# mc_control_unit

**mc_control_unit: routing congestion**

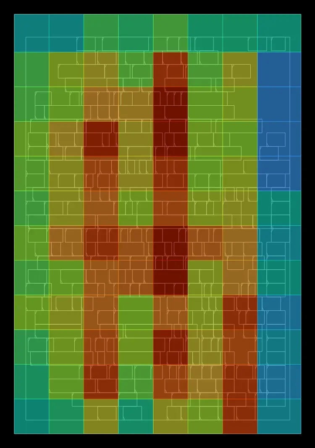

$ cat src/rtl/mips_ctrl_pkg.sv
// Shared encodings for the MIPS control units: opcodes, datapath mux selects and
// the multi-cycle state enum. Imported by both the single-cycle and multi-cycle decoders.
package mips_ctrl_pkg;

    localparam logic [5:0] OP_RTYPE = 6'h00;
    localparam logic [5:0] OP_JAL   = 6'h03;
    localparam logic [5:0] OP_BEQ   = 6'h04;
    localparam logic [5:0] OP_ADDI  = 6'h08;
    localparam logic [5:0] OP_ANDI  = 6'h0C;
    localparam logic [5:0] OP_ORI   = 6'h0D;
    localparam logic [5:0] OP_LW    = 6'h23;
    localparam logic [5:0] OP_SW    = 6'h2B;

    localparam logic [2:0] ALUOP_ADD   = 3'b000;
    localparam logic [2:0] ALUOP_SUB   = 3'b001;
    localparam logic [2:0] ALUOP_FUNCT = 3'b010;
    localparam logic [2:0] ALUOP_AND   = 3'b011;
    localparam logic [2:0] ALUOP_OR    = 3'b100;

    localparam logic [1:0] M2R_ALUOUT = 2'b00;
    localparam logic [1:0] M2R_MDR    = 2'b01;
    localparam logic [1:0] M2R_PC     = 2'b10;

    localparam logic [1:0] RDST_RT = 2'b00;
    localparam logic [1:0] RDST_RD = 2'b01;
    localparam logic [1:0] RDST_RA = 2'b10;

    localparam logic [1:0] SRCB_RT      = 2'b00;
    localparam logic [1:0] SRCB_FOUR    = 2'b01;
    localparam logic [1:0] SRCB_IMM     = 2'b10;
    localparam logic [1:0] SRCB_IMM_SH2 = 2'b11;

    localparam logic [1:0] PCSRC_ALU    = 2'b00;
    localparam logic [1:0] PCSRC_ALUOUT = 2'b01;
    localparam logic [1:0] PCSRC_JUMP   = 2'b10;
    localparam logic [1:0] PCSRC_EXC    = 2'b11;

    typedef enum logic [3:0] {
        S_IDLE     = 4'd0,
        S_FETCH    = 4'd1,
        S_DECODE   = 4'd2,
        S_MEM_ADDR = 4'd3,
        S_MEM_RD   = 4'd4,
        S_MEM_WB   = 4'd5,
        S_MEM_WR   = 4'd6,
        S_R_EXEC   = 4'd7,
        S_I_EXEC   = 4'd8,
        S_ALU_WB   = 4'd9,
        S_BRANCH   = 4'd10,
        S_JAL      = 4'd11,
        S_TRAP     = 4'd12
    } state_t;

    function automatic logic is_legal_op(input logic [5:0] op);
        return (op == OP_RTYPE) || (op == OP_JAL) || (op == OP_BEQ) || (op == OP_ADDI) ||
               (op == OP_ANDI) || (op == OP_ORI) || (op == OP_LW) || (op == OP_SW);
    endfunction

endpackage

$ cat src/rtl/mc_output_decode.sv
// Combinational control-word decode from FSM state, opcode and mem_ready.
// Build option ILLEGAL_OP_TRAP_EN enables the TRAP state outputs.
module mc_output_decode
    import mips_ctrl_pkg::*;
(
    input  logic [3:0] i_state,
    input  logic [5:0] i_opcode,
    input  logic       i_mem_ready,
    output logic       o_pc_write,
    output logic       o_pc_write_cond,
    output logic       o_i_or_d,
    output logic       o_mem_read,
    output logic       o_mem_write,
    output logic       o_ir_write,
    output logic [1:0] o_mem_to_reg,
    output logic [1:0] o_reg_dst,
    output logic       o_reg_write,
    output logic       o_alu_src_a,
    output logic [1:0] o_alu_src_b,
    output logic [2:0] o_alu_op,
    output logic [1:0] o_pc_source,
    output logic       o_instr_done
);

    always_comb begin
        o_pc_write      = 1'b0;
        o_pc_write_cond = 1'b0;
        o_i_or_d        = 1'b0;
        o_mem_read      = 1'b0;
        o_mem_write     = 1'b0;
        o_ir_write      = 1'b0;
        o_mem_to_reg    = M2R_ALUOUT;
        o_reg_dst       = RDST_RT;
        o_reg_write     = 1'b0;
        o_alu_src_a     = 1'b0;
        o_alu_src_b     = SRCB_RT;
        o_alu_op        = ALUOP_ADD;
        o_pc_source     = PCSRC_ALU;
        o_instr_done    = 1'b0;
        case (state_t'(i_state))
            S_FETCH: begin
                o_mem_read  = 1'b1;
                o_alu_src_b = SRCB_FOUR;
                o_ir_write  = i_mem_ready;
                o_pc_write  = i_mem_ready;
            end
            S_DECODE: begin
                o_alu_src_b = SRCB_IMM_SH2;
`ifndef ILLEGAL_OP_TRAP_EN
                // Illegal opcodes retire here as a NOP when trapping is disabled.
                o_instr_done = !is_legal_op(i_opcode);
`endif
            end
            S_MEM_ADDR: begin
                o_alu_src_a = 1'b1;
                o_alu_src_b = SRCB_IMM;
            end
            S_MEM_RD: begin
                o_mem_read = 1'b1;
                o_i_or_d   = 1'b1;
            end
            S_MEM_WB: begin
                o_reg_write  = 1'b1;
                o_mem_to_reg = M2R_MDR;
                o_instr_done = 1'b1;
            end
            S_MEM_WR: begin
                o_mem_write  = 1'b1;
                o_i_or_d     = 1'b1;
                o_instr_done = i_mem_ready;
            end
            S_R_EXEC: begin
                o_alu_src_a = 1'b1;
                o_alu_op    = ALUOP_FUNCT;
            end
            S_I_EXEC: begin
                o_alu_src_a = 1'b1;
                o_alu_src_b = SRCB_IMM;
                if (i_opcode == OP_ANDI)     o_alu_op = ALUOP_AND;
                else if (i_opcode == OP_ORI) o_alu_op = ALUOP_OR;
                else                         o_alu_op = ALUOP_ADD;
            end
            S_ALU_WB: begin
                o_reg_write  = 1'b1;
                o_reg_dst    = (i_opcode == OP_RTYPE) ? RDST_RD : RDST_RT;
                o_instr_done = 1'b1;
            end
            S_BRANCH: begin
                o_alu_src_a     = 1'b1;
                o_alu_op        = ALUOP_SUB;
                o_pc_write_cond = 1'b1;
                o_pc_source     = PCSRC_ALUOUT;
                o_instr_done    = 1'b1;
            end
            S_JAL: begin
                o_pc_write   = 1'b1;
                o_pc_source  = PCSRC_JUMP;
                o_reg_write  = 1'b1;
                o_reg_dst    = RDST_RA;
                o_mem_to_reg = M2R_PC;
                o_instr_done = 1'b1;
            end
`ifdef ILLEGAL_OP_TRAP_EN
            S_TRAP: begin
                o_pc_write  = 1'b1;
                o_pc_source = PCSRC_EXC;
            end
`endif
            default: ;
        endcase
    end

endmodule

$ cat src/rtl/mc_control_unit.sv
// Multi-cycle MIPS control FSM: sequences the shared datapath, stalls on mem_ready,
// counts retired instructions. Build option ILLEGAL_OP_TRAP_EN routes illegal opcodes to TRAP.
// state | meaning: IDLE post-reset | FETCH IR load | DECODE reg read, branch target
//   MEM_ADDR/MEM_RD/MEM_WB lw, MEM_WR sw | R_EXEC/I_EXEC ALU op, ALU_WB writeback
//   BRANCH beq compare | JAL jump and link | TRAP illegal opcode vector
module mc_control_unit
    import mips_ctrl_pkg::*;
#(
    parameter int OPCODE_W = 6,
    parameter int ALUOP_W  = 3,
    parameter int CNT_W    = 32
) (
    input  logic                clk,
    input  logic                rst_n,
    input  logic [OPCODE_W-1:0] opcode,
    input  logic                mem_ready,
    output logic                PCWrite,
    output logic                PCWriteCond,
    output logic                IorD,
    output logic                MemRead,
    output logic                MemWrite,
    output logic                IRWrite,
    output logic [1:0]          MemToReg,
    output logic [1:0]          RegDst,
    output logic                RegWrite,
    output logic                ALUSrcA,
    output logic [1:0]          ALUSrcB,
    output logic [ALUOP_W-1:0]  ALUOp,
    output logic [1:0]          PCSource,
    output logic                instr_done,
    output logic [CNT_W-1:0]    retire_cnt,
    output logic [3:0]          state_o
);

    state_t           r_state;
    logic [CNT_W-1:0] r_retire_cnt;
    logic [2:0]       w_alu_op;
    logic             w_instr_done;

    mc_output_decode u_decode (
        .i_state         (r_state),
        .i_opcode        (opcode),
        .i_mem_ready     (mem_ready),
        .o_pc_write      (PCWrite),
        .o_pc_write_cond (PCWriteCond),
        .o_i_or_d        (IorD),
        .o_mem_read      (MemRead),
        .o_mem_write     (MemWrite),
        .o_ir_write      (IRWrite),
        .o_mem_to_reg    (MemToReg),
        .o_reg_dst       (RegDst),
        .o_reg_write     (RegWrite),
        .o_alu_src_a     (ALUSrcA),
        .o_alu_src_b     (ALUSrcB),
        .o_alu_op        (w_alu_op),
        .o_pc_source     (PCSource),
        .o_instr_done    (w_instr_done)
    );

    always_ff @(posedge clk or negedge rst_n) begin
        if (!rst_n) begin
            r_state      <= S_IDLE;
            r_retire_cnt <= '0;
        end else begin
            if (w_instr_done) r_retire_cnt <= r_retire_cnt + CNT_W'(1);
            case (r_state)
                S_IDLE:     r_state <= S_FETCH;
                S_FETCH:    if (mem_ready) r_state <= S_DECODE;
                S_DECODE: begin
                    case (opcode)
                        OP_LW, OP_SW:            r_state <= S_MEM_ADDR;
                        OP_RTYPE:                r_state <= S_R_EXEC;
                        OP_ADDI, OP_ANDI, OP_ORI: r_state <= S_I_EXEC;
                        OP_BEQ:                  r_state <= S_BRANCH;
                        OP_JAL:                  r_state <= S_JAL;
`ifdef ILLEGAL_OP_TRAP_EN
                        default:                 r_state <= S_TRAP;
`else
                        default:                 r_state <= S_FETCH;
`endif
                    endcase
                end
                S_MEM_ADDR: r_state <= (opcode == OP_SW) ? S_MEM_WR : S_MEM_RD;
                S_MEM_RD:   if (mem_ready) r_state <= S_MEM_WB;
                S_MEM_WR:   if (mem_ready) r_state <= S_FETCH;
                S_R_EXEC:   r_state <= S_ALU_WB;
                S_I_EXEC:   r_state <= S_ALU_WB;
                default:    r_state <= S_FETCH;
            endcase
        end
    end

    assign ALUOp      = ALUOP_W'(w_alu_op);
    assign instr_done = w_instr_done;
    assign retire_cnt = r_retire_cnt;
    assign state_o    = r_state;

endmodule

$ cat config.mk
export PLATFORM = sky130hd
export DESIGN_NAME = mc_control_unit
export DESIGN_NICKNAME = d
export VERILOG_FILES = /design/src/rtl/mips_ctrl_pkg.sv /design/src/rtl/mc_output_decode.sv /design/src/rtl/mc_control_unit.sv
export SDC_FILE = /design/constraint.sdc
export NUM_CORES = 1
export LEC_CHECK = 0
export CAP_MARGIN = 20
export CORE_ASPECT_RATIO = 1.5
export CORE_MARGIN = 2
export CORE_UTILIZATION = 51
export DETAILED_ROUTE_END_ITERATION = 7
export PLACE_DENSITY = 0.86
export SLEW_MARGIN = 20
export SYNTH_ARGS = -nofsm -noshare
export SYNTH_HDL_FRONTEND = slang
export SYNTH_SLANG_ARGS = --single-unit
$ cat constraint.sdc
create_clock -name clk -period 3.9 [get_ports clk]
set_clock_uncertainty 0.15 [all_clocks]
set_input_delay 0.39 -clock clk [delete_from_list [all_inputs] [get_ports clk]]
set_output_delay 0.39 -clock clk [all_outputs]
set_load 0.02 [all_outputs]
# matvec_mac_array

## src/rtl/matvec_mac_array.sv

```systemverilog
// LANES-wide signed multiply-accumulate array. Each lane accumulates a dot product over a vector
// of cfg_len+1 beats and presents one saturated or wrapped pre-activation sum per lane.
module matvec_mac_array #(
    parameter int DATA_W   = 16,
    parameter int DROP_LSB = 3,
    parameter int LANES    = 4,
    parameter int ACC_W    = 24,
    parameter int LEN_W    = 8,
    parameter int SATURATE = 1
) (
    input  logic                     i_clock,
    input  logic                     i_reset,
    input  logic [LEN_W-1:0]         i_cfg_len,
    input  logic                     i_in_valid,
    output logic                     o_in_ready,
    input  logic [LANES*DATA_W-1:0]  i_weight,
    input  logic [LANES*DATA_W-1:0]  i_xt,
    output logic                     o_out_valid,
    input  logic                     i_out_ready,
    output logic [LANES*ACC_W-1:0]   o_ai,
    output logic [LANES-1:0]         o_overflow,
    output logic                     o_busy
);

    localparam int OP_W   = DATA_W - DROP_LSB;
    localparam int PROD_W = 2 * OP_W;
    // A full-scale product can exceed ACC_W, so the sum is sized to whichever of the two is wider.
    localparam int SUM_W  = ((ACC_W > PROD_W) ? ACC_W : PROD_W) + 1;

    localparam logic [ACC_W-1:0] ACC_MAX = {1'b0, {(ACC_W-1){1'b1}}};
    localparam logic [ACC_W-1:0] ACC_MIN = {1'b1, {(ACC_W-1){1'b0}}};

    typedef enum logic [1:0] {
        ST_IDLE,
        ST_ACCUM,
        ST_DRAIN,
        ST_OUTPUT
    } state_t;

    state_t             r_state;
    state_t             w_state_next;
    logic [LEN_W-1:0]   r_len;
    logic [LEN_W-1:0]   r_beat;
    logic [LEN_W-1:0]   w_beat_next;
    logic [1:0]         r_drain_cnt;
    logic               r_s1_valid;
    logic               r_s2_valid;
    logic               w_accept;
    logic               w_vec_start;
    logic               w_load_out;

    // Reset gating keeps the input closed while reset is held, so reset always wins a handshake.
    assign o_in_ready  = ~i_reset & ((r_state == ST_IDLE) || (r_state == ST_ACCUM));
    assign w_accept    = i_in_valid & o_in_ready;
    assign w_vec_start = w_accept & (r_state == ST_IDLE);
    assign w_beat_next = r_beat + LEN_W'(1);
    assign w_load_out  = (r_state == ST_DRAIN) && (r_drain_cnt == 2'd2);
    assign o_out_valid = (r_state == ST_OUTPUT);
    assign o_busy      = (r_state != ST_IDLE);

    always_ff @(posedge i_clock) begin
        if (i_reset) begin
            r_state <= ST_IDLE;
        end else begin
            r_state <= w_state_next;
        end
    end

    always_comb begin
        w_state_next = r_state;
        case (r_state)
            ST_IDLE: begin
                if (w_accept) begin
                    w_state_next = (i_cfg_len == '0) ? ST_DRAIN : ST_ACCUM;
                end
            end
            ST_ACCUM: begin
                if (w_accept && (w_beat_next == r_len)) begin
                    w_state_next = ST_DRAIN;
                end
            end
            ST_DRAIN: begin
                if (r_drain_cnt == 2'd2) begin
                    w_state_next = ST_OUTPUT;
                end
            end
            ST_OUTPUT: begin
                if (i_out_ready) begin
                    w_state_next = ST_IDLE;
                end
            end
            default: w_state_next = ST_IDLE;
        endcase
    end

    // r_beat holds the index of the most recently accepted beat of the current vector.
    always_ff @(posedge i_clock) begin
        if (i_reset) begin
            r_len       <= '0;
            r_beat      <= '0;
            r_drain_cnt <= 2'd0;
            r_s1_valid  <= 1'b0;
            r_s2_valid  <= 1'b0;
        end else begin
            r_s1_valid <= w_accept;
            r_s2_valid <= r_s1_valid;
            if (w_vec_start) begin
                r_len  <= i_cfg_len;
                r_beat <= '0;
            end else if (w_accept) begin
                r_beat <= w_beat_next;
            end
            r_drain_cnt <= (r_state == ST_DRAIN) ? (r_drain_cnt + 2'd1) : 2'd0;
        end
    end

    genvar gi;
    generate
        for (gi = 0; gi < LANES; gi++) begin : g_lane
            logic signed [OP_W-1:0]   r_op_w;
            logic signed [OP_W-1:0]   r_op_x;
            logic signed [PROD_W-1:0] r_prod;
            logic signed [ACC_W-1:0]  r_acc;
            logic                     r_ovf;
            logic [ACC_W-1:0]         r_ai;
            logic                     r_ovf_out;
            logic signed [SUM_W-1:0]  w_sum;
            logic [SUM_W-ACC_W:0]     w_top;
            logic                     w_ovf;
            logic [ACC_W-1:0]         w_acc_next;
            logic                     w_unused_lsbs;

            assign w_unused_lsbs = ^{i_weight[gi*DATA_W +: DROP_LSB], i_xt[gi*DATA_W +: DROP_LSB]};

            // Taking the upper OP_W bits is the arithmetic right shift by DROP_LSB.
            always_ff @(posedge i_clock) begin
                r_op_w <= i_weight[gi*DATA_W+DROP_LSB +: OP_W];
                r_op_x <= i_xt[gi*DATA_W+DROP_LSB +: OP_W];
                r_prod <= PROD_W'(r_op_w) * PROD_W'(r_op_x);
            end

            assign w_sum = SUM_W'(r_acc) + SUM_W'(r_prod);
            assign w_top = w_sum[SUM_W-1:ACC_W-1];
            // In range only when every bit above the ACC_W sign bit matches it.
            assign w_ovf = ~((&w_top) | ~(|w_top));

            if (SATURATE != 0) begin : g_sat
                assign w_acc_next = w_ovf ? (w_sum[SUM_W-1] ? ACC_MIN : ACC_MAX)
                                          : w_sum[ACC_W-1:0];
            end else begin : g_wrap
                assign w_acc_next = w_sum[ACC_W-1:0];
            end

            always_ff @(posedge i_clock) begin
                if (i_reset || w_vec_start) begin
                    r_acc <= '0;
                    r_ovf <= 1'b0;
                end else if (r_s2_valid) begin
                    r_acc <= w_acc_next;
                    r_ovf <= r_ovf | w_ovf;
                end
            end

            always_ff @(posedge i_clock) begin
                if (i_reset) begin
                    r_ai      <= '0;
                    r_ovf_out <= 1'b0;
                end else if (w_load_out) begin
                    r_ai      <= r_acc;
                    r_ovf_out <= r_ovf;
                end
            end

            assign o_ai[gi*ACC_W +: ACC_W] = r_ai;
            assign o_overflow[gi]          = r_ovf_out;
        end
    endgenerate

endmodule

```

## config.mk

```make
export PLATFORM = sky130hd
export DESIGN_NAME = matvec_mac_array
export DESIGN_NICKNAME = d
export VERILOG_FILES = /design/src/rtl/matvec_mac_array.sv
export SDC_FILE = /design/constraint.sdc
export NUM_CORES = 2
export LEC_CHECK = 0
export ABC_CLOCK_PERIOD_IN_PS = 6000
export CAP_MARGIN = 15
export CORE_UTILIZATION = 40
export CTS_BUF_LIST = sky130_fd_sc_hd__clkbuf_2 sky130_fd_sc_hd__clkbuf_4 sky130_fd_sc_hd__clkbuf_8
export CTS_CLUSTER_DIAMETER = 40
export CTS_CLUSTER_SIZE = 30
export DETAILED_ROUTE_END_ITERATION = 8
export PLACE_DENSITY = 0.58
export SETUP_SLACK_MARGIN = 0.02
export SLEW_MARGIN = 20
export SYNTH_ARGS = -nofsm -noshare
export SYNTH_HDL_FRONTEND = slang
export SYNTH_SLANG_ARGS = --single-unit
export TNS_END_PERCENT = 5
```

## constraint.sdc

```tcl
create_clock -name i_clock -period 6 [get_ports i_clock]
set_input_delay 1.2 -clock i_clock [delete_from_list [all_inputs] [get_ports i_clock]]
set_output_delay 1.2 -clock i_clock [all_outputs]
set_load 0.05 [all_outputs]
```

# codec_reg_arbiter

## src/rtl/codec_reg_arbiter.sv

```systemverilog
// -----------------------------------------------------------------------------
// codec_reg_arbiter
//
// Shares one codec I2C register-write engine between N_REQ requesters.
// Requesters are granted round-robin; the granted 16-bit register word is
// framed into a 24-bit I2C write {I2C_ADDR, 1'b0 (write), reg_addr, reg_data},
// launched on the byte engine, and supervised for completion, ACK status and
// timeout. The outcome is returned as a one-cycle done or error pulse on the
// requester's own bit.
//
// Optional feature macro: CODEC_ARB_RETRY_EN
//   defined   : a NACKed frame is re-sent up to 2 more times before o_err.
//   undefined : the first NACK ends the transaction with o_err.
//
// Handshakes:
//   Requester side: i_req[k] is a level request; i_req_word slice k must be
//   valid whenever i_req[k] is high. o_gnt[k] pulses for one cycle when the
//   word has been taken; the requester drops i_req[k] in the following cycle.
//   Ungranted requests stay pending. o_done[k] / o_err[k] pulse once per grant.
//   Engine side: o_wr_start pulses once per attempt with o_wr_frame stable;
//   the engine answers with a one-cycle i_wr_done, i_wr_ack_ok qualified by
//   it. o_wr_abort pulses when the attempt timed out.
//
// Ports:
//   i_clk, i_rst       clock, synchronous active-high reset
//   i_req, i_req_word  per-requester request bits and 16-bit words
//   o_gnt, o_done,     per-requester one-cycle grant / success / failure
//   o_err
//   o_busy             high whenever the FSM is not in IDLE
//   o_wr_start,        engine launch pulse, frame, timeout abort pulse
//   o_wr_frame,
//   o_wr_abort
//   i_wr_done,         engine completion pulse and ACK status
//   i_wr_ack_ok
//   o_dbg_state        current FSM state encoding (0 IDLE, 1 GRANT,
//                      2 START, 3 WAIT, 4 DONE)
// -----------------------------------------------------------------------------
module codec_reg_arbiter #(
    parameter int         N_REQ    = 2,
    parameter logic [6:0] I2C_ADDR = 7'b0011010,
    parameter int         TIMEOUT  = 1023
) (
    input  logic                 i_clk,
    input  logic                 i_rst,
    input  logic [N_REQ-1:0]     i_req,
    input  logic [16*N_REQ-1:0]  i_req_word,
    output logic [N_REQ-1:0]     o_gnt,
    output logic [N_REQ-1:0]     o_done,
    output logic [N_REQ-1:0]     o_err,
    output logic                 o_busy,
    output logic                 o_wr_start,
    output logic [23:0]          o_wr_frame,
    output logic                 o_wr_abort,
    input  logic                 i_wr_done,
    input  logic                 i_wr_ack_ok,
    output logic [2:0]           o_dbg_state
);

    localparam int IDX_W = (N_REQ > 1) ? $clog2(N_REQ) : 1;
    localparam int CNT_W = $clog2(TIMEOUT + 1);

    localparam logic [IDX_W:0]   N_REQ_W   = (IDX_W + 1)'(N_REQ);
    localparam logic [IDX_W-1:0] LAST_IDX  = IDX_W'(N_REQ - 1);
    localparam logic [CNT_W-1:0] TIMEOUT_C = CNT_W'(TIMEOUT);
    localparam logic [N_REQ-1:0] ONE_HOT_0 = N_REQ'(1);

    typedef enum logic [2:0] {
        S_IDLE  = 3'd0,
        S_GRANT = 3'd1,
        S_START = 3'd2,
        S_WAIT  = 3'd3,
        S_DONE  = 3'd4
    } state_t;

    state_t state, state_nxt;

    logic [IDX_W-1:0] ptr;
    logic [IDX_W-1:0] idx;
    logic [23:0]      frame_q;
    logic [CNT_W-1:0] cnt;
    logic             ok_flag;
    logic             err_flag;
    logic             to_flag;

    logic             timeout_hit;
    logic             retry_ok;

    // Round-robin search starting at ptr, wrapping modulo N_REQ.
    logic             sel_found;
    logic [IDX_W-1:0] sel_idx;
    logic [IDX_W:0]   rr_sum;
    logic [IDX_W-1:0] rr_cand;
    logic [IDX_W-1:0] ptr_nxt;

    always_comb begin
        sel_found = 1'b0;
        sel_idx   = '0;
        rr_sum    = '0;
        rr_cand   = '0;
        for (int i = 0; i < N_REQ; i++) begin
            rr_sum = {1'b0, ptr} + (IDX_W + 1)'(i);
            if (rr_sum >= N_REQ_W) begin
                rr_sum = rr_sum - N_REQ_W;
            end
            rr_cand = rr_sum[IDX_W-1:0];
            if (!sel_found && i_req[rr_cand]) begin
                sel_found = 1'b1;
                sel_idx   = rr_cand;
            end
        end
    end

    assign ptr_nxt     = (sel_idx == LAST_IDX) ? '0 : sel_idx + IDX_W'(1);
    assign timeout_hit = (cnt == TIMEOUT_C);

`ifdef CODEC_ARB_RETRY_EN
    // Number of retries already spent on the current grant (0..2).
    localparam logic [1:0] MAX_RETRY = 2'd2;
    logic [1:0] retry_cnt;

    assign retry_ok = (retry_cnt != MAX_RETRY);

    always_ff @(posedge i_clk) begin
        if (i_rst) begin
            retry_cnt <= '0;
        end else if (state == S_GRANT) begin
            retry_cnt <= '0;
        end else if (state == S_WAIT && i_wr_done && !i_wr_ack_ok && retry_ok) begin
            retry_cnt <= retry_cnt + 2'd1;
        end
    end
`else
    assign retry_ok = 1'b0;
`endif

    // State register.
    always_ff @(posedge i_clk) begin
        if (i_rst) begin
            state <= S_IDLE;
        end else begin
            state <= state_nxt;
        end
    end

    // Next-state logic. A completion in the timeout cycle wins over the abort.
    always_comb begin
        state_nxt = state;
        case (state)
            S_IDLE:  if (sel_found) state_nxt = S_GRANT;
            S_GRANT: state_nxt = S_START;
            S_START: state_nxt = S_WAIT;
            S_WAIT: begin
                if (i_wr_done) begin
                    if (!i_wr_ack_ok && retry_ok) begin
                        state_nxt = S_START;
                    end else begin
                        state_nxt = S_DONE;
                    end
                end else if (timeout_hit) begin
                    state_nxt = S_DONE;
                end
            end
            S_DONE:  state_nxt = S_IDLE;
            default: state_nxt = S_IDLE;
        endcase
    end

    // Datapath: grant capture, timeout counter, outcome flags.
    always_ff @(posedge i_clk) begin
        if (i_rst) begin
            ptr      <= '0;
            idx      <= '0;
            frame_q  <= '0;
            cnt      <= '0;
            ok_flag  <= 1'b0;
            err_flag <= 1'b0;
            to_flag  <= 1'b0;
        end else begin
            case (state)
                S_IDLE: begin
                    if (sel_found) begin
                        idx     <= sel_idx;
                        ptr     <= ptr_nxt;
                        frame_q <= {I2C_ADDR, 1'b0, i_req_word[16*sel_idx +: 16]};
                    end
                end
                S_GRANT: begin
                    ok_flag  <= 1'b0;
                    err_flag <= 1'b0;
                    to_flag  <= 1'b0;
                end
                S_START: begin
                    cnt <= '0;
                end
                S_WAIT: begin
                    if (i_wr_done) begin
                        if (i_wr_ack_ok) begin
                            ok_flag <= 1'b1;
                        end else if (!retry_ok) begin
                            err_flag <= 1'b1;
                        end
                    end else if (timeout_hit) begin
                        err_flag <= 1'b1;
                        to_flag  <= 1'b1;
                    end else begin
                        // Leaving WAIT on timeout_hit keeps the counter
                        // saturated at TIMEOUT rather than wrapping.
                        cnt <= cnt + CNT_W'(1);
                    end
                end
                default: ;
            endcase
        end
    end

    // Outputs decoded from state and captured flags.
    always_comb begin
        o_gnt      = '0;
        o_done     = '0;
        o_err      = '0;
        o_wr_start = 1'b0;
        o_wr_abort = 1'b0;
        o_busy     = (state != S_IDLE);
        case (state)
            S_GRANT: o_gnt = ONE_HOT_0 << idx;
            S_START: o_wr_start = 1'b1;
            S_DONE: begin
                if (ok_flag)  o_done = ONE_HOT_0 << idx;
                if (err_flag) o_err  = ONE_HOT_0 << idx;
                o_wr_abort = to_flag;
            end
            default: ;
        endcase
    end

    assign o_wr_frame  = frame_q;
    assign o_dbg_state = state;

endmodule

```

## config.mk

```make
export PLATFORM = sky130hd
export DESIGN_NAME = codec_reg_arbiter
export DESIGN_NICKNAME = d
export VERILOG_FILES = /design/src/rtl/codec_reg_arbiter.sv
export SDC_FILE = /design/constraint.sdc
export NUM_CORES = 1
export LEC_CHECK = 0
export CELL_PAD_IN_SITES_DETAIL_PLACEMENT = 0
export CELL_PAD_IN_SITES_GLOBAL_PLACEMENT = 1
export CORE_ASPECT_RATIO = 0.75
export CORE_MARGIN = 10
export CORE_UTILIZATION = 29
export DETAILED_ROUTE_END_ITERATION = 16
export GPL_TIMING_DRIVEN = 0
export PLACE_DENSITY = 0.78
export SYNTH_ARGS = -nofsm -noshare
export SYNTH_HDL_FRONTEND = slang
export SYNTH_SLANG_ARGS = --single-unit
export TNS_END_PERCENT = 5
```

## constraint.sdc

```tcl
create_clock -name i_clk -period 1.7 [get_ports i_clk]
set_clock_uncertainty 0.2 [all_clocks]
set_input_delay 0.34 -clock i_clk [delete_from_list [all_inputs] [get_ports i_clk]]
set_output_delay 0.34 -clock i_clk [all_outputs]
set_load 0.03 [all_outputs]
```

# led_switch_io

`config.mk`:
```
export PLATFORM = sky130hd
export DESIGN_NAME = led_switch_io
export DESIGN_NICKNAME = d
export VERILOG_FILES = /design/src/rtl/led_switch_io_pkg.sv /design/src/rtl/switch_debouncer.sv /design/src/rtl/led_switch_io.sv
export SDC_FILE = /design/constraint.sdc
export NUM_CORES = 1
export LEC_CHECK = 0
export ABC_AREA = 1
export ABC_CLOCK_PERIOD_IN_PS = 900
export CAP_MARGIN = 10
export CORE_MARGIN = 3
export CORE_UTILIZATION = 25
export CTS_CLUSTER_DIAMETER = 200
export DETAILED_ROUTE_END_ITERATION = 7
export GPL_ROUTABILITY_DRIVEN = 0
export PLACE_DENSITY = 0.62
export SYNTH_ARGS = -nofsm -noshare
export SYNTH_HDL_FRONTEND = slang
export SYNTH_SLANG_ARGS = --single-unit
```
`constraint.sdc`:
```
create_clock -name clock -period 0.9 [get_ports clock]
set_clock_uncertainty 0.05 [all_clocks]
set_input_delay 0.09 -clock clock [delete_from_list [all_inputs] [get_ports clock]]
set_output_delay 0.09 -clock clock [all_outputs]
set_load 0.005 [all_outputs]
```
`src/rtl/led_switch_io_pkg.sv`:
```
// Shared constants for the LED/switch IO responder: bus addresses, halfword select, default widths.
package led_switch_io_pkg;

    localparam logic [31:0] LED_LO_ADDR = 32'hfffffc60;
    localparam logic [31:0] LED_HI_ADDR = 32'hfffffc62;
    localparam logic [31:0] SW_LO_ADDR  = 32'hfffffc70;
    localparam logic [31:0] SW_HI_ADDR  = 32'hfffffc72;

    localparam int unsigned HALF_SEL_BIT  = 1;
    localparam int unsigned DEFAULT_LED_W = 24;
    localparam int unsigned DEFAULT_SW_W  = 24;

    typedef enum logic {
        HalfLo = 1'b0,
        HalfHi = 1'b1
    } half_e;

endpackage

```
`src/rtl/switch_debouncer.sv`:
```
// Two-flop synchronizer for raw board switches, followed by a debounce filter when
// SWITCH_DEBOUNCE_EN is defined; otherwise the synchronized vector is registered directly.
module switch_debouncer
    import led_switch_io_pkg::*;
#(
    parameter int unsigned SW_W            = DEFAULT_SW_W,
    parameter int unsigned DEBOUNCE_CYCLES = 1000000
) (
    input  logic            clock,
    input  logic            reset,
    input  logic [SW_W-1:0] raw,
    output logic [SW_W-1:0] stable
);

    logic [SW_W-1:0] sync1;
    logic [SW_W-1:0] sync2;

    always_ff @(posedge clock) begin
        if (reset) begin
            sync1 <= '0;
            sync2 <= '0;
        end else begin
            sync1 <= raw;
            sync2 <= sync1;
        end
    end

`ifdef SWITCH_DEBOUNCE_EN
    localparam int unsigned CNT_W = $clog2(DEBOUNCE_CYCLES) + 1;
    localparam logic [CNT_W-1:0] CNT_LAST = CNT_W'(DEBOUNCE_CYCLES - 1);

    logic [SW_W-1:0]  candidate;
    logic [CNT_W-1:0] cnt;

    // Any change restarts the count; the counter saturates once the vector is accepted.
    always_ff @(posedge clock) begin
        if (reset) begin
            candidate <= '0;
            cnt       <= '0;
            stable    <= '0;
        end else if (sync2 != candidate) begin
            candidate <= sync2;
            cnt       <= '0;
        end else if (cnt == CNT_LAST) begin
            stable <= candidate;
        end else begin
            cnt <= cnt + CNT_W'(1);
        end
    end
`else
    logic [31:0] unused_cfg;
    assign unused_cfg = 32'(DEBOUNCE_CYCLES);

    always_ff @(posedge clock) begin
        if (reset) begin
            stable <= '0;
        end else begin
            stable <= sync2;
        end
    end
`endif

endmodule

```
`src/rtl/led_switch_io.sv`:
```
// IO-bus target for the board LEDs (halfword writes/readback) and debounced switches.
// Define SWITCH_DEBOUNCE_EN to enable the switch debounce filter in switch_debouncer.
module led_switch_io
    import led_switch_io_pkg::*;
#(
    parameter int unsigned LED_W           = DEFAULT_LED_W,
    parameter int unsigned SW_W            = DEFAULT_SW_W,
    parameter int unsigned DEBOUNCE_CYCLES = 1000000
) (
    input  logic             clock,
    input  logic             reset,
    input  logic             ioRead,
    input  logic             ioWrite,
    input  logic             LEDCtrl,
    input  logic             SwitchCtrl,
    input  logic [1:0]       addr_low,
    input  logic [31:0]      write_data,
    output logic [15:0]      io_rdata,
    input  logic [SW_W-1:0]  switch_in,
    output logic [LED_W-1:0] led_out
);

    logic [LED_W-1:0] led;
    logic [SW_W-1:0]  stable;
    half_e            half;
    logic             unused_bits;

    assign half        = half_e'(addr_low[HALF_SEL_BIT]);
    assign led_out     = led;
    assign unused_bits = ^{write_data[31:16], addr_low[0]};

    switch_debouncer #(
        .SW_W            (SW_W),
        .DEBOUNCE_CYCLES (DEBOUNCE_CYCLES)
    ) u_switch_debouncer (
        .clock  (clock),
        .reset  (reset),
        .raw    (switch_in),
        .stable (stable)
    );

    // LEDCtrl takes priority over SwitchCtrl, so a write with both selects still lands here.
    always_ff @(posedge clock) begin
        if (reset) begin
            led <= '0;
        end else if (ioWrite && LEDCtrl) begin
            unique case (half)
                HalfLo: led[15:0]       <= write_data[15:0];
                HalfHi: led[LED_W-1:16] <= write_data[LED_W-17:0];
                default: ;
            endcase
        end
    end

    always_comb begin
        io_rdata = 16'h0000;
        if (ioRead && LEDCtrl) begin
            io_rdata = (half == HalfHi) ? 16'(led[LED_W-1:16]) : led[15:0];
        end else if (ioRead && SwitchCtrl) begin
            io_rdata = (half == HalfHi) ? 16'(stable[SW_W-1:16]) : stable[15:0];
        end
    end

endmodule
```
**mc_control_unit: routed metal, one colour a layer**

Scale bar: 20 um.
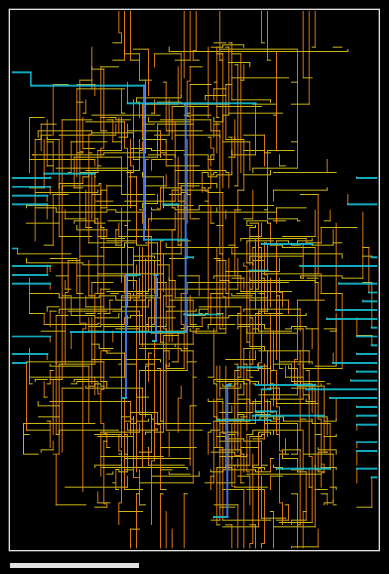
[yellow] M1 | wire length: 2,060 um
[blue] M4 | wire length: 109 um
[cyan] M3 | wire length: 297 um
[orange] M2 | wire length: 2,770 um

About 'routing congestion' of mc_control_unit:
All-Layer GR Usage: 23.7%
GR Layer Usage met2: 40.4%
met1 Usage GRT: 28.6%

==> results.py, mc_control_unit <==
# Physical implementation metrics
metrics = {
    "run_status": {
        "status": "completed",
    },
    "global_routing": {
        "grt_max_degree": 37,
        "top_usage_layer": "met2",
        "grt_pass1_wl_um": 9130,
    },
    "yosys": {
        "simple_gate_share_pct": 29.6,
        "fa_ha_area_share_pct": 0.583,
        "synth_chip_area_um2": 2140,
        "syn_inst": 225,
        "synth-main-ff-cell": "dfrtp_1",
        "mux_area_share_pct": 0,
    },
    "floorplanning": {
        "die_h_um": 83.4,
        "die-area_um2": 4750,
        "tapCellCount": 45,
    },
    "power_and_ir_drop": {
        "internal_power_uw": 933,
        "p_leak_uw": 0.00105,
        "sw_frac_of_total_pct": 38.2,
        "sequentialPowerShare_pct": 35.5,
    },
    "placed_design": {
        "placed_area_um2": 2790,
        "dp_hpwl_um": 3760,
    },
    "finish": {
        "buffer_area_share_pct": 22.5,
        "stdcell_count": 331,
        "nNetsFinal": 295,
        "inv_count": 4,
        "largest_class": "multi-input combinational cells",
        "seq_cell_count": 36,
    },
    "sta": {
        "fin_setup_tns_ns": 0,
        "rsz0062_at_grt": "false",
        "period_used_pct": 83.3,
    },
    "worst_setup_path": {
        "cp_data_arrival_time_ns": 2.71,
        "cpLargestDelayFamily": "buffers and inverters",
        "worstSetupStartpointType": "flip-flop",
        "cp-endpoint": "instr_done",
    },
    "cts": {
        "cts_made_buffers": 5,
        "ctsRootBufferMaster": "clkbuf_8",
        "post_cts_resize_count": 0,
    },
    "min_path": {
        "min_to": "retire_cnt[31]",
    },
    "drt": {
        "ant_nets": 0,
    },
    "run": {
        "drv_cap": 0,
    },
}
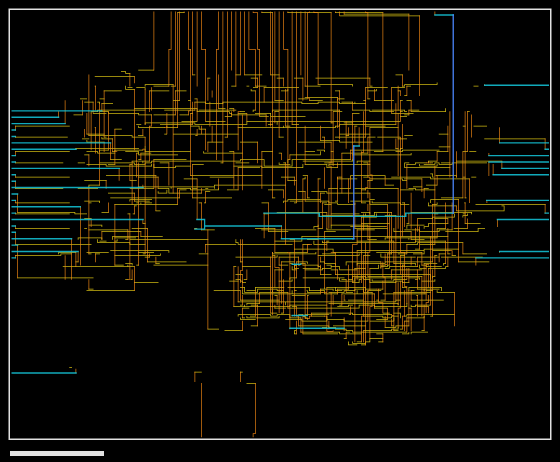
**Above:** codec_reg_arbiter (routed metal, one colour a layer).
Scale bar: 20 um.
[blue] M4 | wire length: 61.9 um
[yellow] M1 | wire length: 2,860 um
[cyan] M3 | wire length: 440 um
[orange] M2 | wire length: 2,580 um
All-Layer GR Usage: 11.2%
routed wire length: 5930 um
total vias in the final route: 1,852
wire length per cell: 15.6 um

==> results.py, codec_reg_arbiter <==
# Physical implementation metrics
metrics = {
    "floorplanning": {
        "num_io_pins": 74,
    },
    "sta": {
        "worst_slack_ns": -0.170,
        "finalSetupViolCount": 28,
    },
    "run_status": {
        "status": "complete, but fails checks",
        "violations": "negative setup slack",
    },
    "finish": {
        "stdcell_count": 380,
        "nNetsFinal": 337,
        "n_antenna_cell": 0,
    },
    "yosys": {
        "synth_chip_area_um2": 1960,
        "mux_area_share_pct": 9.20,
    },
    "min_path": {
        "min_path_type": "flip-flop to flip-flop",
    },
    "power_and_ir_drop": {
        "pg_seq_uw": 936,
    },
    "global_routing": {
        "use_met3_pct": 4.34,
        "grt_pass1_wl_um": 9740,
        "grt_pass1_vias": 1913,
        "use_met1_pct": 14.6,
    },
    "cts": {
        "post_cts_resize_count": 118,
        "clk_latency_ns": 0.29,
    },
    "drt": {
        "first_pass_iters": 4,
    },
}
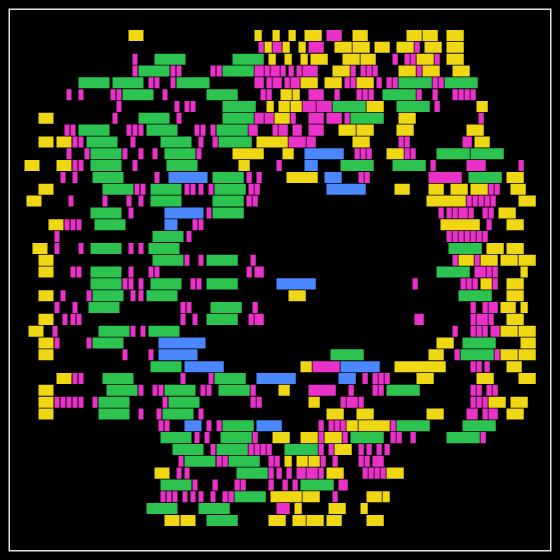
**Above:** led_switch_io (placement by cell class).
[blue] clock drivers and dummy loads | cells: 16
[yellow] remaining buffers and delay cells | cells: 146
[green] registers | cells: 96
[magenta] remaining logic cells | cells: 353

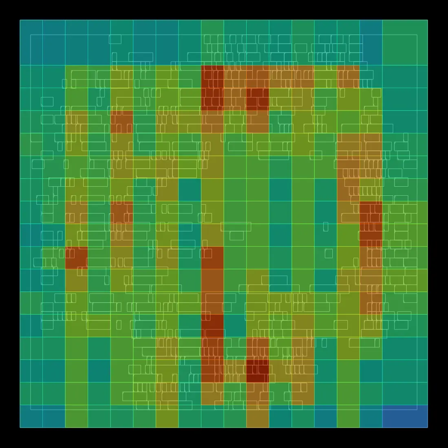
**Above:** led_switch_io (routing congestion).
met3 usage: 2.91%
wire length per cell: 11.2 um

==> results.py, led_switch_io <==
# Physical implementation metrics
metrics = {
    "min_path": {
        "worstHoldStart": "reset",
        "hold_depth": 3,
        "min_to": "u_switch_debouncer.stable[8]",
        "min_path_type": "input pin to flip-flop",
    },
    "sta": {
        "finalSetupViolCount": 41,
        "fmax_mhz": 767,
        "period_used_pct": 145,
        "rsz0062_at_grt": "true",
        "min_period_ns": 1.30,
        "worst_slack_ns": -0.404,
        "whs_ns": 0.149,
    },
    "worst_setup_path": {
        "crit_slowest_cell": "dfxtp_2",
        "cp_data_arrival_time_ns": 1.16,
        "rrSetupSlack_ns": -0.09,
        "reg2reg_depth": 7,
        "worstPathRequired_ns": 0.76,
        "cp-endpoint": "io_rdata[7]",
        "slowest_delay_ns": 0.33,
        "path_class": "flip-flop to primary output",
    },
    "finish": {
        "stdcell_count": 787,
        "lay_top_count": "nor2_1",
        "seq_cell_count": 96,
        "mi_logic_area_um2": 1140,
        "nNetsFinal": 670,
        "signal_buffers": 146,
        "comb-cell-share_pct": 20.5,
    },
    "floorplanning": {
        "tapCellCount": 176,
        "num_io_pins": 104,
        "fp_util_pct": 26.0,
        "die_h_um": 124,
        "rows": 42,
        "die_w_um": 124,
    },
    "yosys": {
        "ys.flops": 96,
        "synth-main-ff-cell": "dfxtp_1",
        "syn_nets": 533,
        "common_cells": "121 x nor2_1, 105 x nand2_1, 98 x inv_1",
        "edf_count": 0,
        "top_area_share_pct": 55.0,
        "ys_sh_aoi_pct": 2.01,
        "yosys-stat-cells": 469,
        "synth_chip_area_um2": 3490,
        "ys_top_cells_by_area": "dfxtp_1 55%, nor2_1 13%, nand2_1 11%, inv_1 11%, nand4_1 1.4%",
        "synth-seq-area-share_pct": 55.0,
        "top_area_cell": "dfxtp_1",
    },
    "drt": {
        "drt_iter0_markers": 110,
        "num_vias": 3054,
        "drc": 0,
        "ant_nets": 0,
    },
    "power_and_ir_drop": {
        "combPwrFrac_pct": 12.2,
        "comb_power_uw": 1180,
        "sw_frac_of_total_pct": 24.1,
        "sequentialPowerShare_pct": 46.6,
        "ir_worst_vdd_v": 0.00103,
        "p_leak_uw": 0.00276,
    },
    "cts": {
        "path_clk_slew_ns": 0.07,
        "post_cts_resize_count": 282,
        "post_cts_buffers": 21,
        "cts_tree": "done",
        "clk_latency_ns": 0.33,
        "cts_max_path_buffers": 2,
        "ctsRootBufferMaster": "clkbuf_16",
    },
    "placed_design": {
        "place_ws_ns": -0.985,
    },
    "run_status": {
        "status": "complete, but fails checks",
        "violations": "negative setup slack",
    },
    "run": {
        "warnings": 45,
    },
}
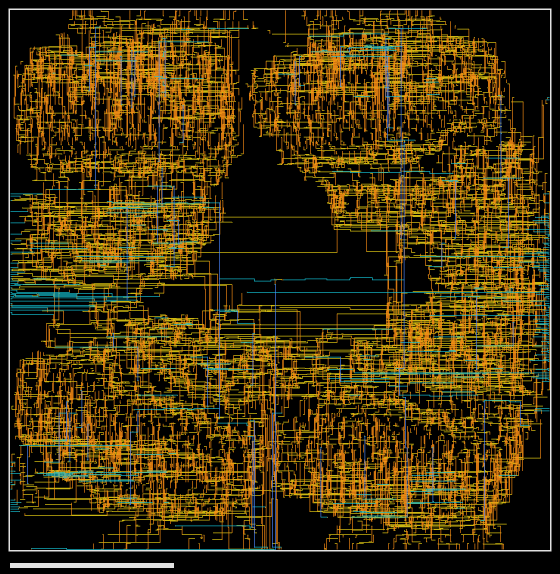
**Above:** matvec_mac_array (routed metal, one colour a layer).
Scale bar: 100 um.
[orange] M2 | wire length: 46.2 mm
[yellow] M1 | wire length: 45.1 mm
[cyan] M3 | wire length: 4,910 um
[blue] M4 | wire length: 2,290 um

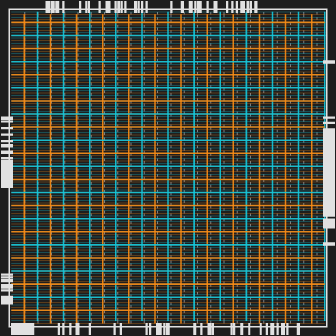
**Above:** matvec_mac_array (floorplan with the power grid).
Pins as bars on the die edge. Tap cells in grey.
[cyan] VDD
[orange] VSS
met4 straps: 24
met1 rails: 120
Peak VDD IR: 0.000693 V
Core Region: 105,000 um^2
Die X: 328 um

==> results.py, matvec_mac_array <==
# Physical implementation metrics
metrics = {
    "run_status": {
        "status": "complete, but fails checks",
        "violations": "design-rule violations",
    },
    "yosys": {
        "ys.flops": 430,
        "fa_ha_area_share_pct": 41.7,
        "simple_gate_share_pct": 15.4,
        "top_area_share_pct": 30.6,
        "yosys-stat-cells": 4652,
        "synth-seq-area-share_pct": 20.2,
        "ys_sh_aoi_pct": 10.2,
        "synthArstFlopShare_pct": 0,
        "ys_top_cells_by_area": "fa_1 31%, dfxtp_1 20%, ha_1 11%, inv_1 6.5%, nand2_1 5.5%",
    },
    "placed_design": {
        "numPortBuffers": 218,
        "dp_hpwl_um": 79300,
    },
    "sta": {
        "worst_pin_slew_ns": 0.993,
        "min_period_ns": 5.79,
        "relSlewSlack_pct": 33.8,
        "fmax_mhz": 173,
    },
    "power_and_ir_drop": {
        "clkPwrFrac_pct": 11.4,
        "comb_power_uw": 21400,
        "combPwrFrac_pct": 74.6,
        "powerClk_uw": 3270,
        "sw_frac_of_total_pct": 46.0,
        "p_per_area_nw_per_um2": 584,
        "maxPowerGroup": "combinational cells",
    },
    "worst_setup_path": {
        "rrSetupSlack_ns": 0.21,
        "crit_slowest_cell": "fa_1",
        "cpLargestDelayFamily": "adder cells",
        "worst-path-stages": 19,
        "worstPathRequired_ns": 6.64,
        "worstSetupStartpointType": "flip-flop",
        "path_cells": "buf_4 -> and2_1 -> fa_1 -> inv_1 -> fa_1 -> inv_1 -> fa_1 -> fa_1 -> fa_1 -> fa_1 -> ha_1 -> a21oi_1 -> nor2b_1 -> a311oi_2 -> nand4bb_1 -> a21oi_1 -> or3_1 -> a21oi_2 -> xnor2_1",
    },
    "finish": {
        "stdcell_count": 6390,
        "lay_top_count": "inv_1",
        "design_area_um2": 49100,
        "seq_area_um2": 8620,
        "top_register": "g_lane.r_prod",
        "seq_cell_count": 430,
        "nNetsFinal": 6101,
    },
    "cts": {
        "post_cts_buffers": 0,
        "cts_hold_buf": 0,
    },
    "drt": {
        "drc": 38,
        "wire_per_inst_um": 15.4,
        "drt_iter0_markers": 1455,
    },
    "run": {
        "drv_cap": 0,
    },
    "global_routing": {
        "grt_pass1_vias": 32670,
        "grtUsageTotal_pct": 18.9,
        "grt_pass1_wl_um": 165000,
        "use_met3_pct": 2.98,
    },
    "min_path": {
        "min_path_type": "flip-flop to flip-flop",
    },
    "floorplanning": {
        "rows": 119,
        "die-area_um2": 108000,
        "fp_util_pct": 40.4,
    },
}

==> layout pictures side by side <==
Clock distribution.
(a)
Scale bar: 20 um.
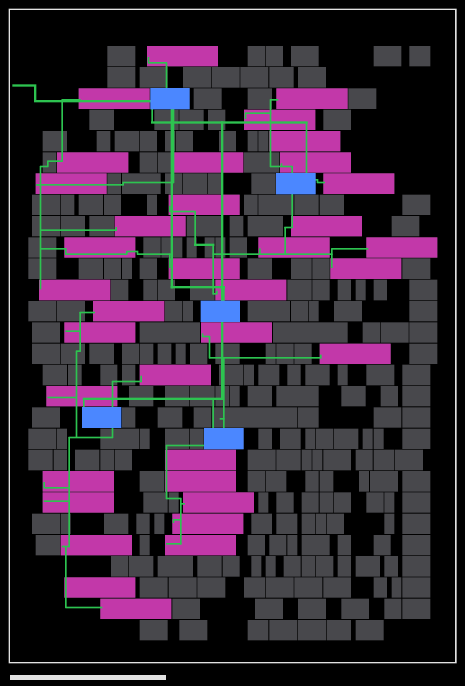
(b)
Scale bar: 20 um.
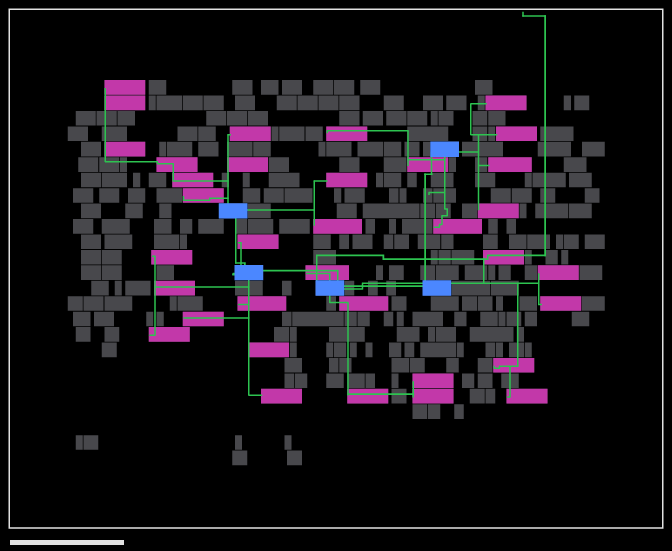
(c)
Scale bar: 100 um.
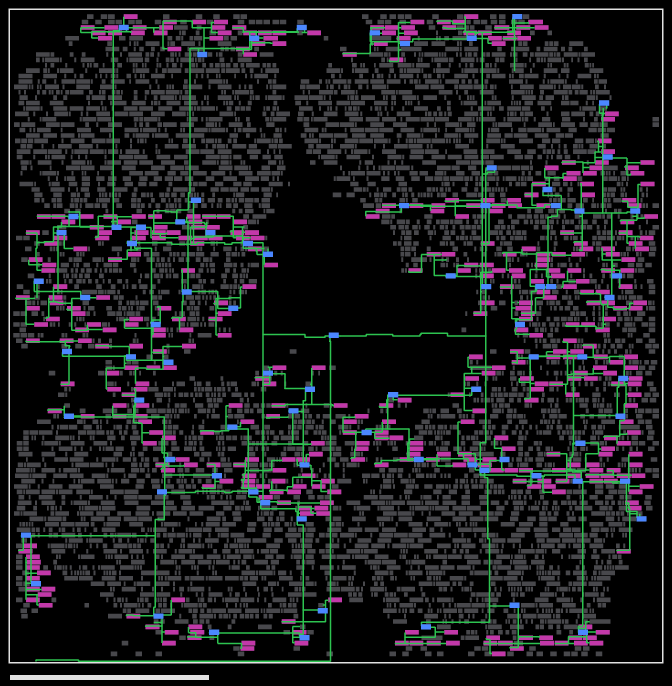
(d)
Scale bar: 20 um.
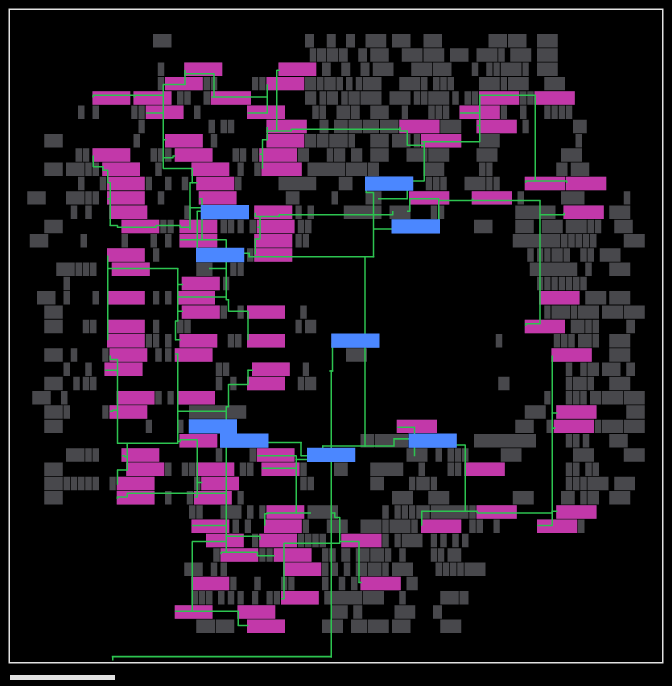
- matvec_mac_array = (c)
- mc_control_unit = (a)
- codec_reg_arbiter = (b)
- led_switch_io = (d)


# cfg_slv_frm_flat

**cfg_slv_frm_flat: floorplan with the power grid**

Pins as bars on the die edge. Tap cells in grey.
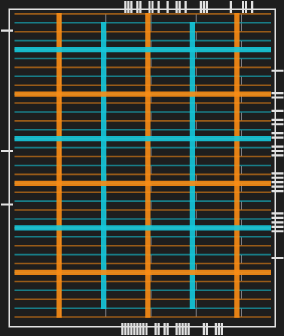

**src/rtl/cfg_slv_frm_pkg.sv**
```systemverilog
`default_nettype none
// ============================================================================
// Module : cfg_slv_frm_pkg
// Brief  : Shared widths, defaults and FSM encodings for the config slave framer
// Rev    : 1.0
// ============================================================================
package cfg_slv_frm_pkg;

  localparam int BYTE_W      = 8;
  localparam int CMD_W       = 24;
  localparam int RSP_W       = 16;
  localparam int TMO_CYC_DEF = 500000;
  localparam int TMO_W_DEF   = 19;

  typedef enum logic [1:0] {
    R_IDLE = 2'd0,
    R_MID  = 2'd1,
    R_LOW  = 2'd2
  } rx_state_t;

  typedef enum logic [1:0] {
    T_IDLE = 2'd0,
    T_HIGH = 2'd1,
    T_LOW  = 2'd2
  } tx_state_t;

  // Byte of the response word presented to the UART in a given TX state
  function automatic logic [BYTE_W-1:0] rsp_byte(input logic [RSP_W-1:0] word,
                                                 input tx_state_t st);
    case (st)
      T_HIGH:  rsp_byte = word[15:8];
      T_LOW:   rsp_byte = word[7:0];
      default: rsp_byte = '0;
    endcase
  endfunction

endpackage
`default_nettype wire

```
**src/rtl/cfg_slv_frm_if.sv**
```systemverilog
`default_nettype none
// ============================================================================
// Module : cfg_slv_frm_if
// Brief  : UART byte side plus command-processor side of the config slave framer
// Rev    : 1.0
// ============================================================================
interface cfg_slv_frm_if;
  import cfg_slv_frm_pkg::*;

  logic [BYTE_W-1:0] rx_data;
  logic              rx_rdy;
  logic              clr_rx_rdy;
  logic [BYTE_W-1:0] tx_data;
  logic              trmt;
  logic              tx_done;
  logic [CMD_W-1:0]  cmd;
  logic              cmd_rdy;
  logic              clr_cmd_rdy;
  logic [RSP_W-1:0]  resp;
  logic              snd_rsp;
  logic              rsp_busy;
  logic              frm_err;

  modport slave (
    input  rx_data, rx_rdy, tx_done, clr_cmd_rdy, resp, snd_rsp,
    output clr_rx_rdy, tx_data, trmt, cmd, cmd_rdy, rsp_busy, frm_err
  );

  modport master (
    output rx_data, rx_rdy, tx_done, clr_cmd_rdy, resp, snd_rsp,
    input  clr_rx_rdy, tx_data, trmt, cmd, cmd_rdy, rsp_busy, frm_err
  );

endinterface
`default_nettype wire

```
**src/rtl/cfg_tmo_cnt.sv**
```systemverilog
`default_nettype none
// ============================================================================
// Module : cfg_tmo_cnt
// Brief  : Inter-byte timeout counter; expired flags the last counted cycle
// Rev    : 1.0
// ============================================================================
module cfg_tmo_cnt #(
  parameter int TMO_CYC = 500000,
  parameter int TMO_W   = 19
) (
  input  logic clk,
  input  logic rst_n,
  input  logic clr,
  input  logic en,
  output logic expired
);

  localparam logic [TMO_W-1:0] c_LAST = TMO_W'(TMO_CYC - 1);

  logic [TMO_W-1:0] r_cnt;

  always_ff @(posedge clk) begin
    if (!rst_n) begin
      r_cnt <= '0;
    end else if (clr) begin
      r_cnt <= '0;
    end else if (en) begin
      r_cnt <= r_cnt + TMO_W'(1);
    end
  end

  assign expired = (r_cnt == c_LAST);

endmodule
`default_nettype wire

```
**src/rtl/cfg_slv_frm.sv**
```systemverilog
`default_nettype none
// ============================================================================
// Module : cfg_slv_frm
// Brief  : Slave framer: 3-byte command assembly with timeout, 2-byte response
// Rev    : 1.0
// ============================================================================
module cfg_slv_frm
  import cfg_slv_frm_pkg::*;
#(
  parameter int TMO_CYC = TMO_CYC_DEF,
  parameter int TMO_W   = TMO_W_DEF
) (
  input  logic             clk,
  input  logic             rst_n,
  cfg_slv_frm_if.slave     bus
);

  // ---------------------------------------------------------------- RX side
  rx_state_t          r_rx_state;
  rx_state_t          w_rx_nxt;
  logic [15:0]        r_cmd_buf;
  logic [CMD_W-1:0]   r_cmd;
  logic               r_cmd_rdy;
  logic               r_frm_err;
  logic               w_cap_hi;
  logic               w_cap_mid;
  logic               w_done;
  logic               w_expire;
  logic               w_tmo_clr;
  logic               w_tmo_en;
  logic               w_tmo_exp;

  always_ff @(posedge clk) begin
    if (!rst_n) begin
      r_rx_state <= R_IDLE;
    end else begin
      r_rx_state <= w_rx_nxt;
    end
  end

  // A waiting byte always wins over an expiring timer in the same cycle
  always_comb begin
    w_rx_nxt  = r_rx_state;
    w_cap_hi  = 1'b0;
    w_cap_mid = 1'b0;
    w_done    = 1'b0;
    w_expire  = 1'b0;
    w_tmo_clr = 1'b1;
    w_tmo_en  = 1'b0;
    case (r_rx_state)
      R_IDLE: begin
        if (bus.rx_rdy) begin
          w_cap_hi = 1'b1;
          w_rx_nxt = R_MID;
        end
      end
      R_MID: begin
        if (bus.rx_rdy) begin
          w_cap_mid = 1'b1;
          w_rx_nxt  = R_LOW;
        end else begin
          w_tmo_clr = w_tmo_exp;
          w_tmo_en  = 1'b1;
          if (w_tmo_exp) begin
            w_expire = 1'b1;
            w_rx_nxt = R_IDLE;
          end
        end
      end
      R_LOW: begin
        if (bus.rx_rdy) begin
          w_done   = 1'b1;
          w_rx_nxt = R_IDLE;
        end else begin
          w_tmo_clr = w_tmo_exp;
          w_tmo_en  = 1'b1;
          if (w_tmo_exp) begin
            w_expire = 1'b1;
            w_rx_nxt = R_IDLE;
          end
        end
      end
      default: begin
        w_rx_nxt = R_IDLE;
      end
    endcase
  end

  always_ff @(posedge clk) begin
    if (!rst_n) begin
      r_cmd_buf <= '0;
      r_cmd     <= '0;
      r_cmd_rdy <= 1'b0;
      r_frm_err <= 1'b0;
    end else begin
      if (w_cap_hi) begin
        r_cmd_buf[15:8] <= bus.rx_data;
      end
      if (w_cap_mid) begin
        r_cmd_buf[7:0] <= bus.rx_data;
      end
      if (w_done) begin
        r_cmd     <= {r_cmd_buf, bus.rx_data};
        r_cmd_rdy <= 1'b1;
      end else if (bus.clr_cmd_rdy) begin
        r_cmd_rdy <= 1'b0;
      end
      r_frm_err <= w_expire;
    end
  end

  cfg_tmo_cnt #(
    .TMO_CYC (TMO_CYC),
    .TMO_W   (TMO_W)
  ) u_tmo (
    .clk     (clk),
    .rst_n   (rst_n),
    .clr     (w_tmo_clr),
    .en      (w_tmo_en),
    .expired (w_tmo_exp)
  );

  assign bus.clr_rx_rdy = rst_n & (w_cap_hi | w_cap_mid | w_done);
  assign bus.cmd        = r_cmd;
  assign bus.cmd_rdy    = r_cmd_rdy;
  assign bus.frm_err    = r_frm_err;

  // ---------------------------------------------------------------- TX side
  tx_state_t          r_tx_state;
  tx_state_t          w_tx_nxt;
  logic [RSP_W-1:0]   r_rsp_buf;
  logic               r_trmt;
  logic               w_trmt_nxt;
  logic               w_load;

  always_ff @(posedge clk) begin
    if (!rst_n) begin
      r_tx_state <= T_IDLE;
      r_trmt     <= 1'b0;
    end else begin
      r_tx_state <= w_tx_nxt;
      r_trmt     <= w_trmt_nxt;
    end
  end

  // tx_done coinciding with trmt belongs to the previous byte and is dropped
  always_comb begin
    w_tx_nxt   = r_tx_state;
    w_trmt_nxt = 1'b0;
    w_load     = 1'b0;
    case (r_tx_state)
      T_IDLE: begin
        if (bus.snd_rsp) begin
          w_load     = 1'b1;
          w_trmt_nxt = 1'b1;
          w_tx_nxt   = T_HIGH;
        end
      end
      T_HIGH: begin
        if (bus.tx_done && !r_trmt) begin
          w_trmt_nxt = 1'b1;
          w_tx_nxt   = T_LOW;
        end
      end
      T_LOW: begin
        if (bus.tx_done && !r_trmt) begin
          w_tx_nxt = T_IDLE;
        end
      end
      default: begin
        w_tx_nxt = T_IDLE;
      end
    endcase
  end

  always_ff @(posedge clk) begin
    if (!rst_n) begin
      r_rsp_buf <= '0;
    end else if (w_load) begin
      r_rsp_buf <= bus.resp;
    end
  end

  assign bus.tx_data  = rsp_byte(r_rsp_buf, r_tx_state);
  assign bus.trmt     = r_trmt;
  assign bus.rsp_busy = (r_tx_state != T_IDLE);

endmodule
`default_nettype wire

```
**src/flat_wrapper.sv**
```systemverilog
// flat-port wrapper written by rule: the top's interface ports become plain ports
module cfg_slv_frm_flat import cfg_slv_frm_pkg::*;
#(
  parameter int TMO_CYC = TMO_CYC_DEF,
  parameter int TMO_W   = TMO_W_DEF
)
  (clk, rst_n, bus_rx_data, bus_rx_rdy, bus_tx_done, bus_clr_cmd_rdy, bus_resp, bus_snd_rsp, bus_clr_rx_rdy, bus_tx_data, bus_trmt, bus_cmd, bus_cmd_rdy, bus_rsp_busy, bus_frm_err);
  cfg_slv_frm_if bus_i ();
  input  logic clk;
  input  logic rst_n;
  input wire logic [$bits(bus_i.rx_data)-1:0] bus_rx_data;
  input wire logic [$bits(bus_i.rx_rdy)-1:0] bus_rx_rdy;
  input wire logic [$bits(bus_i.tx_done)-1:0] bus_tx_done;
  input wire logic [$bits(bus_i.clr_cmd_rdy)-1:0] bus_clr_cmd_rdy;
  input wire logic [$bits(bus_i.resp)-1:0] bus_resp;
  input wire logic [$bits(bus_i.snd_rsp)-1:0] bus_snd_rsp;
  output wire logic [$bits(bus_i.clr_rx_rdy)-1:0] bus_clr_rx_rdy;
  output wire logic [$bits(bus_i.tx_data)-1:0] bus_tx_data;
  output wire logic [$bits(bus_i.trmt)-1:0] bus_trmt;
  output wire logic [$bits(bus_i.cmd)-1:0] bus_cmd;
  output wire logic [$bits(bus_i.cmd_rdy)-1:0] bus_cmd_rdy;
  output wire logic [$bits(bus_i.rsp_busy)-1:0] bus_rsp_busy;
  output wire logic [$bits(bus_i.frm_err)-1:0] bus_frm_err;
  assign bus_i.rx_data = bus_rx_data;
  assign bus_i.rx_rdy = bus_rx_rdy;
  assign bus_i.tx_done = bus_tx_done;
  assign bus_i.clr_cmd_rdy = bus_clr_cmd_rdy;
  assign bus_i.resp = bus_resp;
  assign bus_i.snd_rsp = bus_snd_rsp;
  assign bus_clr_rx_rdy = bus_i.clr_rx_rdy;
  assign bus_tx_data = bus_i.tx_data;
  assign bus_trmt = bus_i.trmt;
  assign bus_cmd = bus_i.cmd;
  assign bus_cmd_rdy = bus_i.cmd_rdy;
  assign bus_rsp_busy = bus_i.rsp_busy;
  assign bus_frm_err = bus_i.frm_err;
  cfg_slv_frm #(.TMO_CYC(TMO_CYC), .TMO_W(TMO_W)) u_core (.clk(clk), .rst_n(rst_n), .bus(bus_i));
endmodule
```
**config.mk**
```make
export PLATFORM = sky130hd
export DESIGN_NAME = cfg_slv_frm_flat
export DESIGN_NICKNAME = d
export VERILOG_FILES = /design/src/rtl/cfg_slv_frm_pkg.sv /design/src/rtl/cfg_slv_frm_if.sv /design/src/rtl/cfg_tmo_cnt.sv /design/src/rtl/cfg_slv_frm.sv /design/src/flat_wrapper.sv
export SDC_FILE = /design/constraint.sdc
export NUM_CORES = 1
export LEC_CHECK = 0
export CAP_MARGIN = 20
export CORE_ASPECT_RATIO = 1.2
export CORE_UTILIZATION = 45
export DETAILED_ROUTE_END_ITERATION = 16
export GPL_ROUTABILITY_DRIVEN = 0
export PLACE_DENSITY = 0.71
export REMOVE_ABC_BUFFERS = 1
export SLEW_MARGIN = 15
export SYNTH_ARGS = -nofsm -noshare
export SYNTH_HDL_FRONTEND = slang
export SYNTH_SLANG_ARGS = --single-unit
```
**constraint.sdc**
```tcl
create_clock -name clk -period 2.6 [get_ports clk]
set_clock_uncertainty 0.2 [all_clocks]
set_input_delay 0.65 -clock clk [delete_from_list [all_inputs] [get_ports clk]]
set_output_delay 0.65 -clock clk [all_outputs]
set_load 0.05 [all_outputs]
```
# sr_ff_bank

==> src/rtl/sr_ff_pkg.sv <==
// Shared encodings for the clocked SR flip-flop bank: conflict policies,
// {s,r} pair constants and the filter stability-counter width helper.
package sr_ff_pkg;

    // Behaviour when a channel applies S=R=1
    typedef enum logic [1:0] {
        SR_HOLD    = 2'd0,
        SR_SET_DOM = 2'd1,
        SR_RST_DOM = 2'd2,
        SR_TOGGLE  = 2'd3
    } sr_conflict_e;

    // {s,r} pair encodings
    localparam logic [1:0] PAIR_HOLD = 2'b00;
    localparam logic [1:0] PAIR_RST  = 2'b01;
    localparam logic [1:0] PAIR_SET  = 2'b10;
    localparam logic [1:0] PAIR_BOTH = 2'b11;

    // Stability counter holds 0..FILT-1; never narrower than one bit
    function automatic int unsigned stab_width(input int unsigned filt);
        return (filt > 1) ? $clog2(filt) : 1;
    endfunction

endpackage

==> src/rtl/sr_ff_cell.sv <==
// One SR channel: input stability filter, state bit with complementary
// output, and a registered flag for applied S=R=1 pairs.
module sr_ff_cell
    import sr_ff_pkg::*;
#(
    parameter int unsigned  FILT   = 2,
    parameter sr_conflict_e POLICY = SR_SET_DOM
) (
    input  logic clk,
    input  logic rst_n,
    input  logic s,
    input  logic r,
    output logic q,
    output logic qbar,
    output logic conflict,
    output logic applied_11
);

    localparam int unsigned     SW       = stab_width(FILT);
    localparam logic [SW-1:0]   STAB_MAX = SW'(FILT - 1);

    logic [1:0]    raw;
    logic [1:0]    cand_q, cand_d;
    logic [SW-1:0] stab_q, stab_d;
    logic          q_q, q_d;
    logic          conflict_q, conflict_d;
    logic          applied;

    assign raw = {s, r};

    // Track the candidate pair and how many consecutive edges it has been seen
    always_comb begin
        cand_d = cand_q;
        stab_d = stab_q;
        if (raw != cand_q) begin
            cand_d = raw;
            stab_d = '0;
        end else if (stab_q < STAB_MAX) begin
            stab_d = stab_q + SW'(1);
        end
    end

    // The pair takes effect on the edge that completes FILT identical samples
    // and on every later edge it stays present; FILT=1 makes this always true.
    assign applied    = (stab_d == STAB_MAX);
    assign applied_11 = applied && (raw == PAIR_BOTH);

    // Next state of the channel bit from the applied pair and conflict policy
    always_comb begin
        q_d        = q_q;
        conflict_d = applied_11;
        if (applied) begin
            case (raw)
                PAIR_RST: q_d = 1'b0;
                PAIR_SET: q_d = 1'b1;
                PAIR_BOTH: begin
                    case (POLICY)
                        SR_HOLD:    q_d = q_q;
                        SR_SET_DOM: q_d = 1'b1;
                        SR_RST_DOM: q_d = 1'b0;
                        SR_TOGGLE:  q_d = ~q_q;
                        default:    q_d = q_q;
                    endcase
                end
                default: q_d = q_q;
            endcase
        end
    end

    // Channel state; reset leaves the filter saturated on the idle pair
    always_ff @(posedge clk or negedge rst_n) begin
        if (!rst_n) begin
            cand_q     <= PAIR_HOLD;
            stab_q     <= STAB_MAX;
            q_q        <= 1'b0;
            conflict_q <= 1'b0;
        end else begin
            cand_q     <= cand_d;
            stab_q     <= stab_d;
            q_q        <= q_d;
            conflict_q <= conflict_d;
        end
    end

    assign q        = q_q;
    assign qbar     = ~q_q;
    assign conflict = conflict_q;

endmodule

==> src/rtl/sr_ff_bank.sv <==
// Bank of WIDTH filtered SR flip-flops with a shared saturating counter of
// edges on which any channel applied S=R=1.
module sr_ff_bank
    import sr_ff_pkg::*;
#(
    parameter int unsigned WIDTH    = 8,
    parameter int unsigned FILT     = 2,
    parameter int unsigned CONFLICT = 1,
    parameter int unsigned CNT_W    = 8
) (
    input  logic              clk,
    input  logic              rst_n,
    input  logic [WIDTH-1:0]  s,
    input  logic [WIDTH-1:0]  r,
    input  logic              clr_cnt,
    output logic [WIDTH-1:0]  q,
    output logic [WIDTH-1:0]  qbar,
    output logic [WIDTH-1:0]  conflict,
    output logic [CNT_W-1:0]  conflict_cnt
);

    localparam logic [1:0]   CONFLICT_SEL = CONFLICT[1:0];
    localparam sr_conflict_e POLICY       = sr_conflict_e'(CONFLICT_SEL);

    logic [WIDTH-1:0] applied_11;
    logic             any_11;
    logic [CNT_W-1:0] cnt_q, cnt_d;

    for (genvar i = 0; i < WIDTH; i++) begin : g_ch
        sr_ff_cell #(
            .FILT   (FILT),
            .POLICY (POLICY)
        ) u_cell (
            .clk        (clk),
            .rst_n      (rst_n),
            .s          (s[i]),
            .r          (r[i]),
            .q          (q[i]),
            .qbar       (qbar[i]),
            .conflict   (conflict[i]),
            .applied_11 (applied_11[i])
        );
    end

    // Several channels in conflict on one edge still count once
    assign any_11 = |applied_11;

    // Saturating conflict counter; clear beats a same-edge increment
    always_comb begin
        cnt_d = cnt_q;
        if (clr_cnt) begin
            cnt_d = '0;
        end else if (any_11 && (cnt_q != '1)) begin
            cnt_d = cnt_q + CNT_W'(1);
        end
    end

    // Counter register
    always_ff @(posedge clk or negedge rst_n) begin
        if (!rst_n) begin
            cnt_q <= '0;
        end else begin
            cnt_q <= cnt_d;
        end
    end

    assign conflict_cnt = cnt_q;

endmodule

==> config.mk <==
export PLATFORM = sky130hd
export DESIGN_NAME = sr_ff_bank
export DESIGN_NICKNAME = d
export VERILOG_FILES = /design/src/rtl/sr_ff_pkg.sv /design/src/rtl/sr_ff_cell.sv /design/src/rtl/sr_ff_bank.sv
export SDC_FILE = /design/constraint.sdc
export NUM_CORES = 1
export LEC_CHECK = 0
export CORE_ASPECT_RATIO = 1.2
export CORE_UTILIZATION = 35
export CTS_CLUSTER_SIZE = 8
export DETAILED_ROUTE_END_ITERATION = 12
export PLACE_DENSITY_LB_ADDON = 0.25
export SLEW_MARGIN = 25
export SYNTH_ARGS = -nofsm -noshare
export SYNTH_HDL_FRONTEND = slang
export SYNTH_SLANG_ARGS = --single-unit
==> constraint.sdc <==
create_clock -name clk -period 2.21 [get_ports clk]
set_clock_uncertainty 0.2 [all_clocks]
set_input_delay 0.442 -clock clk [delete_from_list [all_inputs] [get_ports clk]]
set_output_delay 0.442 -clock clk [all_outputs]
set_load 0.02 [all_outputs]
# mem_access

## src/rtl/mem_access.sv

```systemverilog
// mem_access: memory-access stage of the multi-cycle core.
//
// Captures the ALU result (byte address) on the ALU_kick_up pulse, issues a
// load or store on a req/ready data-memory port, and returns extended load
// data with a one-cycle MEM_kick_up pulse toward write-back.
//
// Optional feature macro: MEM_MISALIGN_TRAP_EN
//   defined   : misaligned half/word accesses skip the bus and flag MEM_misaligned
//   undefined : the address is aligned down to the access size, MEM_misaligned = 0
//
// Ports
//   clk, reset                 clock (rising edge), asynchronous active-low reset
//   ALU_result, ALU_kick_up    address / passthrough value and its valid pulse
//   reg_read_data_2            store data
//   Controller_mem*            load/store/size/unsigned controls
//   dmem_req/we/addr/wdata/wstrb, dmem_ready/rdata   data-memory port
//   MEM_read_data, MEM_alu_result, MEM_misaligned, MEM_kick_up   results

module mem_access (
   input  logic        clk,
   input  logic        reset,
   input  logic [31:0] ALU_result,
   input  logic        ALU_kick_up,
   input  logic [31:0] reg_read_data_2,
   input  logic        Controller_memread,
   input  logic        Controller_memwrite,
   input  logic [1:0]  Controller_memsize,
   input  logic        Controller_memunsigned,
   output logic        dmem_req,
   output logic        dmem_we,
   output logic [31:0] dmem_addr,
   output logic [31:0] dmem_wdata,
   output logic [3:0]  dmem_wstrb,
   input  logic        dmem_ready,
   input  logic [31:0] dmem_rdata,
   output logic [31:0] MEM_read_data,
   output logic [31:0] MEM_alu_result,
   output logic        MEM_misaligned,
   output logic        MEM_kick_up
);

   localparam logic [1:0] MEM_SIZE_BYTE = 2'd0;
   localparam logic [1:0] MEM_SIZE_HALF = 2'd1;
   localparam logic [1:0] MEM_SIZE_WORD = 2'd2;

   typedef enum logic {StIdle, StReq} state_t;

   state_t      state_q;
   logic [1:0]  off_q;
   logic [1:0]  size_q;
   logic        unsigned_q;
   logic        read_q;
   logic [31:0] alu_q;

   logic        is_word;
   logic        is_half;
   logic        is_mem;
   logic        trap_hit;
   logic [31:0] eff_addr;
   logic [31:0] st_wdata;
   logic [3:0]  st_wstrb;
   logic [7:0]  ld_byte;
   logic [15:0] ld_half;
   logic [31:0] ld_ext;

   // Reserved size code 3 behaves as word.
   assign is_word = (Controller_memsize == MEM_SIZE_WORD) || (Controller_memsize == 2'd3);
   assign is_half = (Controller_memsize == MEM_SIZE_HALF);
   assign is_mem  = Controller_memread | Controller_memwrite;

`ifdef MEM_MISALIGN_TRAP_EN
   logic misaligned_in;
   logic mis_q;

   assign misaligned_in = (is_half & ALU_result[0]) | (is_word & (ALU_result[1:0] != 2'b00));
   assign trap_hit      = is_mem & misaligned_in;
   assign eff_addr      = ALU_result;
   assign MEM_misaligned = mis_q;
`else
   // No check: drop the low address bits the access size cannot use.
   assign trap_hit = 1'b0;
   assign eff_addr = {ALU_result[31:2],
                      is_word ? 2'b00 : {ALU_result[1], ALU_result[0] & ~is_half}};
   assign MEM_misaligned = 1'b0;
`endif

   // Store steering: replicate data across lanes, strobe only the addressed bytes.
   always_comb begin
      st_wdata = reg_read_data_2;
      st_wstrb = 4'b1111;
      if (is_word) begin
         st_wdata = reg_read_data_2;
         st_wstrb = 4'b1111;
      end else if (is_half) begin
         st_wdata = {2{reg_read_data_2[15:0]}};
         st_wstrb = 4'b0011 << eff_addr[1:0];
      end else begin
         st_wdata = {4{reg_read_data_2[7:0]}};
         st_wstrb = 4'b0001 << eff_addr[1:0];
      end
   end

   // Load extraction from the returned word using the captured offset/size.
   always_comb begin
      ld_byte = dmem_rdata[7:0];
      unique case (off_q)
         2'd0: ld_byte = dmem_rdata[7:0];
         2'd1: ld_byte = dmem_rdata[15:8];
         2'd2: ld_byte = dmem_rdata[23:16];
         2'd3: ld_byte = dmem_rdata[31:24];
      endcase
      ld_half = off_q[1] ? dmem_rdata[31:16] : dmem_rdata[15:0];
      if (size_q == MEM_SIZE_BYTE) begin
         ld_ext = unsigned_q ? {24'b0, ld_byte} : {{24{ld_byte[7]}}, ld_byte};
      end else if (size_q == MEM_SIZE_HALF) begin
         ld_ext = unsigned_q ? {16'b0, ld_half} : {{16{ld_half[15]}}, ld_half};
      end else begin
         ld_ext = dmem_rdata;
      end
   end

   always_ff @(posedge clk or negedge reset) begin
      if (!reset) begin
         state_q        <= StIdle;
         off_q          <= 2'b00;
         size_q         <= 2'b00;
         unsigned_q     <= 1'b0;
         read_q         <= 1'b0;
         alu_q          <= 32'b0;
         dmem_req       <= 1'b0;
         dmem_we        <= 1'b0;
         dmem_addr      <= 32'b0;
         dmem_wdata     <= 32'b0;
         dmem_wstrb     <= 4'b0;
         MEM_read_data  <= 32'b0;
         MEM_alu_result <= 32'b0;
         MEM_kick_up    <= 1'b0;
`ifdef MEM_MISALIGN_TRAP_EN
         mis_q          <= 1'b0;
`endif
      end else begin
         MEM_kick_up <= 1'b0;
         unique case (state_q)
            StIdle: begin
               if (ALU_kick_up) begin
                  off_q      <= eff_addr[1:0];
                  size_q     <= Controller_memsize;
                  unsigned_q <= Controller_memunsigned;
                  read_q     <= Controller_memread;
                  alu_q      <= ALU_result;
                  if (!is_mem || trap_hit) begin
                     // Completes without touching the bus.
                     MEM_alu_result <= ALU_result;
                     MEM_read_data  <= 32'b0;
                     MEM_kick_up    <= 1'b1;
`ifdef MEM_MISALIGN_TRAP_EN
                     mis_q          <= trap_hit;
`endif
                  end else begin
                     state_q    <= StReq;
                     dmem_req   <= 1'b1;
                     dmem_we    <= ~Controller_memread;
                     dmem_addr  <= {eff_addr[31:2], 2'b00};
                     dmem_wdata <= st_wdata;
                     dmem_wstrb <= Controller_memread ? 4'b0000 : st_wstrb;
                  end
               end
            end
            StReq: begin
               // New ALU_kick_up pulses are ignored while waiting here.
               if (dmem_ready) begin
                  MEM_read_data  <= read_q ? ld_ext : 32'b0;
                  MEM_alu_result <= alu_q;
                  MEM_kick_up    <= 1'b1;
                  dmem_req       <= 1'b0;
                  dmem_we        <= 1'b0;
                  dmem_addr      <= 32'b0;
                  dmem_wdata     <= 32'b0;
                  dmem_wstrb     <= 4'b0;
                  state_q        <= StIdle;
`ifdef MEM_MISALIGN_TRAP_EN
                  mis_q          <= 1'b0;
`endif
               end
            end
         endcase
      end
   end

endmodule

```

## config.mk

```make
export PLATFORM = sky130hd
export DESIGN_NAME = mem_access
export DESIGN_NICKNAME = d
export VERILOG_FILES = /design/src/rtl/mem_access.sv
export SDC_FILE = /design/constraint.sdc
export NUM_CORES = 1
export LEC_CHECK = 0
export CAP_MARGIN = 5
export CORE_ASPECT_RATIO = 1.2
export CORE_MARGIN = 3
export CORE_UTILIZATION = 45
export CTS_CLUSTER_DIAMETER = 30
export CTS_CLUSTER_SIZE = 14
export DETAILED_ROUTE_END_ITERATION = 6
export PLACE_DENSITY = 0.78
export SYNTH_ARGS = -nofsm -noshare
export SYNTH_HDL_FRONTEND = slang
export SYNTH_SLANG_ARGS = --single-unit
export TNS_END_PERCENT = 30
```

## constraint.sdc

```tcl
create_clock -name clk -period 2.2 [get_ports clk]
set_clock_uncertainty 0.05 [all_clocks]
set_input_delay 0.44 -clock clk [delete_from_list [all_inputs] [get_ports clk]]
set_output_delay 0.44 -clock clk [all_outputs]
set_load 0.02 [all_outputs]
```

**mem_access: floorplan with the power grid**

Pins as bars on the die edge. Tap cells in grey.
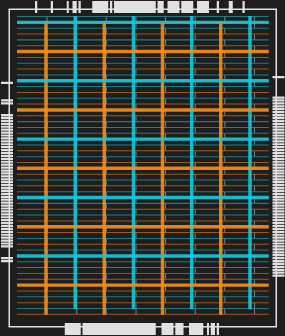
[orange] VSS
[cyan] VDD
met1 rails: 52
rows: 51
signal pins: 241

==> results.py, mem_access <==
# Physical implementation metrics
metrics = {
    "worst_setup_path": {
        "r2r-start": "size_q[1]",
        "r2r-end": "MEM_read_data[29]",
        "reg2reg_depth": 3,
        "rrSetupSlack_ns": 0.32,
        "cp_data_arrival_time_ns": 1.47,
    },
    "run": {
        "drv_cap": 0,
    },
    "run_status": {
        "status": "completed",
    },
    "floorplanning": {
        "fp_util_pct": 45.9,
    },
    "yosys": {
        "mux_area_share_pct": 9.26,
        "ys.flops": 172,
        "synth.avg_cell_area_um2": 10.6,
        "fa_ha_area_share_pct": 0,
        "top_cell": "nand2_1",
    },
    "power_and_ir_drop": {
        "ir_worst_vdd_v": 0.000515,
        "combPwrFrac_pct": 32.9,
        "pg_seq_uw": 4270,
    },
    "min_path": {
        "worstHoldStart": "alu_q[28]",
        "hold_depth": 2,
    },
    "finish": {
        "drive_gt1_share_pct": 9.30,
        "layout_top_cells": "236 x clkdlybuf4s50_1, 179 x nand2_1, 171 x dfrtp_1",
        "clock_buffers": 18,
    },
    "global_routing": {
        "antenna_found_initial": 0,
        "grt_pass1_vias": 6400,
    },
    "cts": {
        "cts_tree": "done",
    },
    "placed_design": {
        "post-place-cells": 1147,
        "gp_congestion": 0.835,
    },
    "sta": {
        "period_used_pct": 89.0,
    },
    "drt": {
        "ant_nets": 0,
    },
}
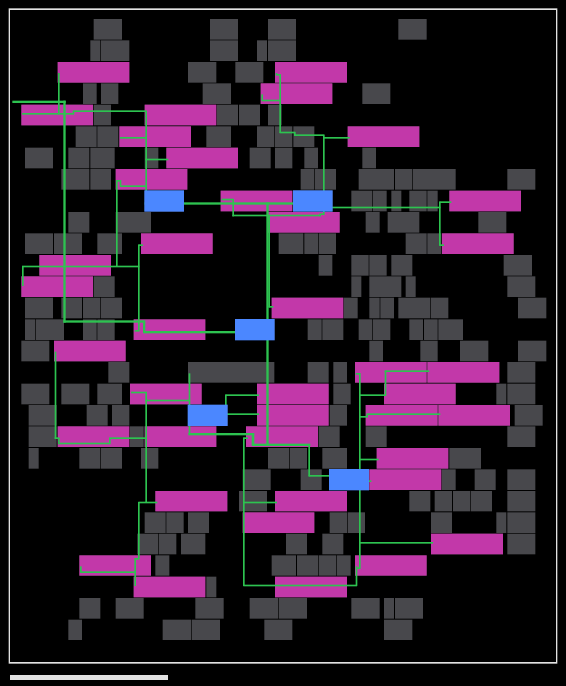
**Above:** sr_ff_bank (clock distribution).
Scale bar: 20 um.
[green] clock wires | length: 486 um
[blue] clock-net drivers | count: 5
[magenta] flip-flops | count: 40
routed clock nets: 6

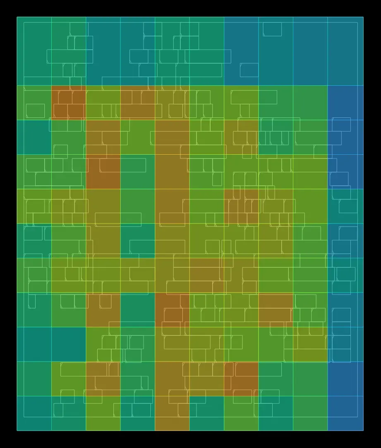
**Above:** sr_ff_bank (routing congestion).
met3 usage: 3.52%
Core Util, Final: 46.6%
met1 Usage GRT: 15.2%
GR Layer Usage met2: 19.2%

==> results.py, sr_ff_bank <==
# Physical implementation metrics
metrics = {
    "cts": {
        "cts_tree": "done",
        "cts_hold_buf": 0,
        "post_cts_resize_count": 0,
    },
    "placed_design": {
        "placed_area_um2": 2340,
        "post-place-cells": 267,
    },
    "global_routing": {
        "grt_max_degree": 41,
        "grt_pass1_vias": 1176,
    },
    "run_status": {
        "status": "complete, but fails checks",
        "violations": "negative hold slack",
    },
    "finish": {
        "drive_gt1_share_pct": 16.9,
        "clock_buffers": 5,
        "mi_logic_area_um2": 609,
        "nNetsFinal": 232,
        "n_antenna_cell": 0,
    },
    "sta": {
        "fin_setup_tns_ns": 0,
        "hold_viol_final": 2,
        "rsz0062_at_grt": "false",
        "finalSetupViolCount": 0,
        "whs_ns": -0.00383,
        "min_period_ns": 2.08,
    },
    "yosys": {
        "syn_inst": 180,
        "synth.avg_cell_area_um2": 10.6,
        "top_area_share_pct": 52.7,
    },
    "drt": {
        "top_layer": "met4",
    },
    "power_and_ir_drop": {
        "clkPwrFrac_pct": 32.1,
        "ir_worst_vdd_v": 0.000390,
        "pg_seq_uw": 833,
    },
    "floorplanning": {
        "num_io_pins": 51,
        "die-area_um2": 5730,
    },
    "worst_setup_path": {
        "cp_data_arrival_time_ns": 2.09,
        "worst-path-stages": 6,
    },
}
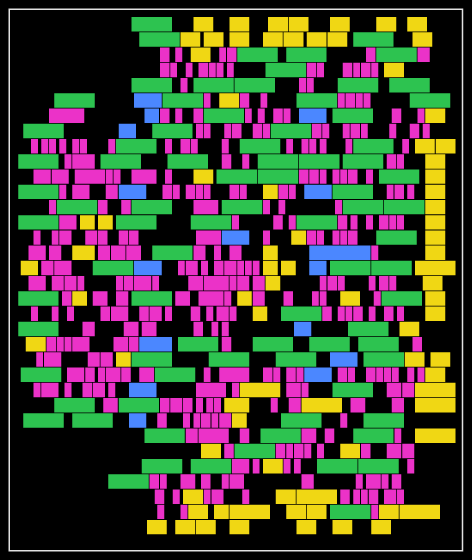
**Above:** cfg_slv_frm_flat (placement by cell class).
[blue] clock drivers and dummy loads | cells: 16
[yellow] remaining buffers and delay cells | cells: 80
[magenta] remaining logic cells | cells: 317
[green] registers | cells: 82
# rows: 34
final instance area: 4450 um^2
Core Region: 7230 um^2
Core Util, Final: 61.5%

About 'floorplan with the power grid' of cfg_slv_frm_flat:
[orange] VSS
[cyan] VDD
signal pins: 67
met5 straps: 6
met1 rails: 35

==> results.py, cfg_slv_frm_flat <==
# Physical implementation metrics
metrics = {
    "floorplanning": {
        "fp_util_pct": 46.2,
        "num_io_pins": 67,
    },
    "worst_setup_path": {
        "crit_slowest_cell": "ha_2",
        "worstSetupStartpointType": "flip-flop",
        "reg2reg_depth": 6,
    },
    "finish": {
        "seq_share_pct": 36.9,
        "mi_logic_area_um2": 1580,
        "final-clk-cell-share_pct": 4.78,
    },
    "yosys": {
        "simple_gate_share_pct": 26.0,
        "ys.flops": 82,
        "yosys-stat-cells": 421,
        "synth_xor_xnor_area_share_pct": 2.36,
        "syn_inst": 421,
        "ys_sh_aoi_pct": 15.1,
    },
    "cts": {
        "cts_hold_buf": 0,
    },
    "power_and_ir_drop": {
        "pg_seq_uw": 1330,
        "p_sw_uw": 724,
    },
    "drt": {
        "wl_met1_um": 3300,
    },
    "sta": {
        "fin_setup_tns_ns": 0,
        "worst_pin_slew_ns": 0.740,
    },
    "run_status": {
        "status": "completed",
    },
}

==> screenshots <==
Routed metal, one colour a layer.
Scale bar: 20 um.
shot_01.png
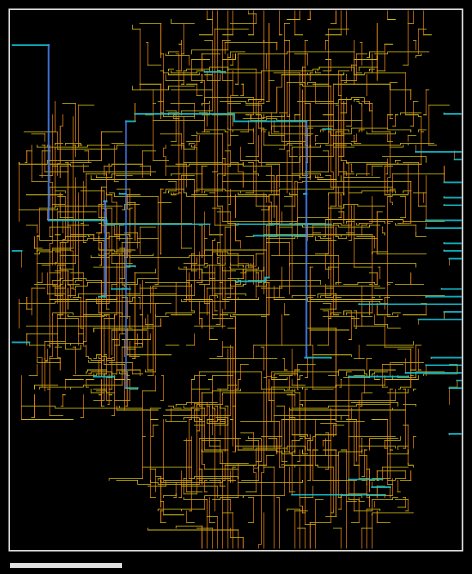
shot_02.png
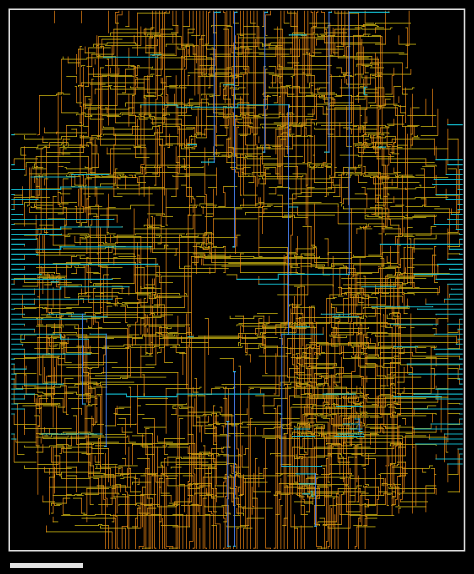
shot_03.png
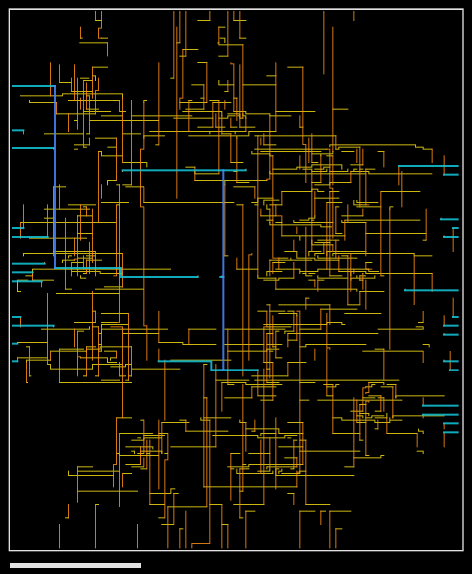
shot_02.png comes from mem_access.
shot_03.png comes from sr_ff_bank.
shot_01.png comes from cfg_slv_frm_flat.
Of these, smallest die: shot_03.png

Key to shot_03.png:
[orange] M2 | wire length: 1,510 um
[blue] M4 | wire length: 58.5 um
[cyan] M3 | wire length: 148 um
[yellow] M1 | wire length: 1,470 um


# rotator_arbiter

**rotator_arbiter: routed metal, one colour a layer**

Scale bar: 20 um.
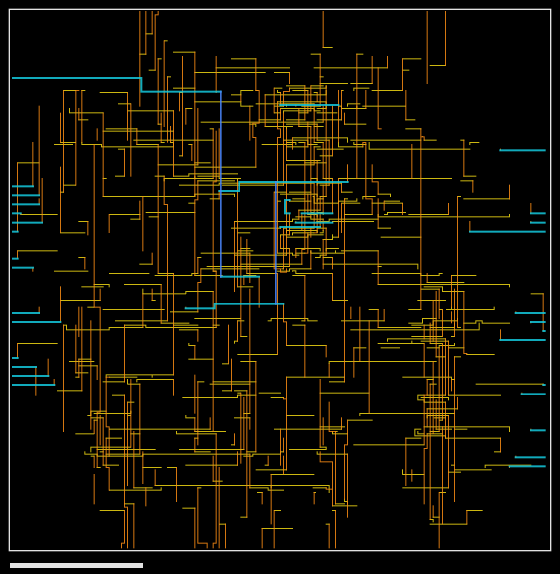

--- config.mk ---
export PLATFORM = sky130hd
export DESIGN_NAME = rotator_arbiter
export DESIGN_NICKNAME = d
export VERILOG_FILES = /design/src/rtl/rotator_arbiter.sv
export SDC_FILE = /design/constraint.sdc
export NUM_CORES = 1
export LEC_CHECK = 0
export CAP_MARGIN = 5
export CELL_PAD_IN_SITES_DETAIL_PLACEMENT = 1
export CELL_PAD_IN_SITES_GLOBAL_PLACEMENT = 2
export CORE_MARGIN = 2
export CORE_UTILIZATION = 28
export CTS_BUF_LIST = sky130_fd_sc_hd__clkbuf_2 sky130_fd_sc_hd__clkbuf_4 sky130_fd_sc_hd__clkbuf_8
export DETAILED_ROUTE_END_ITERATION = 10
export PLACE_DENSITY_LB_ADDON = 0.1
export SYNTH_ARGS = -nofsm -noshare
export SYNTH_HDL_FRONTEND = slang
export SYNTH_SLANG_ARGS = --single-unit
--- constraint.sdc ---
create_clock -name clk -period 1.55 [get_ports clk]
set_clock_uncertainty 0.05 [all_clocks]
set_input_delay 0.155 -clock clk [delete_from_list [all_inputs] [get_ports clk]]
set_output_delay 0.155 -clock clk [all_outputs]
set_load 0.01 [all_outputs]
--- src/rtl/rotator_arbiter.sv ---
// rotator_arbiter: round-robin arbiter sharing one 8-bit rotate-right unit between two requesters,
// with a registered valid/ready response and a wrapping completed-operation count.
module rotator_arbiter (
  input  logic       clk,
  input  logic       rst_n,
  input  logic       req0_valid,
  output logic       req0_ready,
  input  logic [7:0] req0_data,
  input  logic [2:0] req0_amnt,
  input  logic       req1_valid,
  output logic       req1_ready,
  input  logic [7:0] req1_data,
  input  logic [2:0] req1_amnt,
  output logic       rsp_valid,
  input  logic       rsp_ready,
  output logic [7:0] rsp_data,
  output logic       rsp_id,
  output logic       busy,
  output logic [7:0] ops_cnt
);
  typedef enum logic [1:0] {IDLE, EXEC, RESP} state_t;
  state_t     state_q, state_d;
  logic       last_grant_q, last_grant_d;
  logic [7:0] op_data_q, op_data_d;
  logic [2:0] op_amnt_q, op_amnt_d;
  logic       op_id_q, op_id_d;
  logic [7:0] rsp_data_q, rsp_data_d;
  logic       rsp_id_q, rsp_id_d;
  logic [7:0] ops_cnt_q, ops_cnt_d;
  logic       gnt;
  logic [7:0] rot;
  always_ff @(posedge clk or negedge rst_n)
    if (!rst_n) begin
      state_q      <= IDLE;
      last_grant_q <= 1'b1;
      op_data_q    <= '0;
      op_amnt_q    <= '0;
      op_id_q      <= 1'b0;
      rsp_data_q   <= '0;
      rsp_id_q     <= 1'b0;
      ops_cnt_q    <= '0;
    end else begin
      state_q      <= state_d;
      last_grant_q <= last_grant_d;
      op_data_q    <= op_data_d;
      op_amnt_q    <= op_amnt_d;
      op_id_q      <= op_id_d;
      rsp_data_q   <= rsp_data_d;
      rsp_id_q     <= rsp_id_d;
      ops_cnt_q    <= ops_cnt_d;
    end
  always_comb begin
    gnt          = (req0_valid & req1_valid) ? ~last_grant_q : req1_valid;
    req0_ready   = (state_q == IDLE) & req0_valid & ~gnt;
    req1_ready   = (state_q == IDLE) & req1_valid & gnt;
    rot          = 8'({op_data_q, op_data_q} >> op_amnt_q);
    state_d      = state_q;
    last_grant_d = last_grant_q;
    op_data_d    = op_data_q;
    op_amnt_d    = op_amnt_q;
    op_id_d      = op_id_q;
    rsp_data_d   = rsp_data_q;
    rsp_id_d     = rsp_id_q;
    ops_cnt_d    = ops_cnt_q;
    case (state_q)
      IDLE: if (req0_ready | req1_ready) begin
        op_data_d    = gnt ? req1_data : req0_data;
        op_amnt_d    = gnt ? req1_amnt : req0_amnt;
        op_id_d      = gnt;
        last_grant_d = gnt;
        state_d      = EXEC;
      end
      EXEC: begin
        rsp_data_d = rot;
        rsp_id_d   = op_id_q;
        state_d    = RESP;
      end
      RESP: if (rsp_ready) begin
        ops_cnt_d = ops_cnt_q + 8'd1;
        state_d   = IDLE;
      end
      default: state_d = IDLE;
    endcase
  end
  assign rsp_valid = (state_q == RESP);
  assign rsp_data  = rsp_data_q;
  assign rsp_id    = rsp_id_q;
  assign busy      = (state_q != IDLE);
  assign ops_cnt   = ops_cnt_q;
endmodule

# fp_max_pool

--- src/rtl/fp_max_pool_pkg.sv ---
// rtl/fp_max_pool_pkg.sv - shared FP32 field positions and pooling FSM encoding
package fp_max_pool_pkg;

  localparam int SIGN_BIT = 31;
  localparam int EXP_MSB  = 30;
  localparam int EXP_LSB  = 23;
  localparam int MANT_MSB = 22;

  localparam logic [2:0] ST_IDLE = 3'd0;
  localparam logic [2:0] ST_LOAD = 3'd1;
  localparam logic [2:0] ST_POOL = 3'd2;
  localparam logic [2:0] ST_EMIT = 3'd3;
  localparam logic [2:0] ST_DONE = 3'd4;

  typedef enum logic [2:0] {
    IDLE = ST_IDLE,
    LOAD = ST_LOAD,
    POOL = ST_POOL,
    EMIT = ST_EMIT,
    DONE = ST_DONE
  } state_t;

endpackage

--- src/rtl/fp32_max_cmp.sv ---
// rtl/fp32_max_cmp.sv - combinational FP32 max by sign-magnitude ordering
// NaN/Inf are ordered by bit pattern like any other value; ties return a.
module fp32_max_cmp
  import fp_max_pool_pkg::*;
(
  input  logic [31:0] a,
  input  logic [31:0] b,
  output logic [31:0] y
);

  logic        sign_a;
  logic        sign_b;
  logic [30:0] mag_a;
  logic [30:0] mag_b;
  logic        pick_a;

  always_comb begin
    sign_a = a[SIGN_BIT];
    sign_b = b[SIGN_BIT];
    mag_a  = {a[EXP_MSB:EXP_LSB], a[MANT_MSB:0]};
    mag_b  = {b[EXP_MSB:EXP_LSB], b[MANT_MSB:0]};
    pick_a = 1'b1;
    if (sign_a != sign_b) begin
      pick_a = !sign_a;
    end else if (!sign_a) begin
      pick_a = (mag_a >= mag_b);
    end else begin
      // among negatives the smaller magnitude is the larger value
      pick_a = (mag_a <= mag_b);
    end
    y = pick_a ? a : b;
  end

endmodule

--- src/rtl/fp_max_pool.sv ---
// rtl/fp_max_pool.sv - buffers a serialized OxO FP32 map, then emits KxK/stride-S max pools
module fp_max_pool
  import fp_max_pool_pkg::*;
#(
  parameter int Width = 32,
  parameter int Depth = 64
) (
  input  logic             CLK,
  input  logic             RST,
  input  logic [Width-1:0] DIN,
  input  logic             DIN_VALID,
  input  logic [5:0]       O1,
  input  logic [5:0]       K1,
  input  logic [5:0]       S1,
  output logic [Width-1:0] POOL_OUT,
  output logic             POOL_VALID,
  output logic             DONE_ALL
);

  localparam int AW = $clog2(Depth);

  state_t state;
  state_t state_n;

  logic [Width-1:0] mem [Depth];

  logic [5:0]       o_r, k_r, s_r;
  logic [11:0]      n_tot;
  logic [11:0]      wr_cnt;
  logic [5:0]       row0, col0, i_r, j_r;
  logic [Width-1:0] acc;
  logic [Width-1:0] pool_out;
  logic             pool_valid;

  logic [11:0]      ntot_in;
  logic             bad_cfg;
  logic             wr_en;
  logic [11:0]      addr;
  logic [Width-1:0] elem;
  logic [Width-1:0] max_y;
  logic [Width-1:0] acc_n;
  logic             first_el;
  logic             j_wrap;
  logic             last_el;
  logic [11:0]      col_adv;
  logic [5:0]       col0_n;
  logic [11:0]      row0_n;
  logic             unused_bits;

  always_comb begin
    ntot_in  = {6'd0, O1} * {6'd0, O1};
    bad_cfg  = (K1 == 6'd0) || (S1 == 6'd0) || (K1 > O1) || (ntot_in > 12'(Depth));
    wr_en    = (state == LOAD) && DIN_VALID && (wr_cnt < n_tot);
    addr     = ({6'd0, row0} + {6'd0, i_r}) * {6'd0, o_r} + {6'd0, col0} + {6'd0, j_r};
    elem     = mem[addr[AW-1:0]];
    first_el = (i_r == 6'd0) && (j_r == 6'd0);
    acc_n    = first_el ? elem : max_y;
    j_wrap   = (j_r == 6'(k_r - 6'd1));
    last_el  = j_wrap && (i_r == 6'(k_r - 6'd1));
    col_adv  = {6'd0, col0} + {6'd0, s_r} + {6'd0, k_r};
    if (col_adv <= {6'd0, o_r}) begin
      col0_n = 6'(col0 + s_r);
      row0_n = {6'd0, row0};
    end else begin
      col0_n = 6'd0;
      row0_n = {6'd0, row0} + {6'd0, s_r};
    end
    unused_bits = ^{addr[11:AW], wr_cnt[11:AW]};
  end

  fp32_max_cmp u_cmp (
    .a (acc),
    .b (elem),
    .y (max_y)
  );

  always_ff @(posedge CLK or posedge RST) begin
    if (RST) state <= IDLE;
    else     state <= state_n;
  end

  always_comb begin
    state_n = state;
    case (state)
      IDLE: state_n = bad_cfg ? DONE : LOAD;
      // leave on the write of the last word so pooling starts immediately after it
      LOAD: if ((wr_cnt == n_tot) || (wr_en && (wr_cnt + 12'd1 == n_tot))) state_n = POOL;
      POOL: if (last_el) state_n = EMIT;
      EMIT: state_n = ((row0_n + {6'd0, k_r}) > {6'd0, o_r}) ? DONE : POOL;
      DONE: state_n = DONE;
      default: state_n = IDLE;
    endcase
  end

  always_ff @(posedge CLK) begin
    if (wr_en) mem[wr_cnt[AW-1:0]] <= DIN;
  end

  always_ff @(posedge CLK or posedge RST) begin
    if (RST) begin
      o_r        <= '0;
      k_r        <= '0;
      s_r        <= '0;
      n_tot      <= '0;
      wr_cnt     <= '0;
      row0       <= '0;
      col0       <= '0;
      i_r        <= '0;
      j_r        <= '0;
      acc        <= '0;
      pool_out   <= '0;
      pool_valid <= 1'b0;
    end else begin
      pool_valid <= 1'b0;
      case (state)
        IDLE: begin
          o_r    <= O1;
          k_r    <= K1;
          s_r    <= S1;
          n_tot  <= ntot_in;
          wr_cnt <= '0;
          row0   <= '0;
          col0   <= '0;
          i_r    <= '0;
          j_r    <= '0;
        end
        LOAD: if (wr_en) wr_cnt <= wr_cnt + 12'd1;
        POOL: begin
          acc <= acc_n;
          if (j_wrap) begin
            j_r <= '0;
            i_r <= last_el ? 6'd0 : 6'(i_r + 6'd1);
          end else begin
            j_r <= 6'(j_r + 6'd1);
          end
          // result is registered with the final element so the strobe lands in EMIT
          if (last_el) begin
            pool_out   <= acc_n;
            pool_valid <= 1'b1;
          end
        end
        EMIT: begin
          col0 <= col0_n;
          row0 <= row0_n[5:0];
        end
        default: ;
      endcase
    end
  end

  assign POOL_OUT   = pool_out;
  assign POOL_VALID = pool_valid;
  assign DONE_ALL   = (state == DONE);

endmodule

--- config.mk ---
export PLATFORM = sky130hd
export DESIGN_NAME = fp_max_pool
export DESIGN_NICKNAME = d
export VERILOG_FILES = /design/src/rtl/fp_max_pool_pkg.sv /design/src/rtl/fp32_max_cmp.sv /design/src/rtl/fp_max_pool.sv
export SDC_FILE = /design/constraint.sdc
export NUM_CORES = 2
export LEC_CHECK = 0
export ABC_AREA = 1
export CAP_MARGIN = 20
export CORE_MARGIN = 1
export CORE_UTILIZATION = 55
export CTS_CLUSTER_DIAMETER = 80
export DETAILED_ROUTE_END_ITERATION = 12
export PLACE_DENSITY = 0.82
export SYNTH_ARGS = -nofsm -noshare
export SYNTH_HDL_FRONTEND = slang
export SYNTH_SLANG_ARGS = --single-unit
--- constraint.sdc ---
create_clock -name CLK -period 13.3 [get_ports CLK]
set_input_delay 1.995 -clock CLK [delete_from_list [all_inputs] [get_ports CLK]]
set_output_delay 1.995 -clock CLK [all_outputs]
set_load 0.02 [all_outputs]
# cond_unit

### config.mk
export PLATFORM = sky130hd
export DESIGN_NAME = cond_unit
export DESIGN_NICKNAME = d
export VERILOG_FILES = /design/src/rtl/cond_pkg.sv /design/src/rtl/cond_eval.sv /design/src/rtl/cond_unit.sv
export SDC_FILE = /design/constraint.sdc
export NUM_CORES = 1
export LEC_CHECK = 0
export CORE_MARGIN = 4
export CORE_UTILIZATION = 44
export CTS_BUF_LIST = sky130_fd_sc_hd__clkbuf_8
export DETAILED_ROUTE_END_ITERATION = 16
export GPL_TIMING_DRIVEN = 1
export PLACE_DENSITY_LB_ADDON = 0.25
export REMOVE_ABC_BUFFERS = 1
export SLEW_MARGIN = 20
export SYNTH_ARGS = -nofsm -noshare
export SYNTH_HDL_FRONTEND = slang
export SYNTH_SLANG_ARGS = --single-unit
### constraint.sdc
create_clock -name clk -period 2.33 [get_ports clk]
set_clock_uncertainty 0.05 [all_clocks]
set_input_delay 0.233 -clock clk [delete_from_list [all_inputs] [get_ports clk]]
set_output_delay 0.233 -clock clk [all_outputs]
set_load 0.02 [all_outputs]
### src/rtl/cond_pkg.sv
// cond_pkg: shared condition-code and flag definitions for the condition unit.
//   cond_e       4-bit ARM-style condition field encoding (EQ..NV)
//   FLAG_N..V    bit positions of N, Z, C, V inside a {N,Z,C,V} status word
//   uses_flags   1 when a condition depends on the flags (everything but AL/NV)
package cond_pkg;

    typedef enum logic [3:0] {
        COND_EQ = 4'h0,
        COND_NE = 4'h1,
        COND_CS = 4'h2,
        COND_CC = 4'h3,
        COND_MI = 4'h4,
        COND_PL = 4'h5,
        COND_VS = 4'h6,
        COND_VC = 4'h7,
        COND_HI = 4'h8,
        COND_LS = 4'h9,
        COND_GE = 4'hA,
        COND_LT = 4'hB,
        COND_GT = 4'hC,
        COND_LE = 4'hD,
        COND_AL = 4'hE,
        COND_NV = 4'hF
    } cond_e;

    localparam int FLAG_N = 3;
    localparam int FLAG_Z = 2;
    localparam int FLAG_C = 1;
    localparam int FLAG_V = 0;

    localparam int PEND_W = 3;

    // AL and NV share the top three bits 3'b111.
    function automatic logic uses_flags(input logic [3:0] cond);
        return cond[3:1] != 3'b111;
    endfunction

endpackage

### src/rtl/cond_eval.sv
// cond_eval: combinational condition decode.
//   cond  [3:0] in   condition field (cond_e encoding)
//   flags [3:0] in   {N,Z,C,V} flags to evaluate against
//   pass        out  1 when the condition holds on flags
module cond_eval
    import cond_pkg::*;
(
    input  logic [3:0] cond,
    input  logic [3:0] flags,
    output logic       pass
);

    logic n, z, c, v;

    assign n = flags[FLAG_N];
    assign z = flags[FLAG_Z];
    assign c = flags[FLAG_C];
    assign v = flags[FLAG_V];

    always_comb begin
        pass = 1'b0;
        case (cond_e'(cond))
            COND_EQ: pass = z;
            COND_NE: pass = !z;
            COND_CS: pass = c;
            COND_CC: pass = !c;
            COND_MI: pass = n;
            COND_PL: pass = !n;
            COND_VS: pass = v;
            COND_VC: pass = !v;
            COND_HI: pass = c && !z;
            COND_LS: pass = !c || z;
            COND_GE: pass = n == v;
            COND_LT: pass = n != v;
            COND_GT: pass = !z && (n == v);
            COND_LE: pass = z || (n != v);
            COND_AL: pass = 1'b1;
            COND_NV: pass = 1'b0;
            default: pass = 1'b0;
        endcase
    end

endmodule

### src/rtl/cond_unit.sv
// cond_unit: status register, flag-writer hazard tracking and condition check
// for the ID stage.
//   clk, rst_n          clock, asynchronous active-low reset
//   flush               discard in-flight flag writers, block this cycle's sr load
//   ex_s, status_in     EX-stage flag write and the {N,Z,C,V} value written
//   id_valid, id_cond,  ID-stage instruction, its condition field and whether
//   id_s                it will write flags
//   sr                  registered {N,Z,C,V}
//   cond_pass           ID condition satisfied (0 while stalled/flushed/reset)
//   stall               hold ID this cycle
//   pending             number of issued flag writers not yet at EX
// Optional macro COND_FWD_EN: when the last pending writer is in EX this cycle,
// its status_in is forwarded to the condition check instead of stalling.
module cond_unit
    import cond_pkg::*;
#(
    parameter int MAX_INFLIGHT = 3
) (
    input  logic              clk,
    input  logic              rst_n,
    input  logic              flush,
    input  logic              ex_s,
    input  logic [3:0]        status_in,
    input  logic              id_valid,
    input  logic [3:0]        id_cond,
    input  logic              id_s,
    output logic [3:0]        sr,
    output logic              cond_pass,
    output logic              stall,
    output logic [PEND_W-1:0] pending
);

    localparam logic [PEND_W-1:0] MAX_P = PEND_W'(MAX_INFLIGHT);

    logic [3:0]        sr_q, sr_d;
    logic [PEND_W-1:0] pending_q, pending_d;
    logic [3:0]        flags;
    logic              fwd, hazard, inc, raw_pass;

`ifdef COND_FWD_EN
    assign fwd = (pending_q == PEND_W'(1)) && ex_s;
`else
    assign fwd = 1'b0;
`endif

    cond_eval u_eval (
        .cond  (id_cond),
        .flags (flags),
        .pass  (raw_pass)
    );

    always_comb begin
        flags  = fwd ? status_in : sr_q;
        hazard = uses_flags(id_cond) && (pending_q != '0) && !fwd;
        // rst_n gating keeps the combinational outputs quiet during reset
        // without waiting for a clock edge.
        stall     = rst_n && !flush && id_valid && (hazard || (id_s && pending_q == MAX_P));
        cond_pass = rst_n && !flush && id_valid && !stall && raw_pass;
        inc       = id_valid && !stall && id_s;
        // A same-cycle issue and retire cancel; a retire with nothing pending
        // saturates at zero.
        pending_d = flush                          ? '0 :
                    (inc && ex_s)                  ? pending_q :
                    inc                            ? pending_q + PEND_W'(1) :
                    (ex_s && pending_q != '0)      ? pending_q - PEND_W'(1) :
                                                     pending_q;
        sr_d      = (ex_s && !flush) ? status_in : sr_q;
    end

    always_ff @(posedge clk or negedge rst_n) begin
        if (!rst_n) begin
            sr_q      <= '0;
            pending_q <= '0;
        end else begin
            sr_q      <= sr_d;
            pending_q <= pending_d;
        end
    end

    assign sr      = sr_q;
    assign pending = pending_q;

endmodule

# fifo_enq_rr_arbiter

--- src/rtl/fifo_enq_rr_arbiter.sv ---
// rtl/fifo_enq_rr_arbiter.sv - round-robin arbiter feeding a one-entry sync_fifo enqueue register
// Picks one requester per cycle and holds its payload until the FIFO accepts it.
module fifo_enq_rr_arbiter #(
  parameter int NUM_REQ    = 4,
  parameter int DATA_WIDTH = 64
) (
  input  logic                          clk,
  input  logic                          rst_n,
  input  logic                          flush,
  input  logic [NUM_REQ-1:0]            req,
  input  logic [NUM_REQ*DATA_WIDTH-1:0] req_data,
  output logic [NUM_REQ-1:0]            gnt,
  output logic                          fifo_enqueue,
  output logic [DATA_WIDTH-1:0]         fifo_wdata,
  input  logic                          fifo_is_full,
  output logic                          busy
);

  localparam int PTR_W = (NUM_REQ > 1) ? $clog2(NUM_REQ) : 1;

  logic                  out_valid_q, out_valid_d;
  logic [DATA_WIDTH-1:0] out_data_q, out_data_d;
  logic [PTR_W-1:0]      rr_ptr_q, rr_ptr_d;

  logic [PTR_W-1:0]      winner;
  logic [PTR_W:0]        scan_sum;
  logic [PTR_W-1:0]      scan_idx;
  logic                  found;
  logic                  any_req;
  logic                  space;
  logic                  drain;
  logic                  grant_en;
  logic [DATA_WIDTH-1:0] sel_data;

  assign any_req  = |req;
  assign space    = ~out_valid_q | ~fifo_is_full;
  assign drain    = out_valid_q & ~fifo_is_full;
  // rst_n gates the grant so nothing is offered while the register is held in reset
  assign grant_en = rst_n & space & ~flush & any_req;

  always_comb begin
    winner   = rr_ptr_q;
    found    = 1'b0;
    scan_sum = '0;
    scan_idx = '0;
    for (int k = 0; k < NUM_REQ; k++) begin
      scan_sum = {1'b0, rr_ptr_q} + (PTR_W+1)'(k);
      if (scan_sum >= (PTR_W+1)'(NUM_REQ)) begin
        scan_sum = scan_sum - (PTR_W+1)'(NUM_REQ);
      end
      scan_idx = scan_sum[PTR_W-1:0];
      if (!found && req[scan_idx]) begin
        found  = 1'b1;
        winner = scan_idx;
      end
    end
  end

  always_comb begin
    gnt      = '0;
    sel_data = '0;
    for (int i = 0; i < NUM_REQ; i++) begin
      if (winner == PTR_W'(i)) begin
        gnt[i]   = grant_en;
        sel_data = req_data[i*DATA_WIDTH +: DATA_WIDTH];
      end
    end
  end

  always_comb begin
    out_valid_d = out_valid_q;
    out_data_d  = out_data_q;
    rr_ptr_d    = rr_ptr_q;
    if (drain || flush) begin
      out_valid_d = 1'b0;
    end
    // A grant in the same cycle as a drain refills the register back-to-back
    if (grant_en) begin
      out_valid_d = 1'b1;
      out_data_d  = sel_data;
      rr_ptr_d    = (winner == PTR_W'(NUM_REQ-1)) ? '0 : winner + 1'b1;
    end
  end

  always_ff @(posedge clk or negedge rst_n) begin
    if (!rst_n) begin
      out_valid_q <= 1'b0;
      out_data_q  <= '0;
      rr_ptr_q    <= '0;
    end else begin
      out_valid_q <= out_valid_d;
      out_data_q  <= out_data_d;
      rr_ptr_q    <= rr_ptr_d;
    end
  end

  assign fifo_enqueue = out_valid_q;
  assign fifo_wdata   = out_data_q;
  assign busy         = out_valid_q | any_req;

endmodule

--- config.mk ---
export PLATFORM = sky130hd
export DESIGN_NAME = fifo_enq_rr_arbiter
export DESIGN_NICKNAME = d
export VERILOG_FILES = /design/src/rtl/fifo_enq_rr_arbiter.sv
export SDC_FILE = /design/constraint.sdc
export NUM_CORES = 1
export LEC_CHECK = 0
export CAP_MARGIN = 20
export CORE_AREA = 2 2 130 132
export DETAILED_ROUTE_END_ITERATION = 8
export DIE_AREA = 0 0 132 134
export GPL_ROUTABILITY_DRIVEN = 0
export GPL_TIMING_DRIVEN = 0
export PLACE_DENSITY = 0.81
export SLEW_MARGIN = 40
export SYNTH_ARGS = -nofsm -noshare
export SYNTH_HDL_FRONTEND = slang
export SYNTH_SLANG_ARGS = --single-unit
--- constraint.sdc ---
create_clock -name clk -period 2.21 [get_ports clk]
set_input_delay 0.442 -clock clk [delete_from_list [all_inputs] [get_ports clk]]
set_output_delay 0.442 -clock clk [all_outputs]
set_load 0.1 [all_outputs]

==> notes/layouts.md <==
Pictures saved along the way, in no particular order.

Clock distribution.
image #1
Scale bar: 20 um.
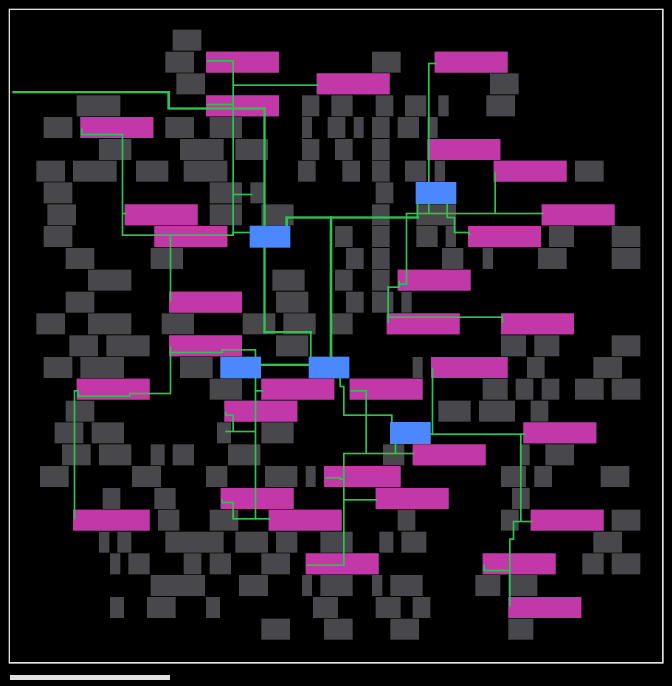
image #2
Scale bar: 10 um.
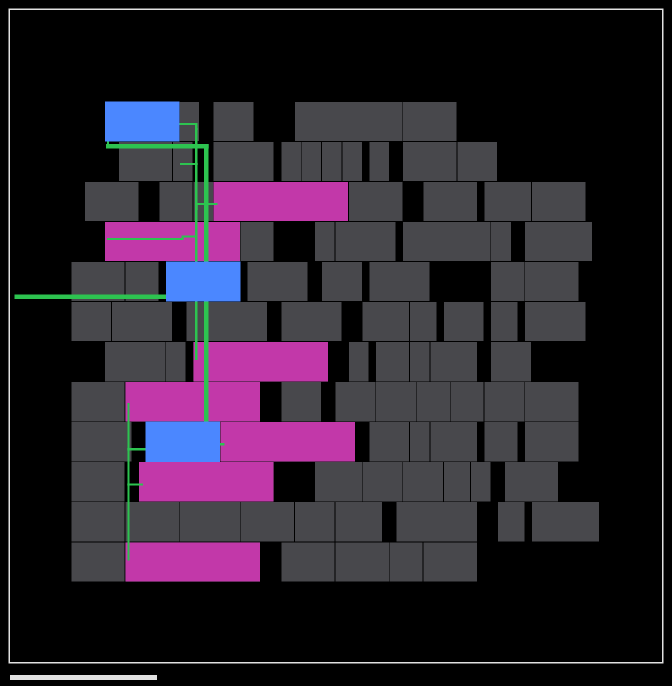
image #3
Scale bar: 100 um.
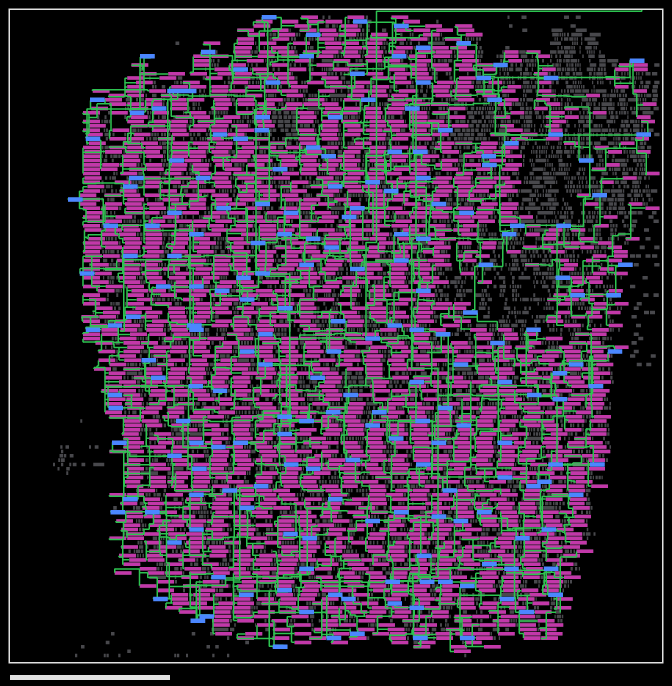
image #4
Scale bar: 50 um.
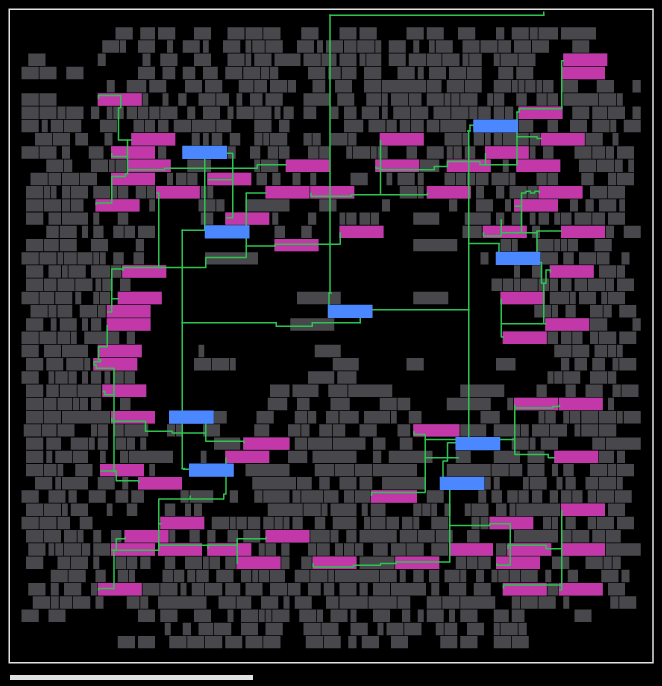
Image #2 is cond_unit.
Image #1 is rotator_arbiter.
Image #3 is fp_max_pool.
Image #4 is fifo_enq_rr_arbiter.

**fp_max_pool: routed metal, one colour a layer**

Scale bar: 100 um.
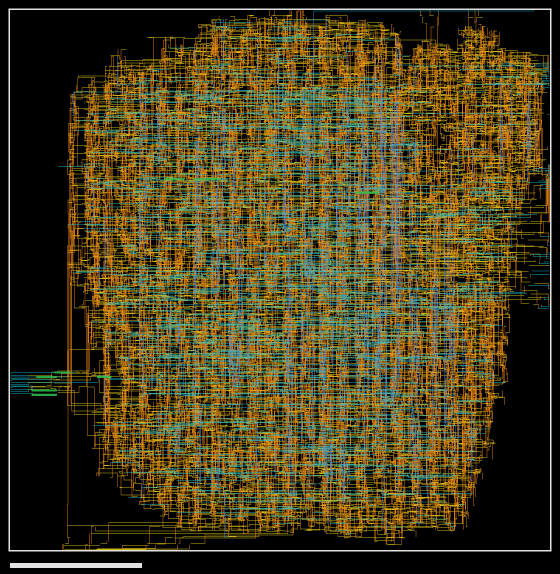
[blue] M4 | wire length: 13,100 um
[orange] M2 | wire length: 116 mm
[cyan] M3 | wire length: 36.5 mm
[green] M5 | wire length: 117 um
[yellow] M1 | wire length: 89.8 mm

==> results.py, fp_max_pool <==
# Physical implementation metrics
metrics = {
    "cts": {
        "cts_made_buffers": 204,
        "ctsHtreeMaxLevel": 4,
    },
    "yosys": {
        "top_logic_kind": "AND-OR/OR-AND gates",
        "synth.avg_cell_area_um2": 12.6,
        "ys_sh_aoi_pct": 11.3,
        "edf_count": 2048,
        "ys.flops": 2180,
        "fa_ha_area_share_pct": 2.35,
    },
    "power_and_ir_drop": {
        "sequentialPowerShare_pct": 54.7,
        "p_sw_uw": 2910,
        "clkPwrFrac_pct": 41.0,
        "sw_frac_of_total_pct": 21.1,
        "finalPower_uw": 13800,
    },
    "worst_setup_path": {
        "crit_slowest_cell": "buf_4",
        "worstSetupStartpointType": "flip-flop",
    },
    "sta": {
        "rsz0062_at_grt": "false",
        "hold_viol_final": 0,
        "worst_pin_slew_ns": 1.21,
        "skew_ns": 0.0335,
    },
    "global_routing": {
        "met2_usage_pct": 46.2,
        "use_met3_pct": 7.17,
        "use_met1_pct": 40.5,
        "grtUsageTotal_pct": 30.1,
    },
    "finish": {
        "seq_cell_count": 2180,
        "fillers": 11527,
        "seq_area_um2": 64800,
        "drive_gt1_share_pct": 7.59,
        "inv_count": 292,
    },
    "run_status": {
        "status": "completed",
    },
    "drt": {
        "drt_iter0_markers": 11042,
        "wirelength_um": 255000,
        "wl_met1_um": 89800,
    },
    "placed_design": {
        "post-place-cells": 9141,
    },
    "floorplanning": {
        "tapCellCount": 2175,
    },
}
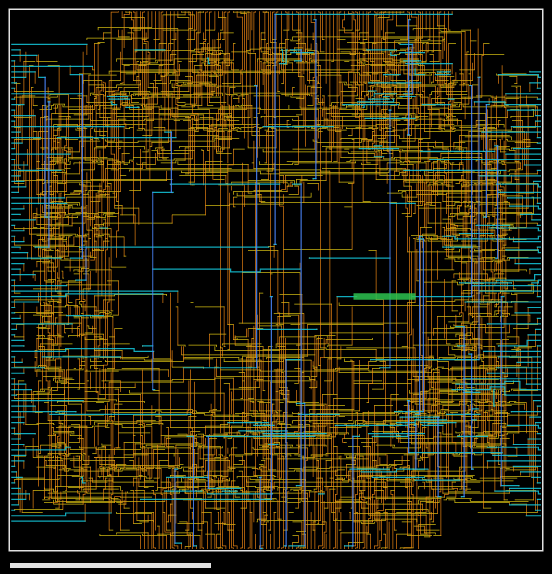
**Above:** fifo_enq_rr_arbiter (routed metal, one colour a layer).
Scale bar: 50 um.
[green] M5 | wire length: 13.8 um
[orange] M2 | wire length: 12,600 um
[blue] M4 | wire length: 1,200 um
[cyan] M3 | wire length: 2,240 um
[yellow] M1 | wire length: 9,800 um
wire length per cell: 20.8 um
routed wire length: 25,900 um

==> results.py, fifo_enq_rr_arbiter <==
# Physical implementation metrics
metrics = {
    "sta": {
        "finalSetupViolCount": 67,
        "fin_setup_tns_ns": -14.80,
        "hold_viol_final": 0,
        "rsz0062_at_grt": "true",
        "worst_slack_ns": -0.382,
    },
    "power_and_ir_drop": {
        "powerClk_uw": 1490,
        "ir_worst_vdd_v": 0.000744,
        "finalPower_uw": 14300,
        "p_leak_uw": 0.00403,
        "internal_power_uw": 6390,
    },
    "yosys": {
        "top_cell": "a31oi_1",
        "synth_area_um2": 4970,
        "top_logic_kind": "AND-OR/OR-AND gates",
        "top_area_share_pct": 33.8,
    },
    "finish": {
        "stdcell_count": 1242,
        "n_antenna_cell": 0,
        "syn_to_final_growth_pct": 99.7,
    },
    "global_routing": {
        "top_usage_layer": "met2",
        "use_met1_pct": 31.8,
    },
    "cts": {
        "cts_made_buffers": 9,
        "cts_tree": "done",
    },
    "worst_setup_path": {
        "slowest_delay_ns": 0.43,
        "worstSetupStartpointType": "flip-flop",
        "path_cells": "a221o_1 -> o22a_1 -> ha_2 -> buf_8 -> clkbuf_16 -> and2_4 -> buf_12",
    },
    "drt": {
        "num_vias": 6907,
        "wl_met3_um": 2240,
        "vias_per_cell": 5.56,
    },
    "run_status": {
        "violations": "negative setup slack",
        "status": "complete, but fails checks",
    },
    "floorplanning": {
        "num_io_pins": 334,
    },
}
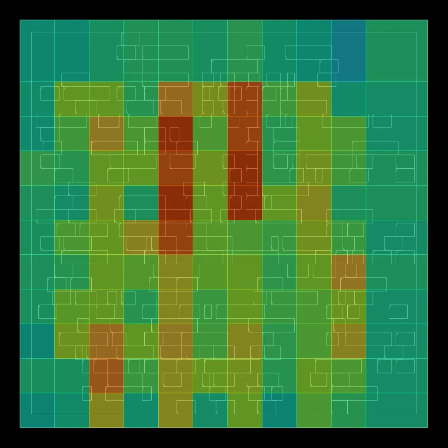
**Above:** rotator_arbiter (routing congestion).
Core Util, Final: 40.5%
All-Layer GR Usage: 12.5%

About 'routed metal, one colour a layer' of rotator_arbiter:
[blue] M4 | wire length: 46.2 um
[cyan] M3 | wire length: 202 um
[yellow] M1 | wire length: 1,680 um
[orange] M2 | wire length: 1,920 um

==> results.py, rotator_arbiter <==
# Physical implementation metrics
metrics = {
    "run_status": {
        "status": "completed",
    },
    "finish": {
        "n_antenna_cell": 0,
        "fillers": 631,
        "drive_gt1_share_pct": 27.4,
        "seq_share_pct": 33.9,
        "syn_to_final_growth_pct": 41.7,
        "final-clk-cell-share_pct": 3.91,
    },
    "drt": {
        "first_pass_iters": 4,
        "wl_met3_um": 201,
        "num_vias": 1316,
        "vias_per_cell": 4.84,
    },
    "worst_setup_path": {
        "crit_path_end_kind": "flip-flop",
        "cp_data_arrival_time_ns": 1.63,
        "slowest_delay_ns": 0.56,
        "cp-endpoint": "op_data_q[5]",
        "cp.buffers_inverters": 1,
        "reg2reg_depth": 4,
        "cp-startpoint": "last_grant_q",
    },
    "power_and_ir_drop": {
        "internal_power_uw": 2890,
        "powerClk_uw": 661,
        "clkPwrFrac_pct": 14.3,
        "p_sw_uw": 1720,
        "sw_frac_of_total_pct": 37.4,
        "comb_power_uw": 2350,
    },
    "yosys": {
        "synth.distinct_cells": 31,
        "synth_chip_area_um2": 1670,
        "synth-main-ff-cell": "dfrtp_1",
        "ys.flops": 32,
        "synth_area_um2": 1670,
        "fa_ha_area_share_pct": 0.748,
        "syn_nets": 169,
    },
    "sta": {
        "rsz0062_at_grt": "true",
        "fmax_mhz": 662,
        "min_period_ns": 1.51,
    },
    "cts": {
        "cts_max_path_buffers": 2,
        "cts_made_buffers": 5,
        "cts_tree": "done",
        "ctsHtreeMaxLevel": 2,
        "post_cts_buffers": 1,
        "ctsRootBufferMaster": "clkbuf_8",
    },
    "floorplanning": {
        "die_w_um": 81.3,
        "tapCellCount": 75,
        "num_io_pins": 48,
    },
    "global_routing": {
        "grt_pass1_wl_um": 6230,
    },
    "placed_design": {
        "place_ws_ns": -0.257,
        "placed_area_um2": 2270,
    },
    "min_path": {
        "min_path_type": "input pin to asynchronous set/reset pin",
    },
}
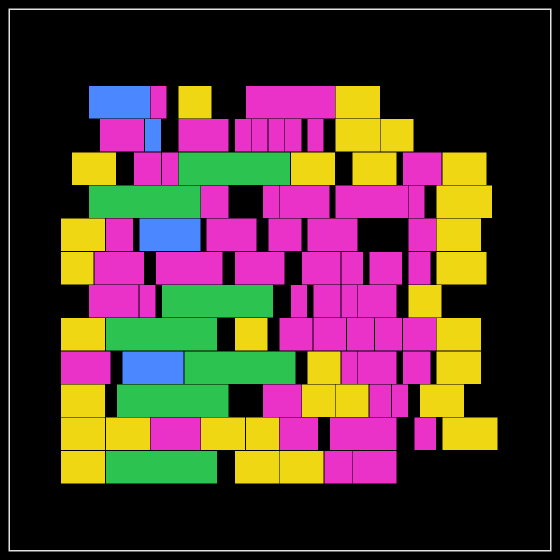
**Above:** cond_unit (placement by cell class).
[magenta] remaining logic cells | cells: 53
[yellow] remaining buffers and delay cells | cells: 31
[blue] clock drivers and dummy loads | cells: 4
[green] registers | cells: 7

==> results.py, cond_unit <==
# Physical implementation metrics
metrics = {
    "yosys": {
        "syn_inst": 61,
        "ys_sh_aoi_pct": 16.0,
        "top_cell": "nor2_1",
        "top_logic_kind": "simple AND/OR/NAND/NOR gates",
        "synth-main-ff-cell": "dfrtp_1",
        "synth-seq-area-share_pct": 30.2,
    },
    "drt": {
        "wire_per_inst_um": 12.9,
        "ant_nets": 0,
        "drt_iter0_markers": 9,
    },
    "run_status": {
        "status": "completed",
    },
    "power_and_ir_drop": {
        "powerClk_uw": 162,
        "finalPower_uw": 739,
        "sw_frac_of_total_pct": 34.8,
        "p_sw_uw": 257,
    },
    "finish": {
        "buffer_area_share_pct": 31.3,
        "comb-cell-share_pct": 42.1,
        "utilization_pct": 80.1,
        "mi_logic_area_um2": 395,
    },
    "sta": {
        "fmax_mhz": 448,
        "period_used_pct": 95.7,
        "finalSetupViolCount": 0,
        "maxSlewViolCount": 0,
    },
    "worst_setup_path": {
        "path_cells": "clkdlybuf4s50_1 -> buf_4 -> nand3_1 -> a32o_2 -> a21oi_4 -> fa_1 -> and3_1 -> mux2i_1 -> mux2_1",
    },
    "placed_design": {
        "numPortBuffers": 22,
        "post-place-cells": 105,
        "place_ws_ns": -0.364,
    },
    "global_routing": {
        "grtUsageTotal_pct": 16.1,
        "grt-ovfl-total": 0,
    },
}


==> layout pictures side by side <==
Placement by cell class.
panel A
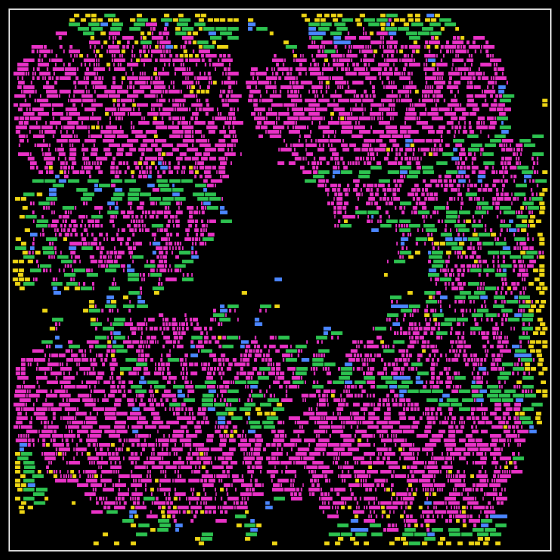
panel B
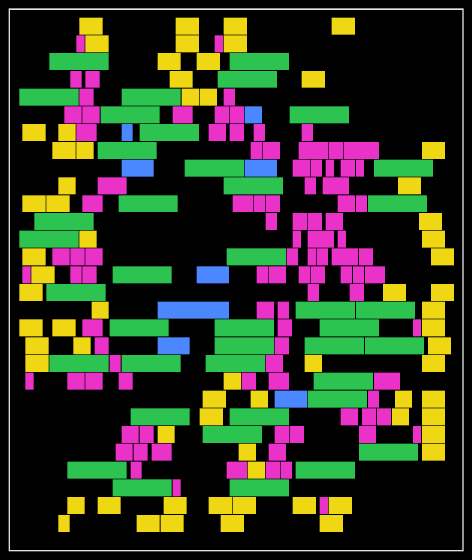
panel C
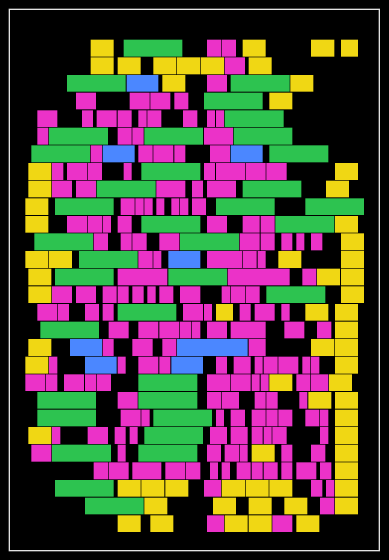
panel D
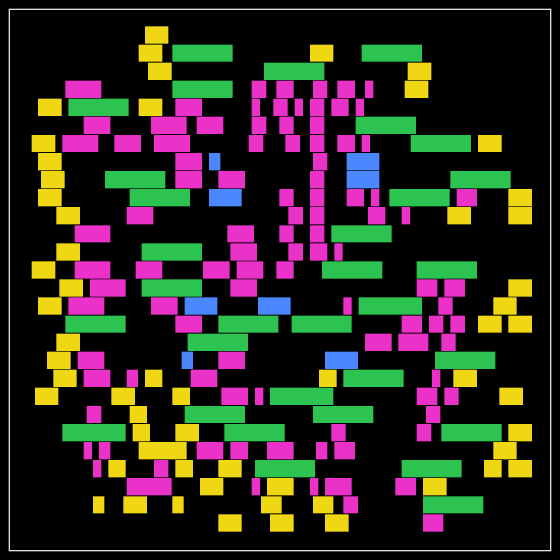
panel E
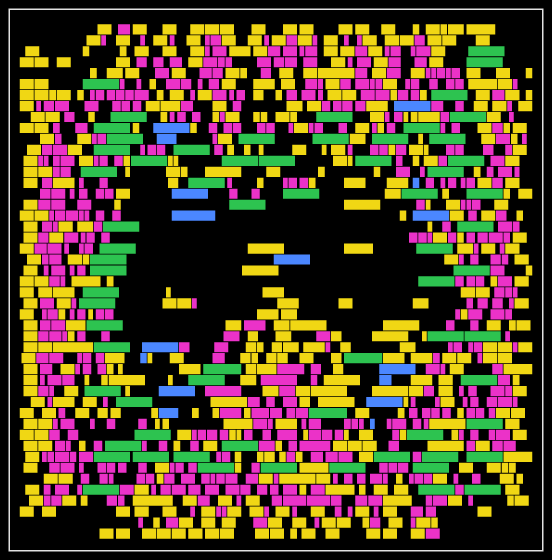
panel F
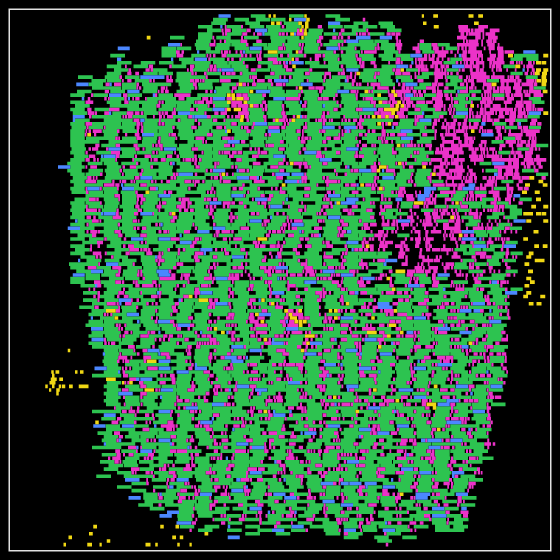
Of these, highest utilization: panel C
| picture | from |
|---|---|
| panel D | rotator_arbiter |
| panel A | matvec_mac_array |
| panel C | mc_control_unit |
| panel F | fp_max_pool |
| panel B | sr_ff_bank |
| panel E | fifo_enq_rr_arbiter |


==> layout pictures side by side <==
Routing congestion.
Plate I
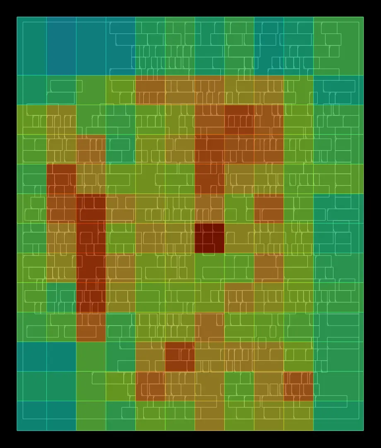
Plate II
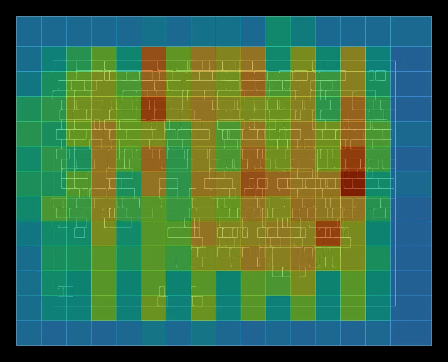
Plate III
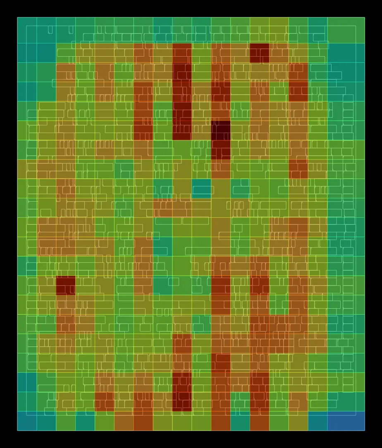
Plate IV
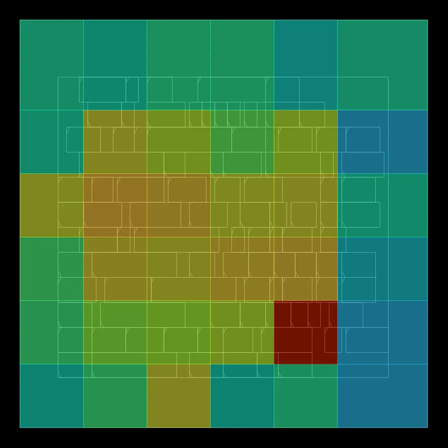
Plate V
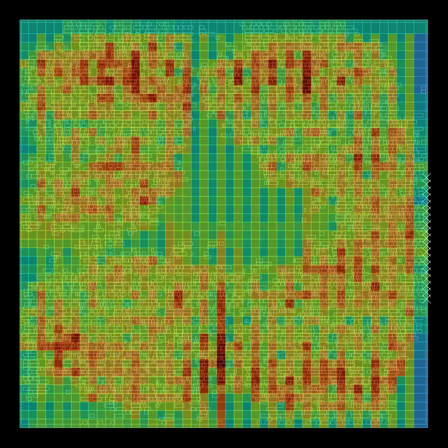
Plate VI
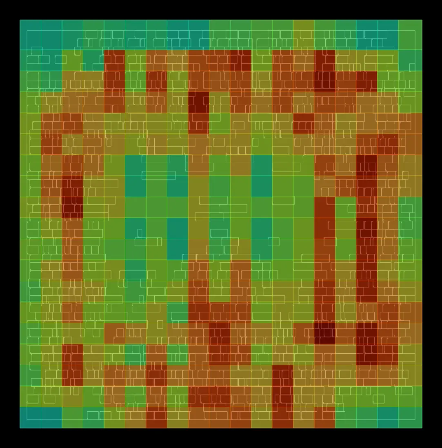
Of these, highest track usage: Plate VI
Of these, most wire per cell: Plate VI
| from | picture |
|---|---|
| cfg_slv_frm_flat | Plate I |
| matvec_mac_array | Plate V |
| codec_reg_arbiter | Plate II |
| fifo_enq_rr_arbiter | Plate VI |
| cond_unit | Plate IV |
| mem_access | Plate III |

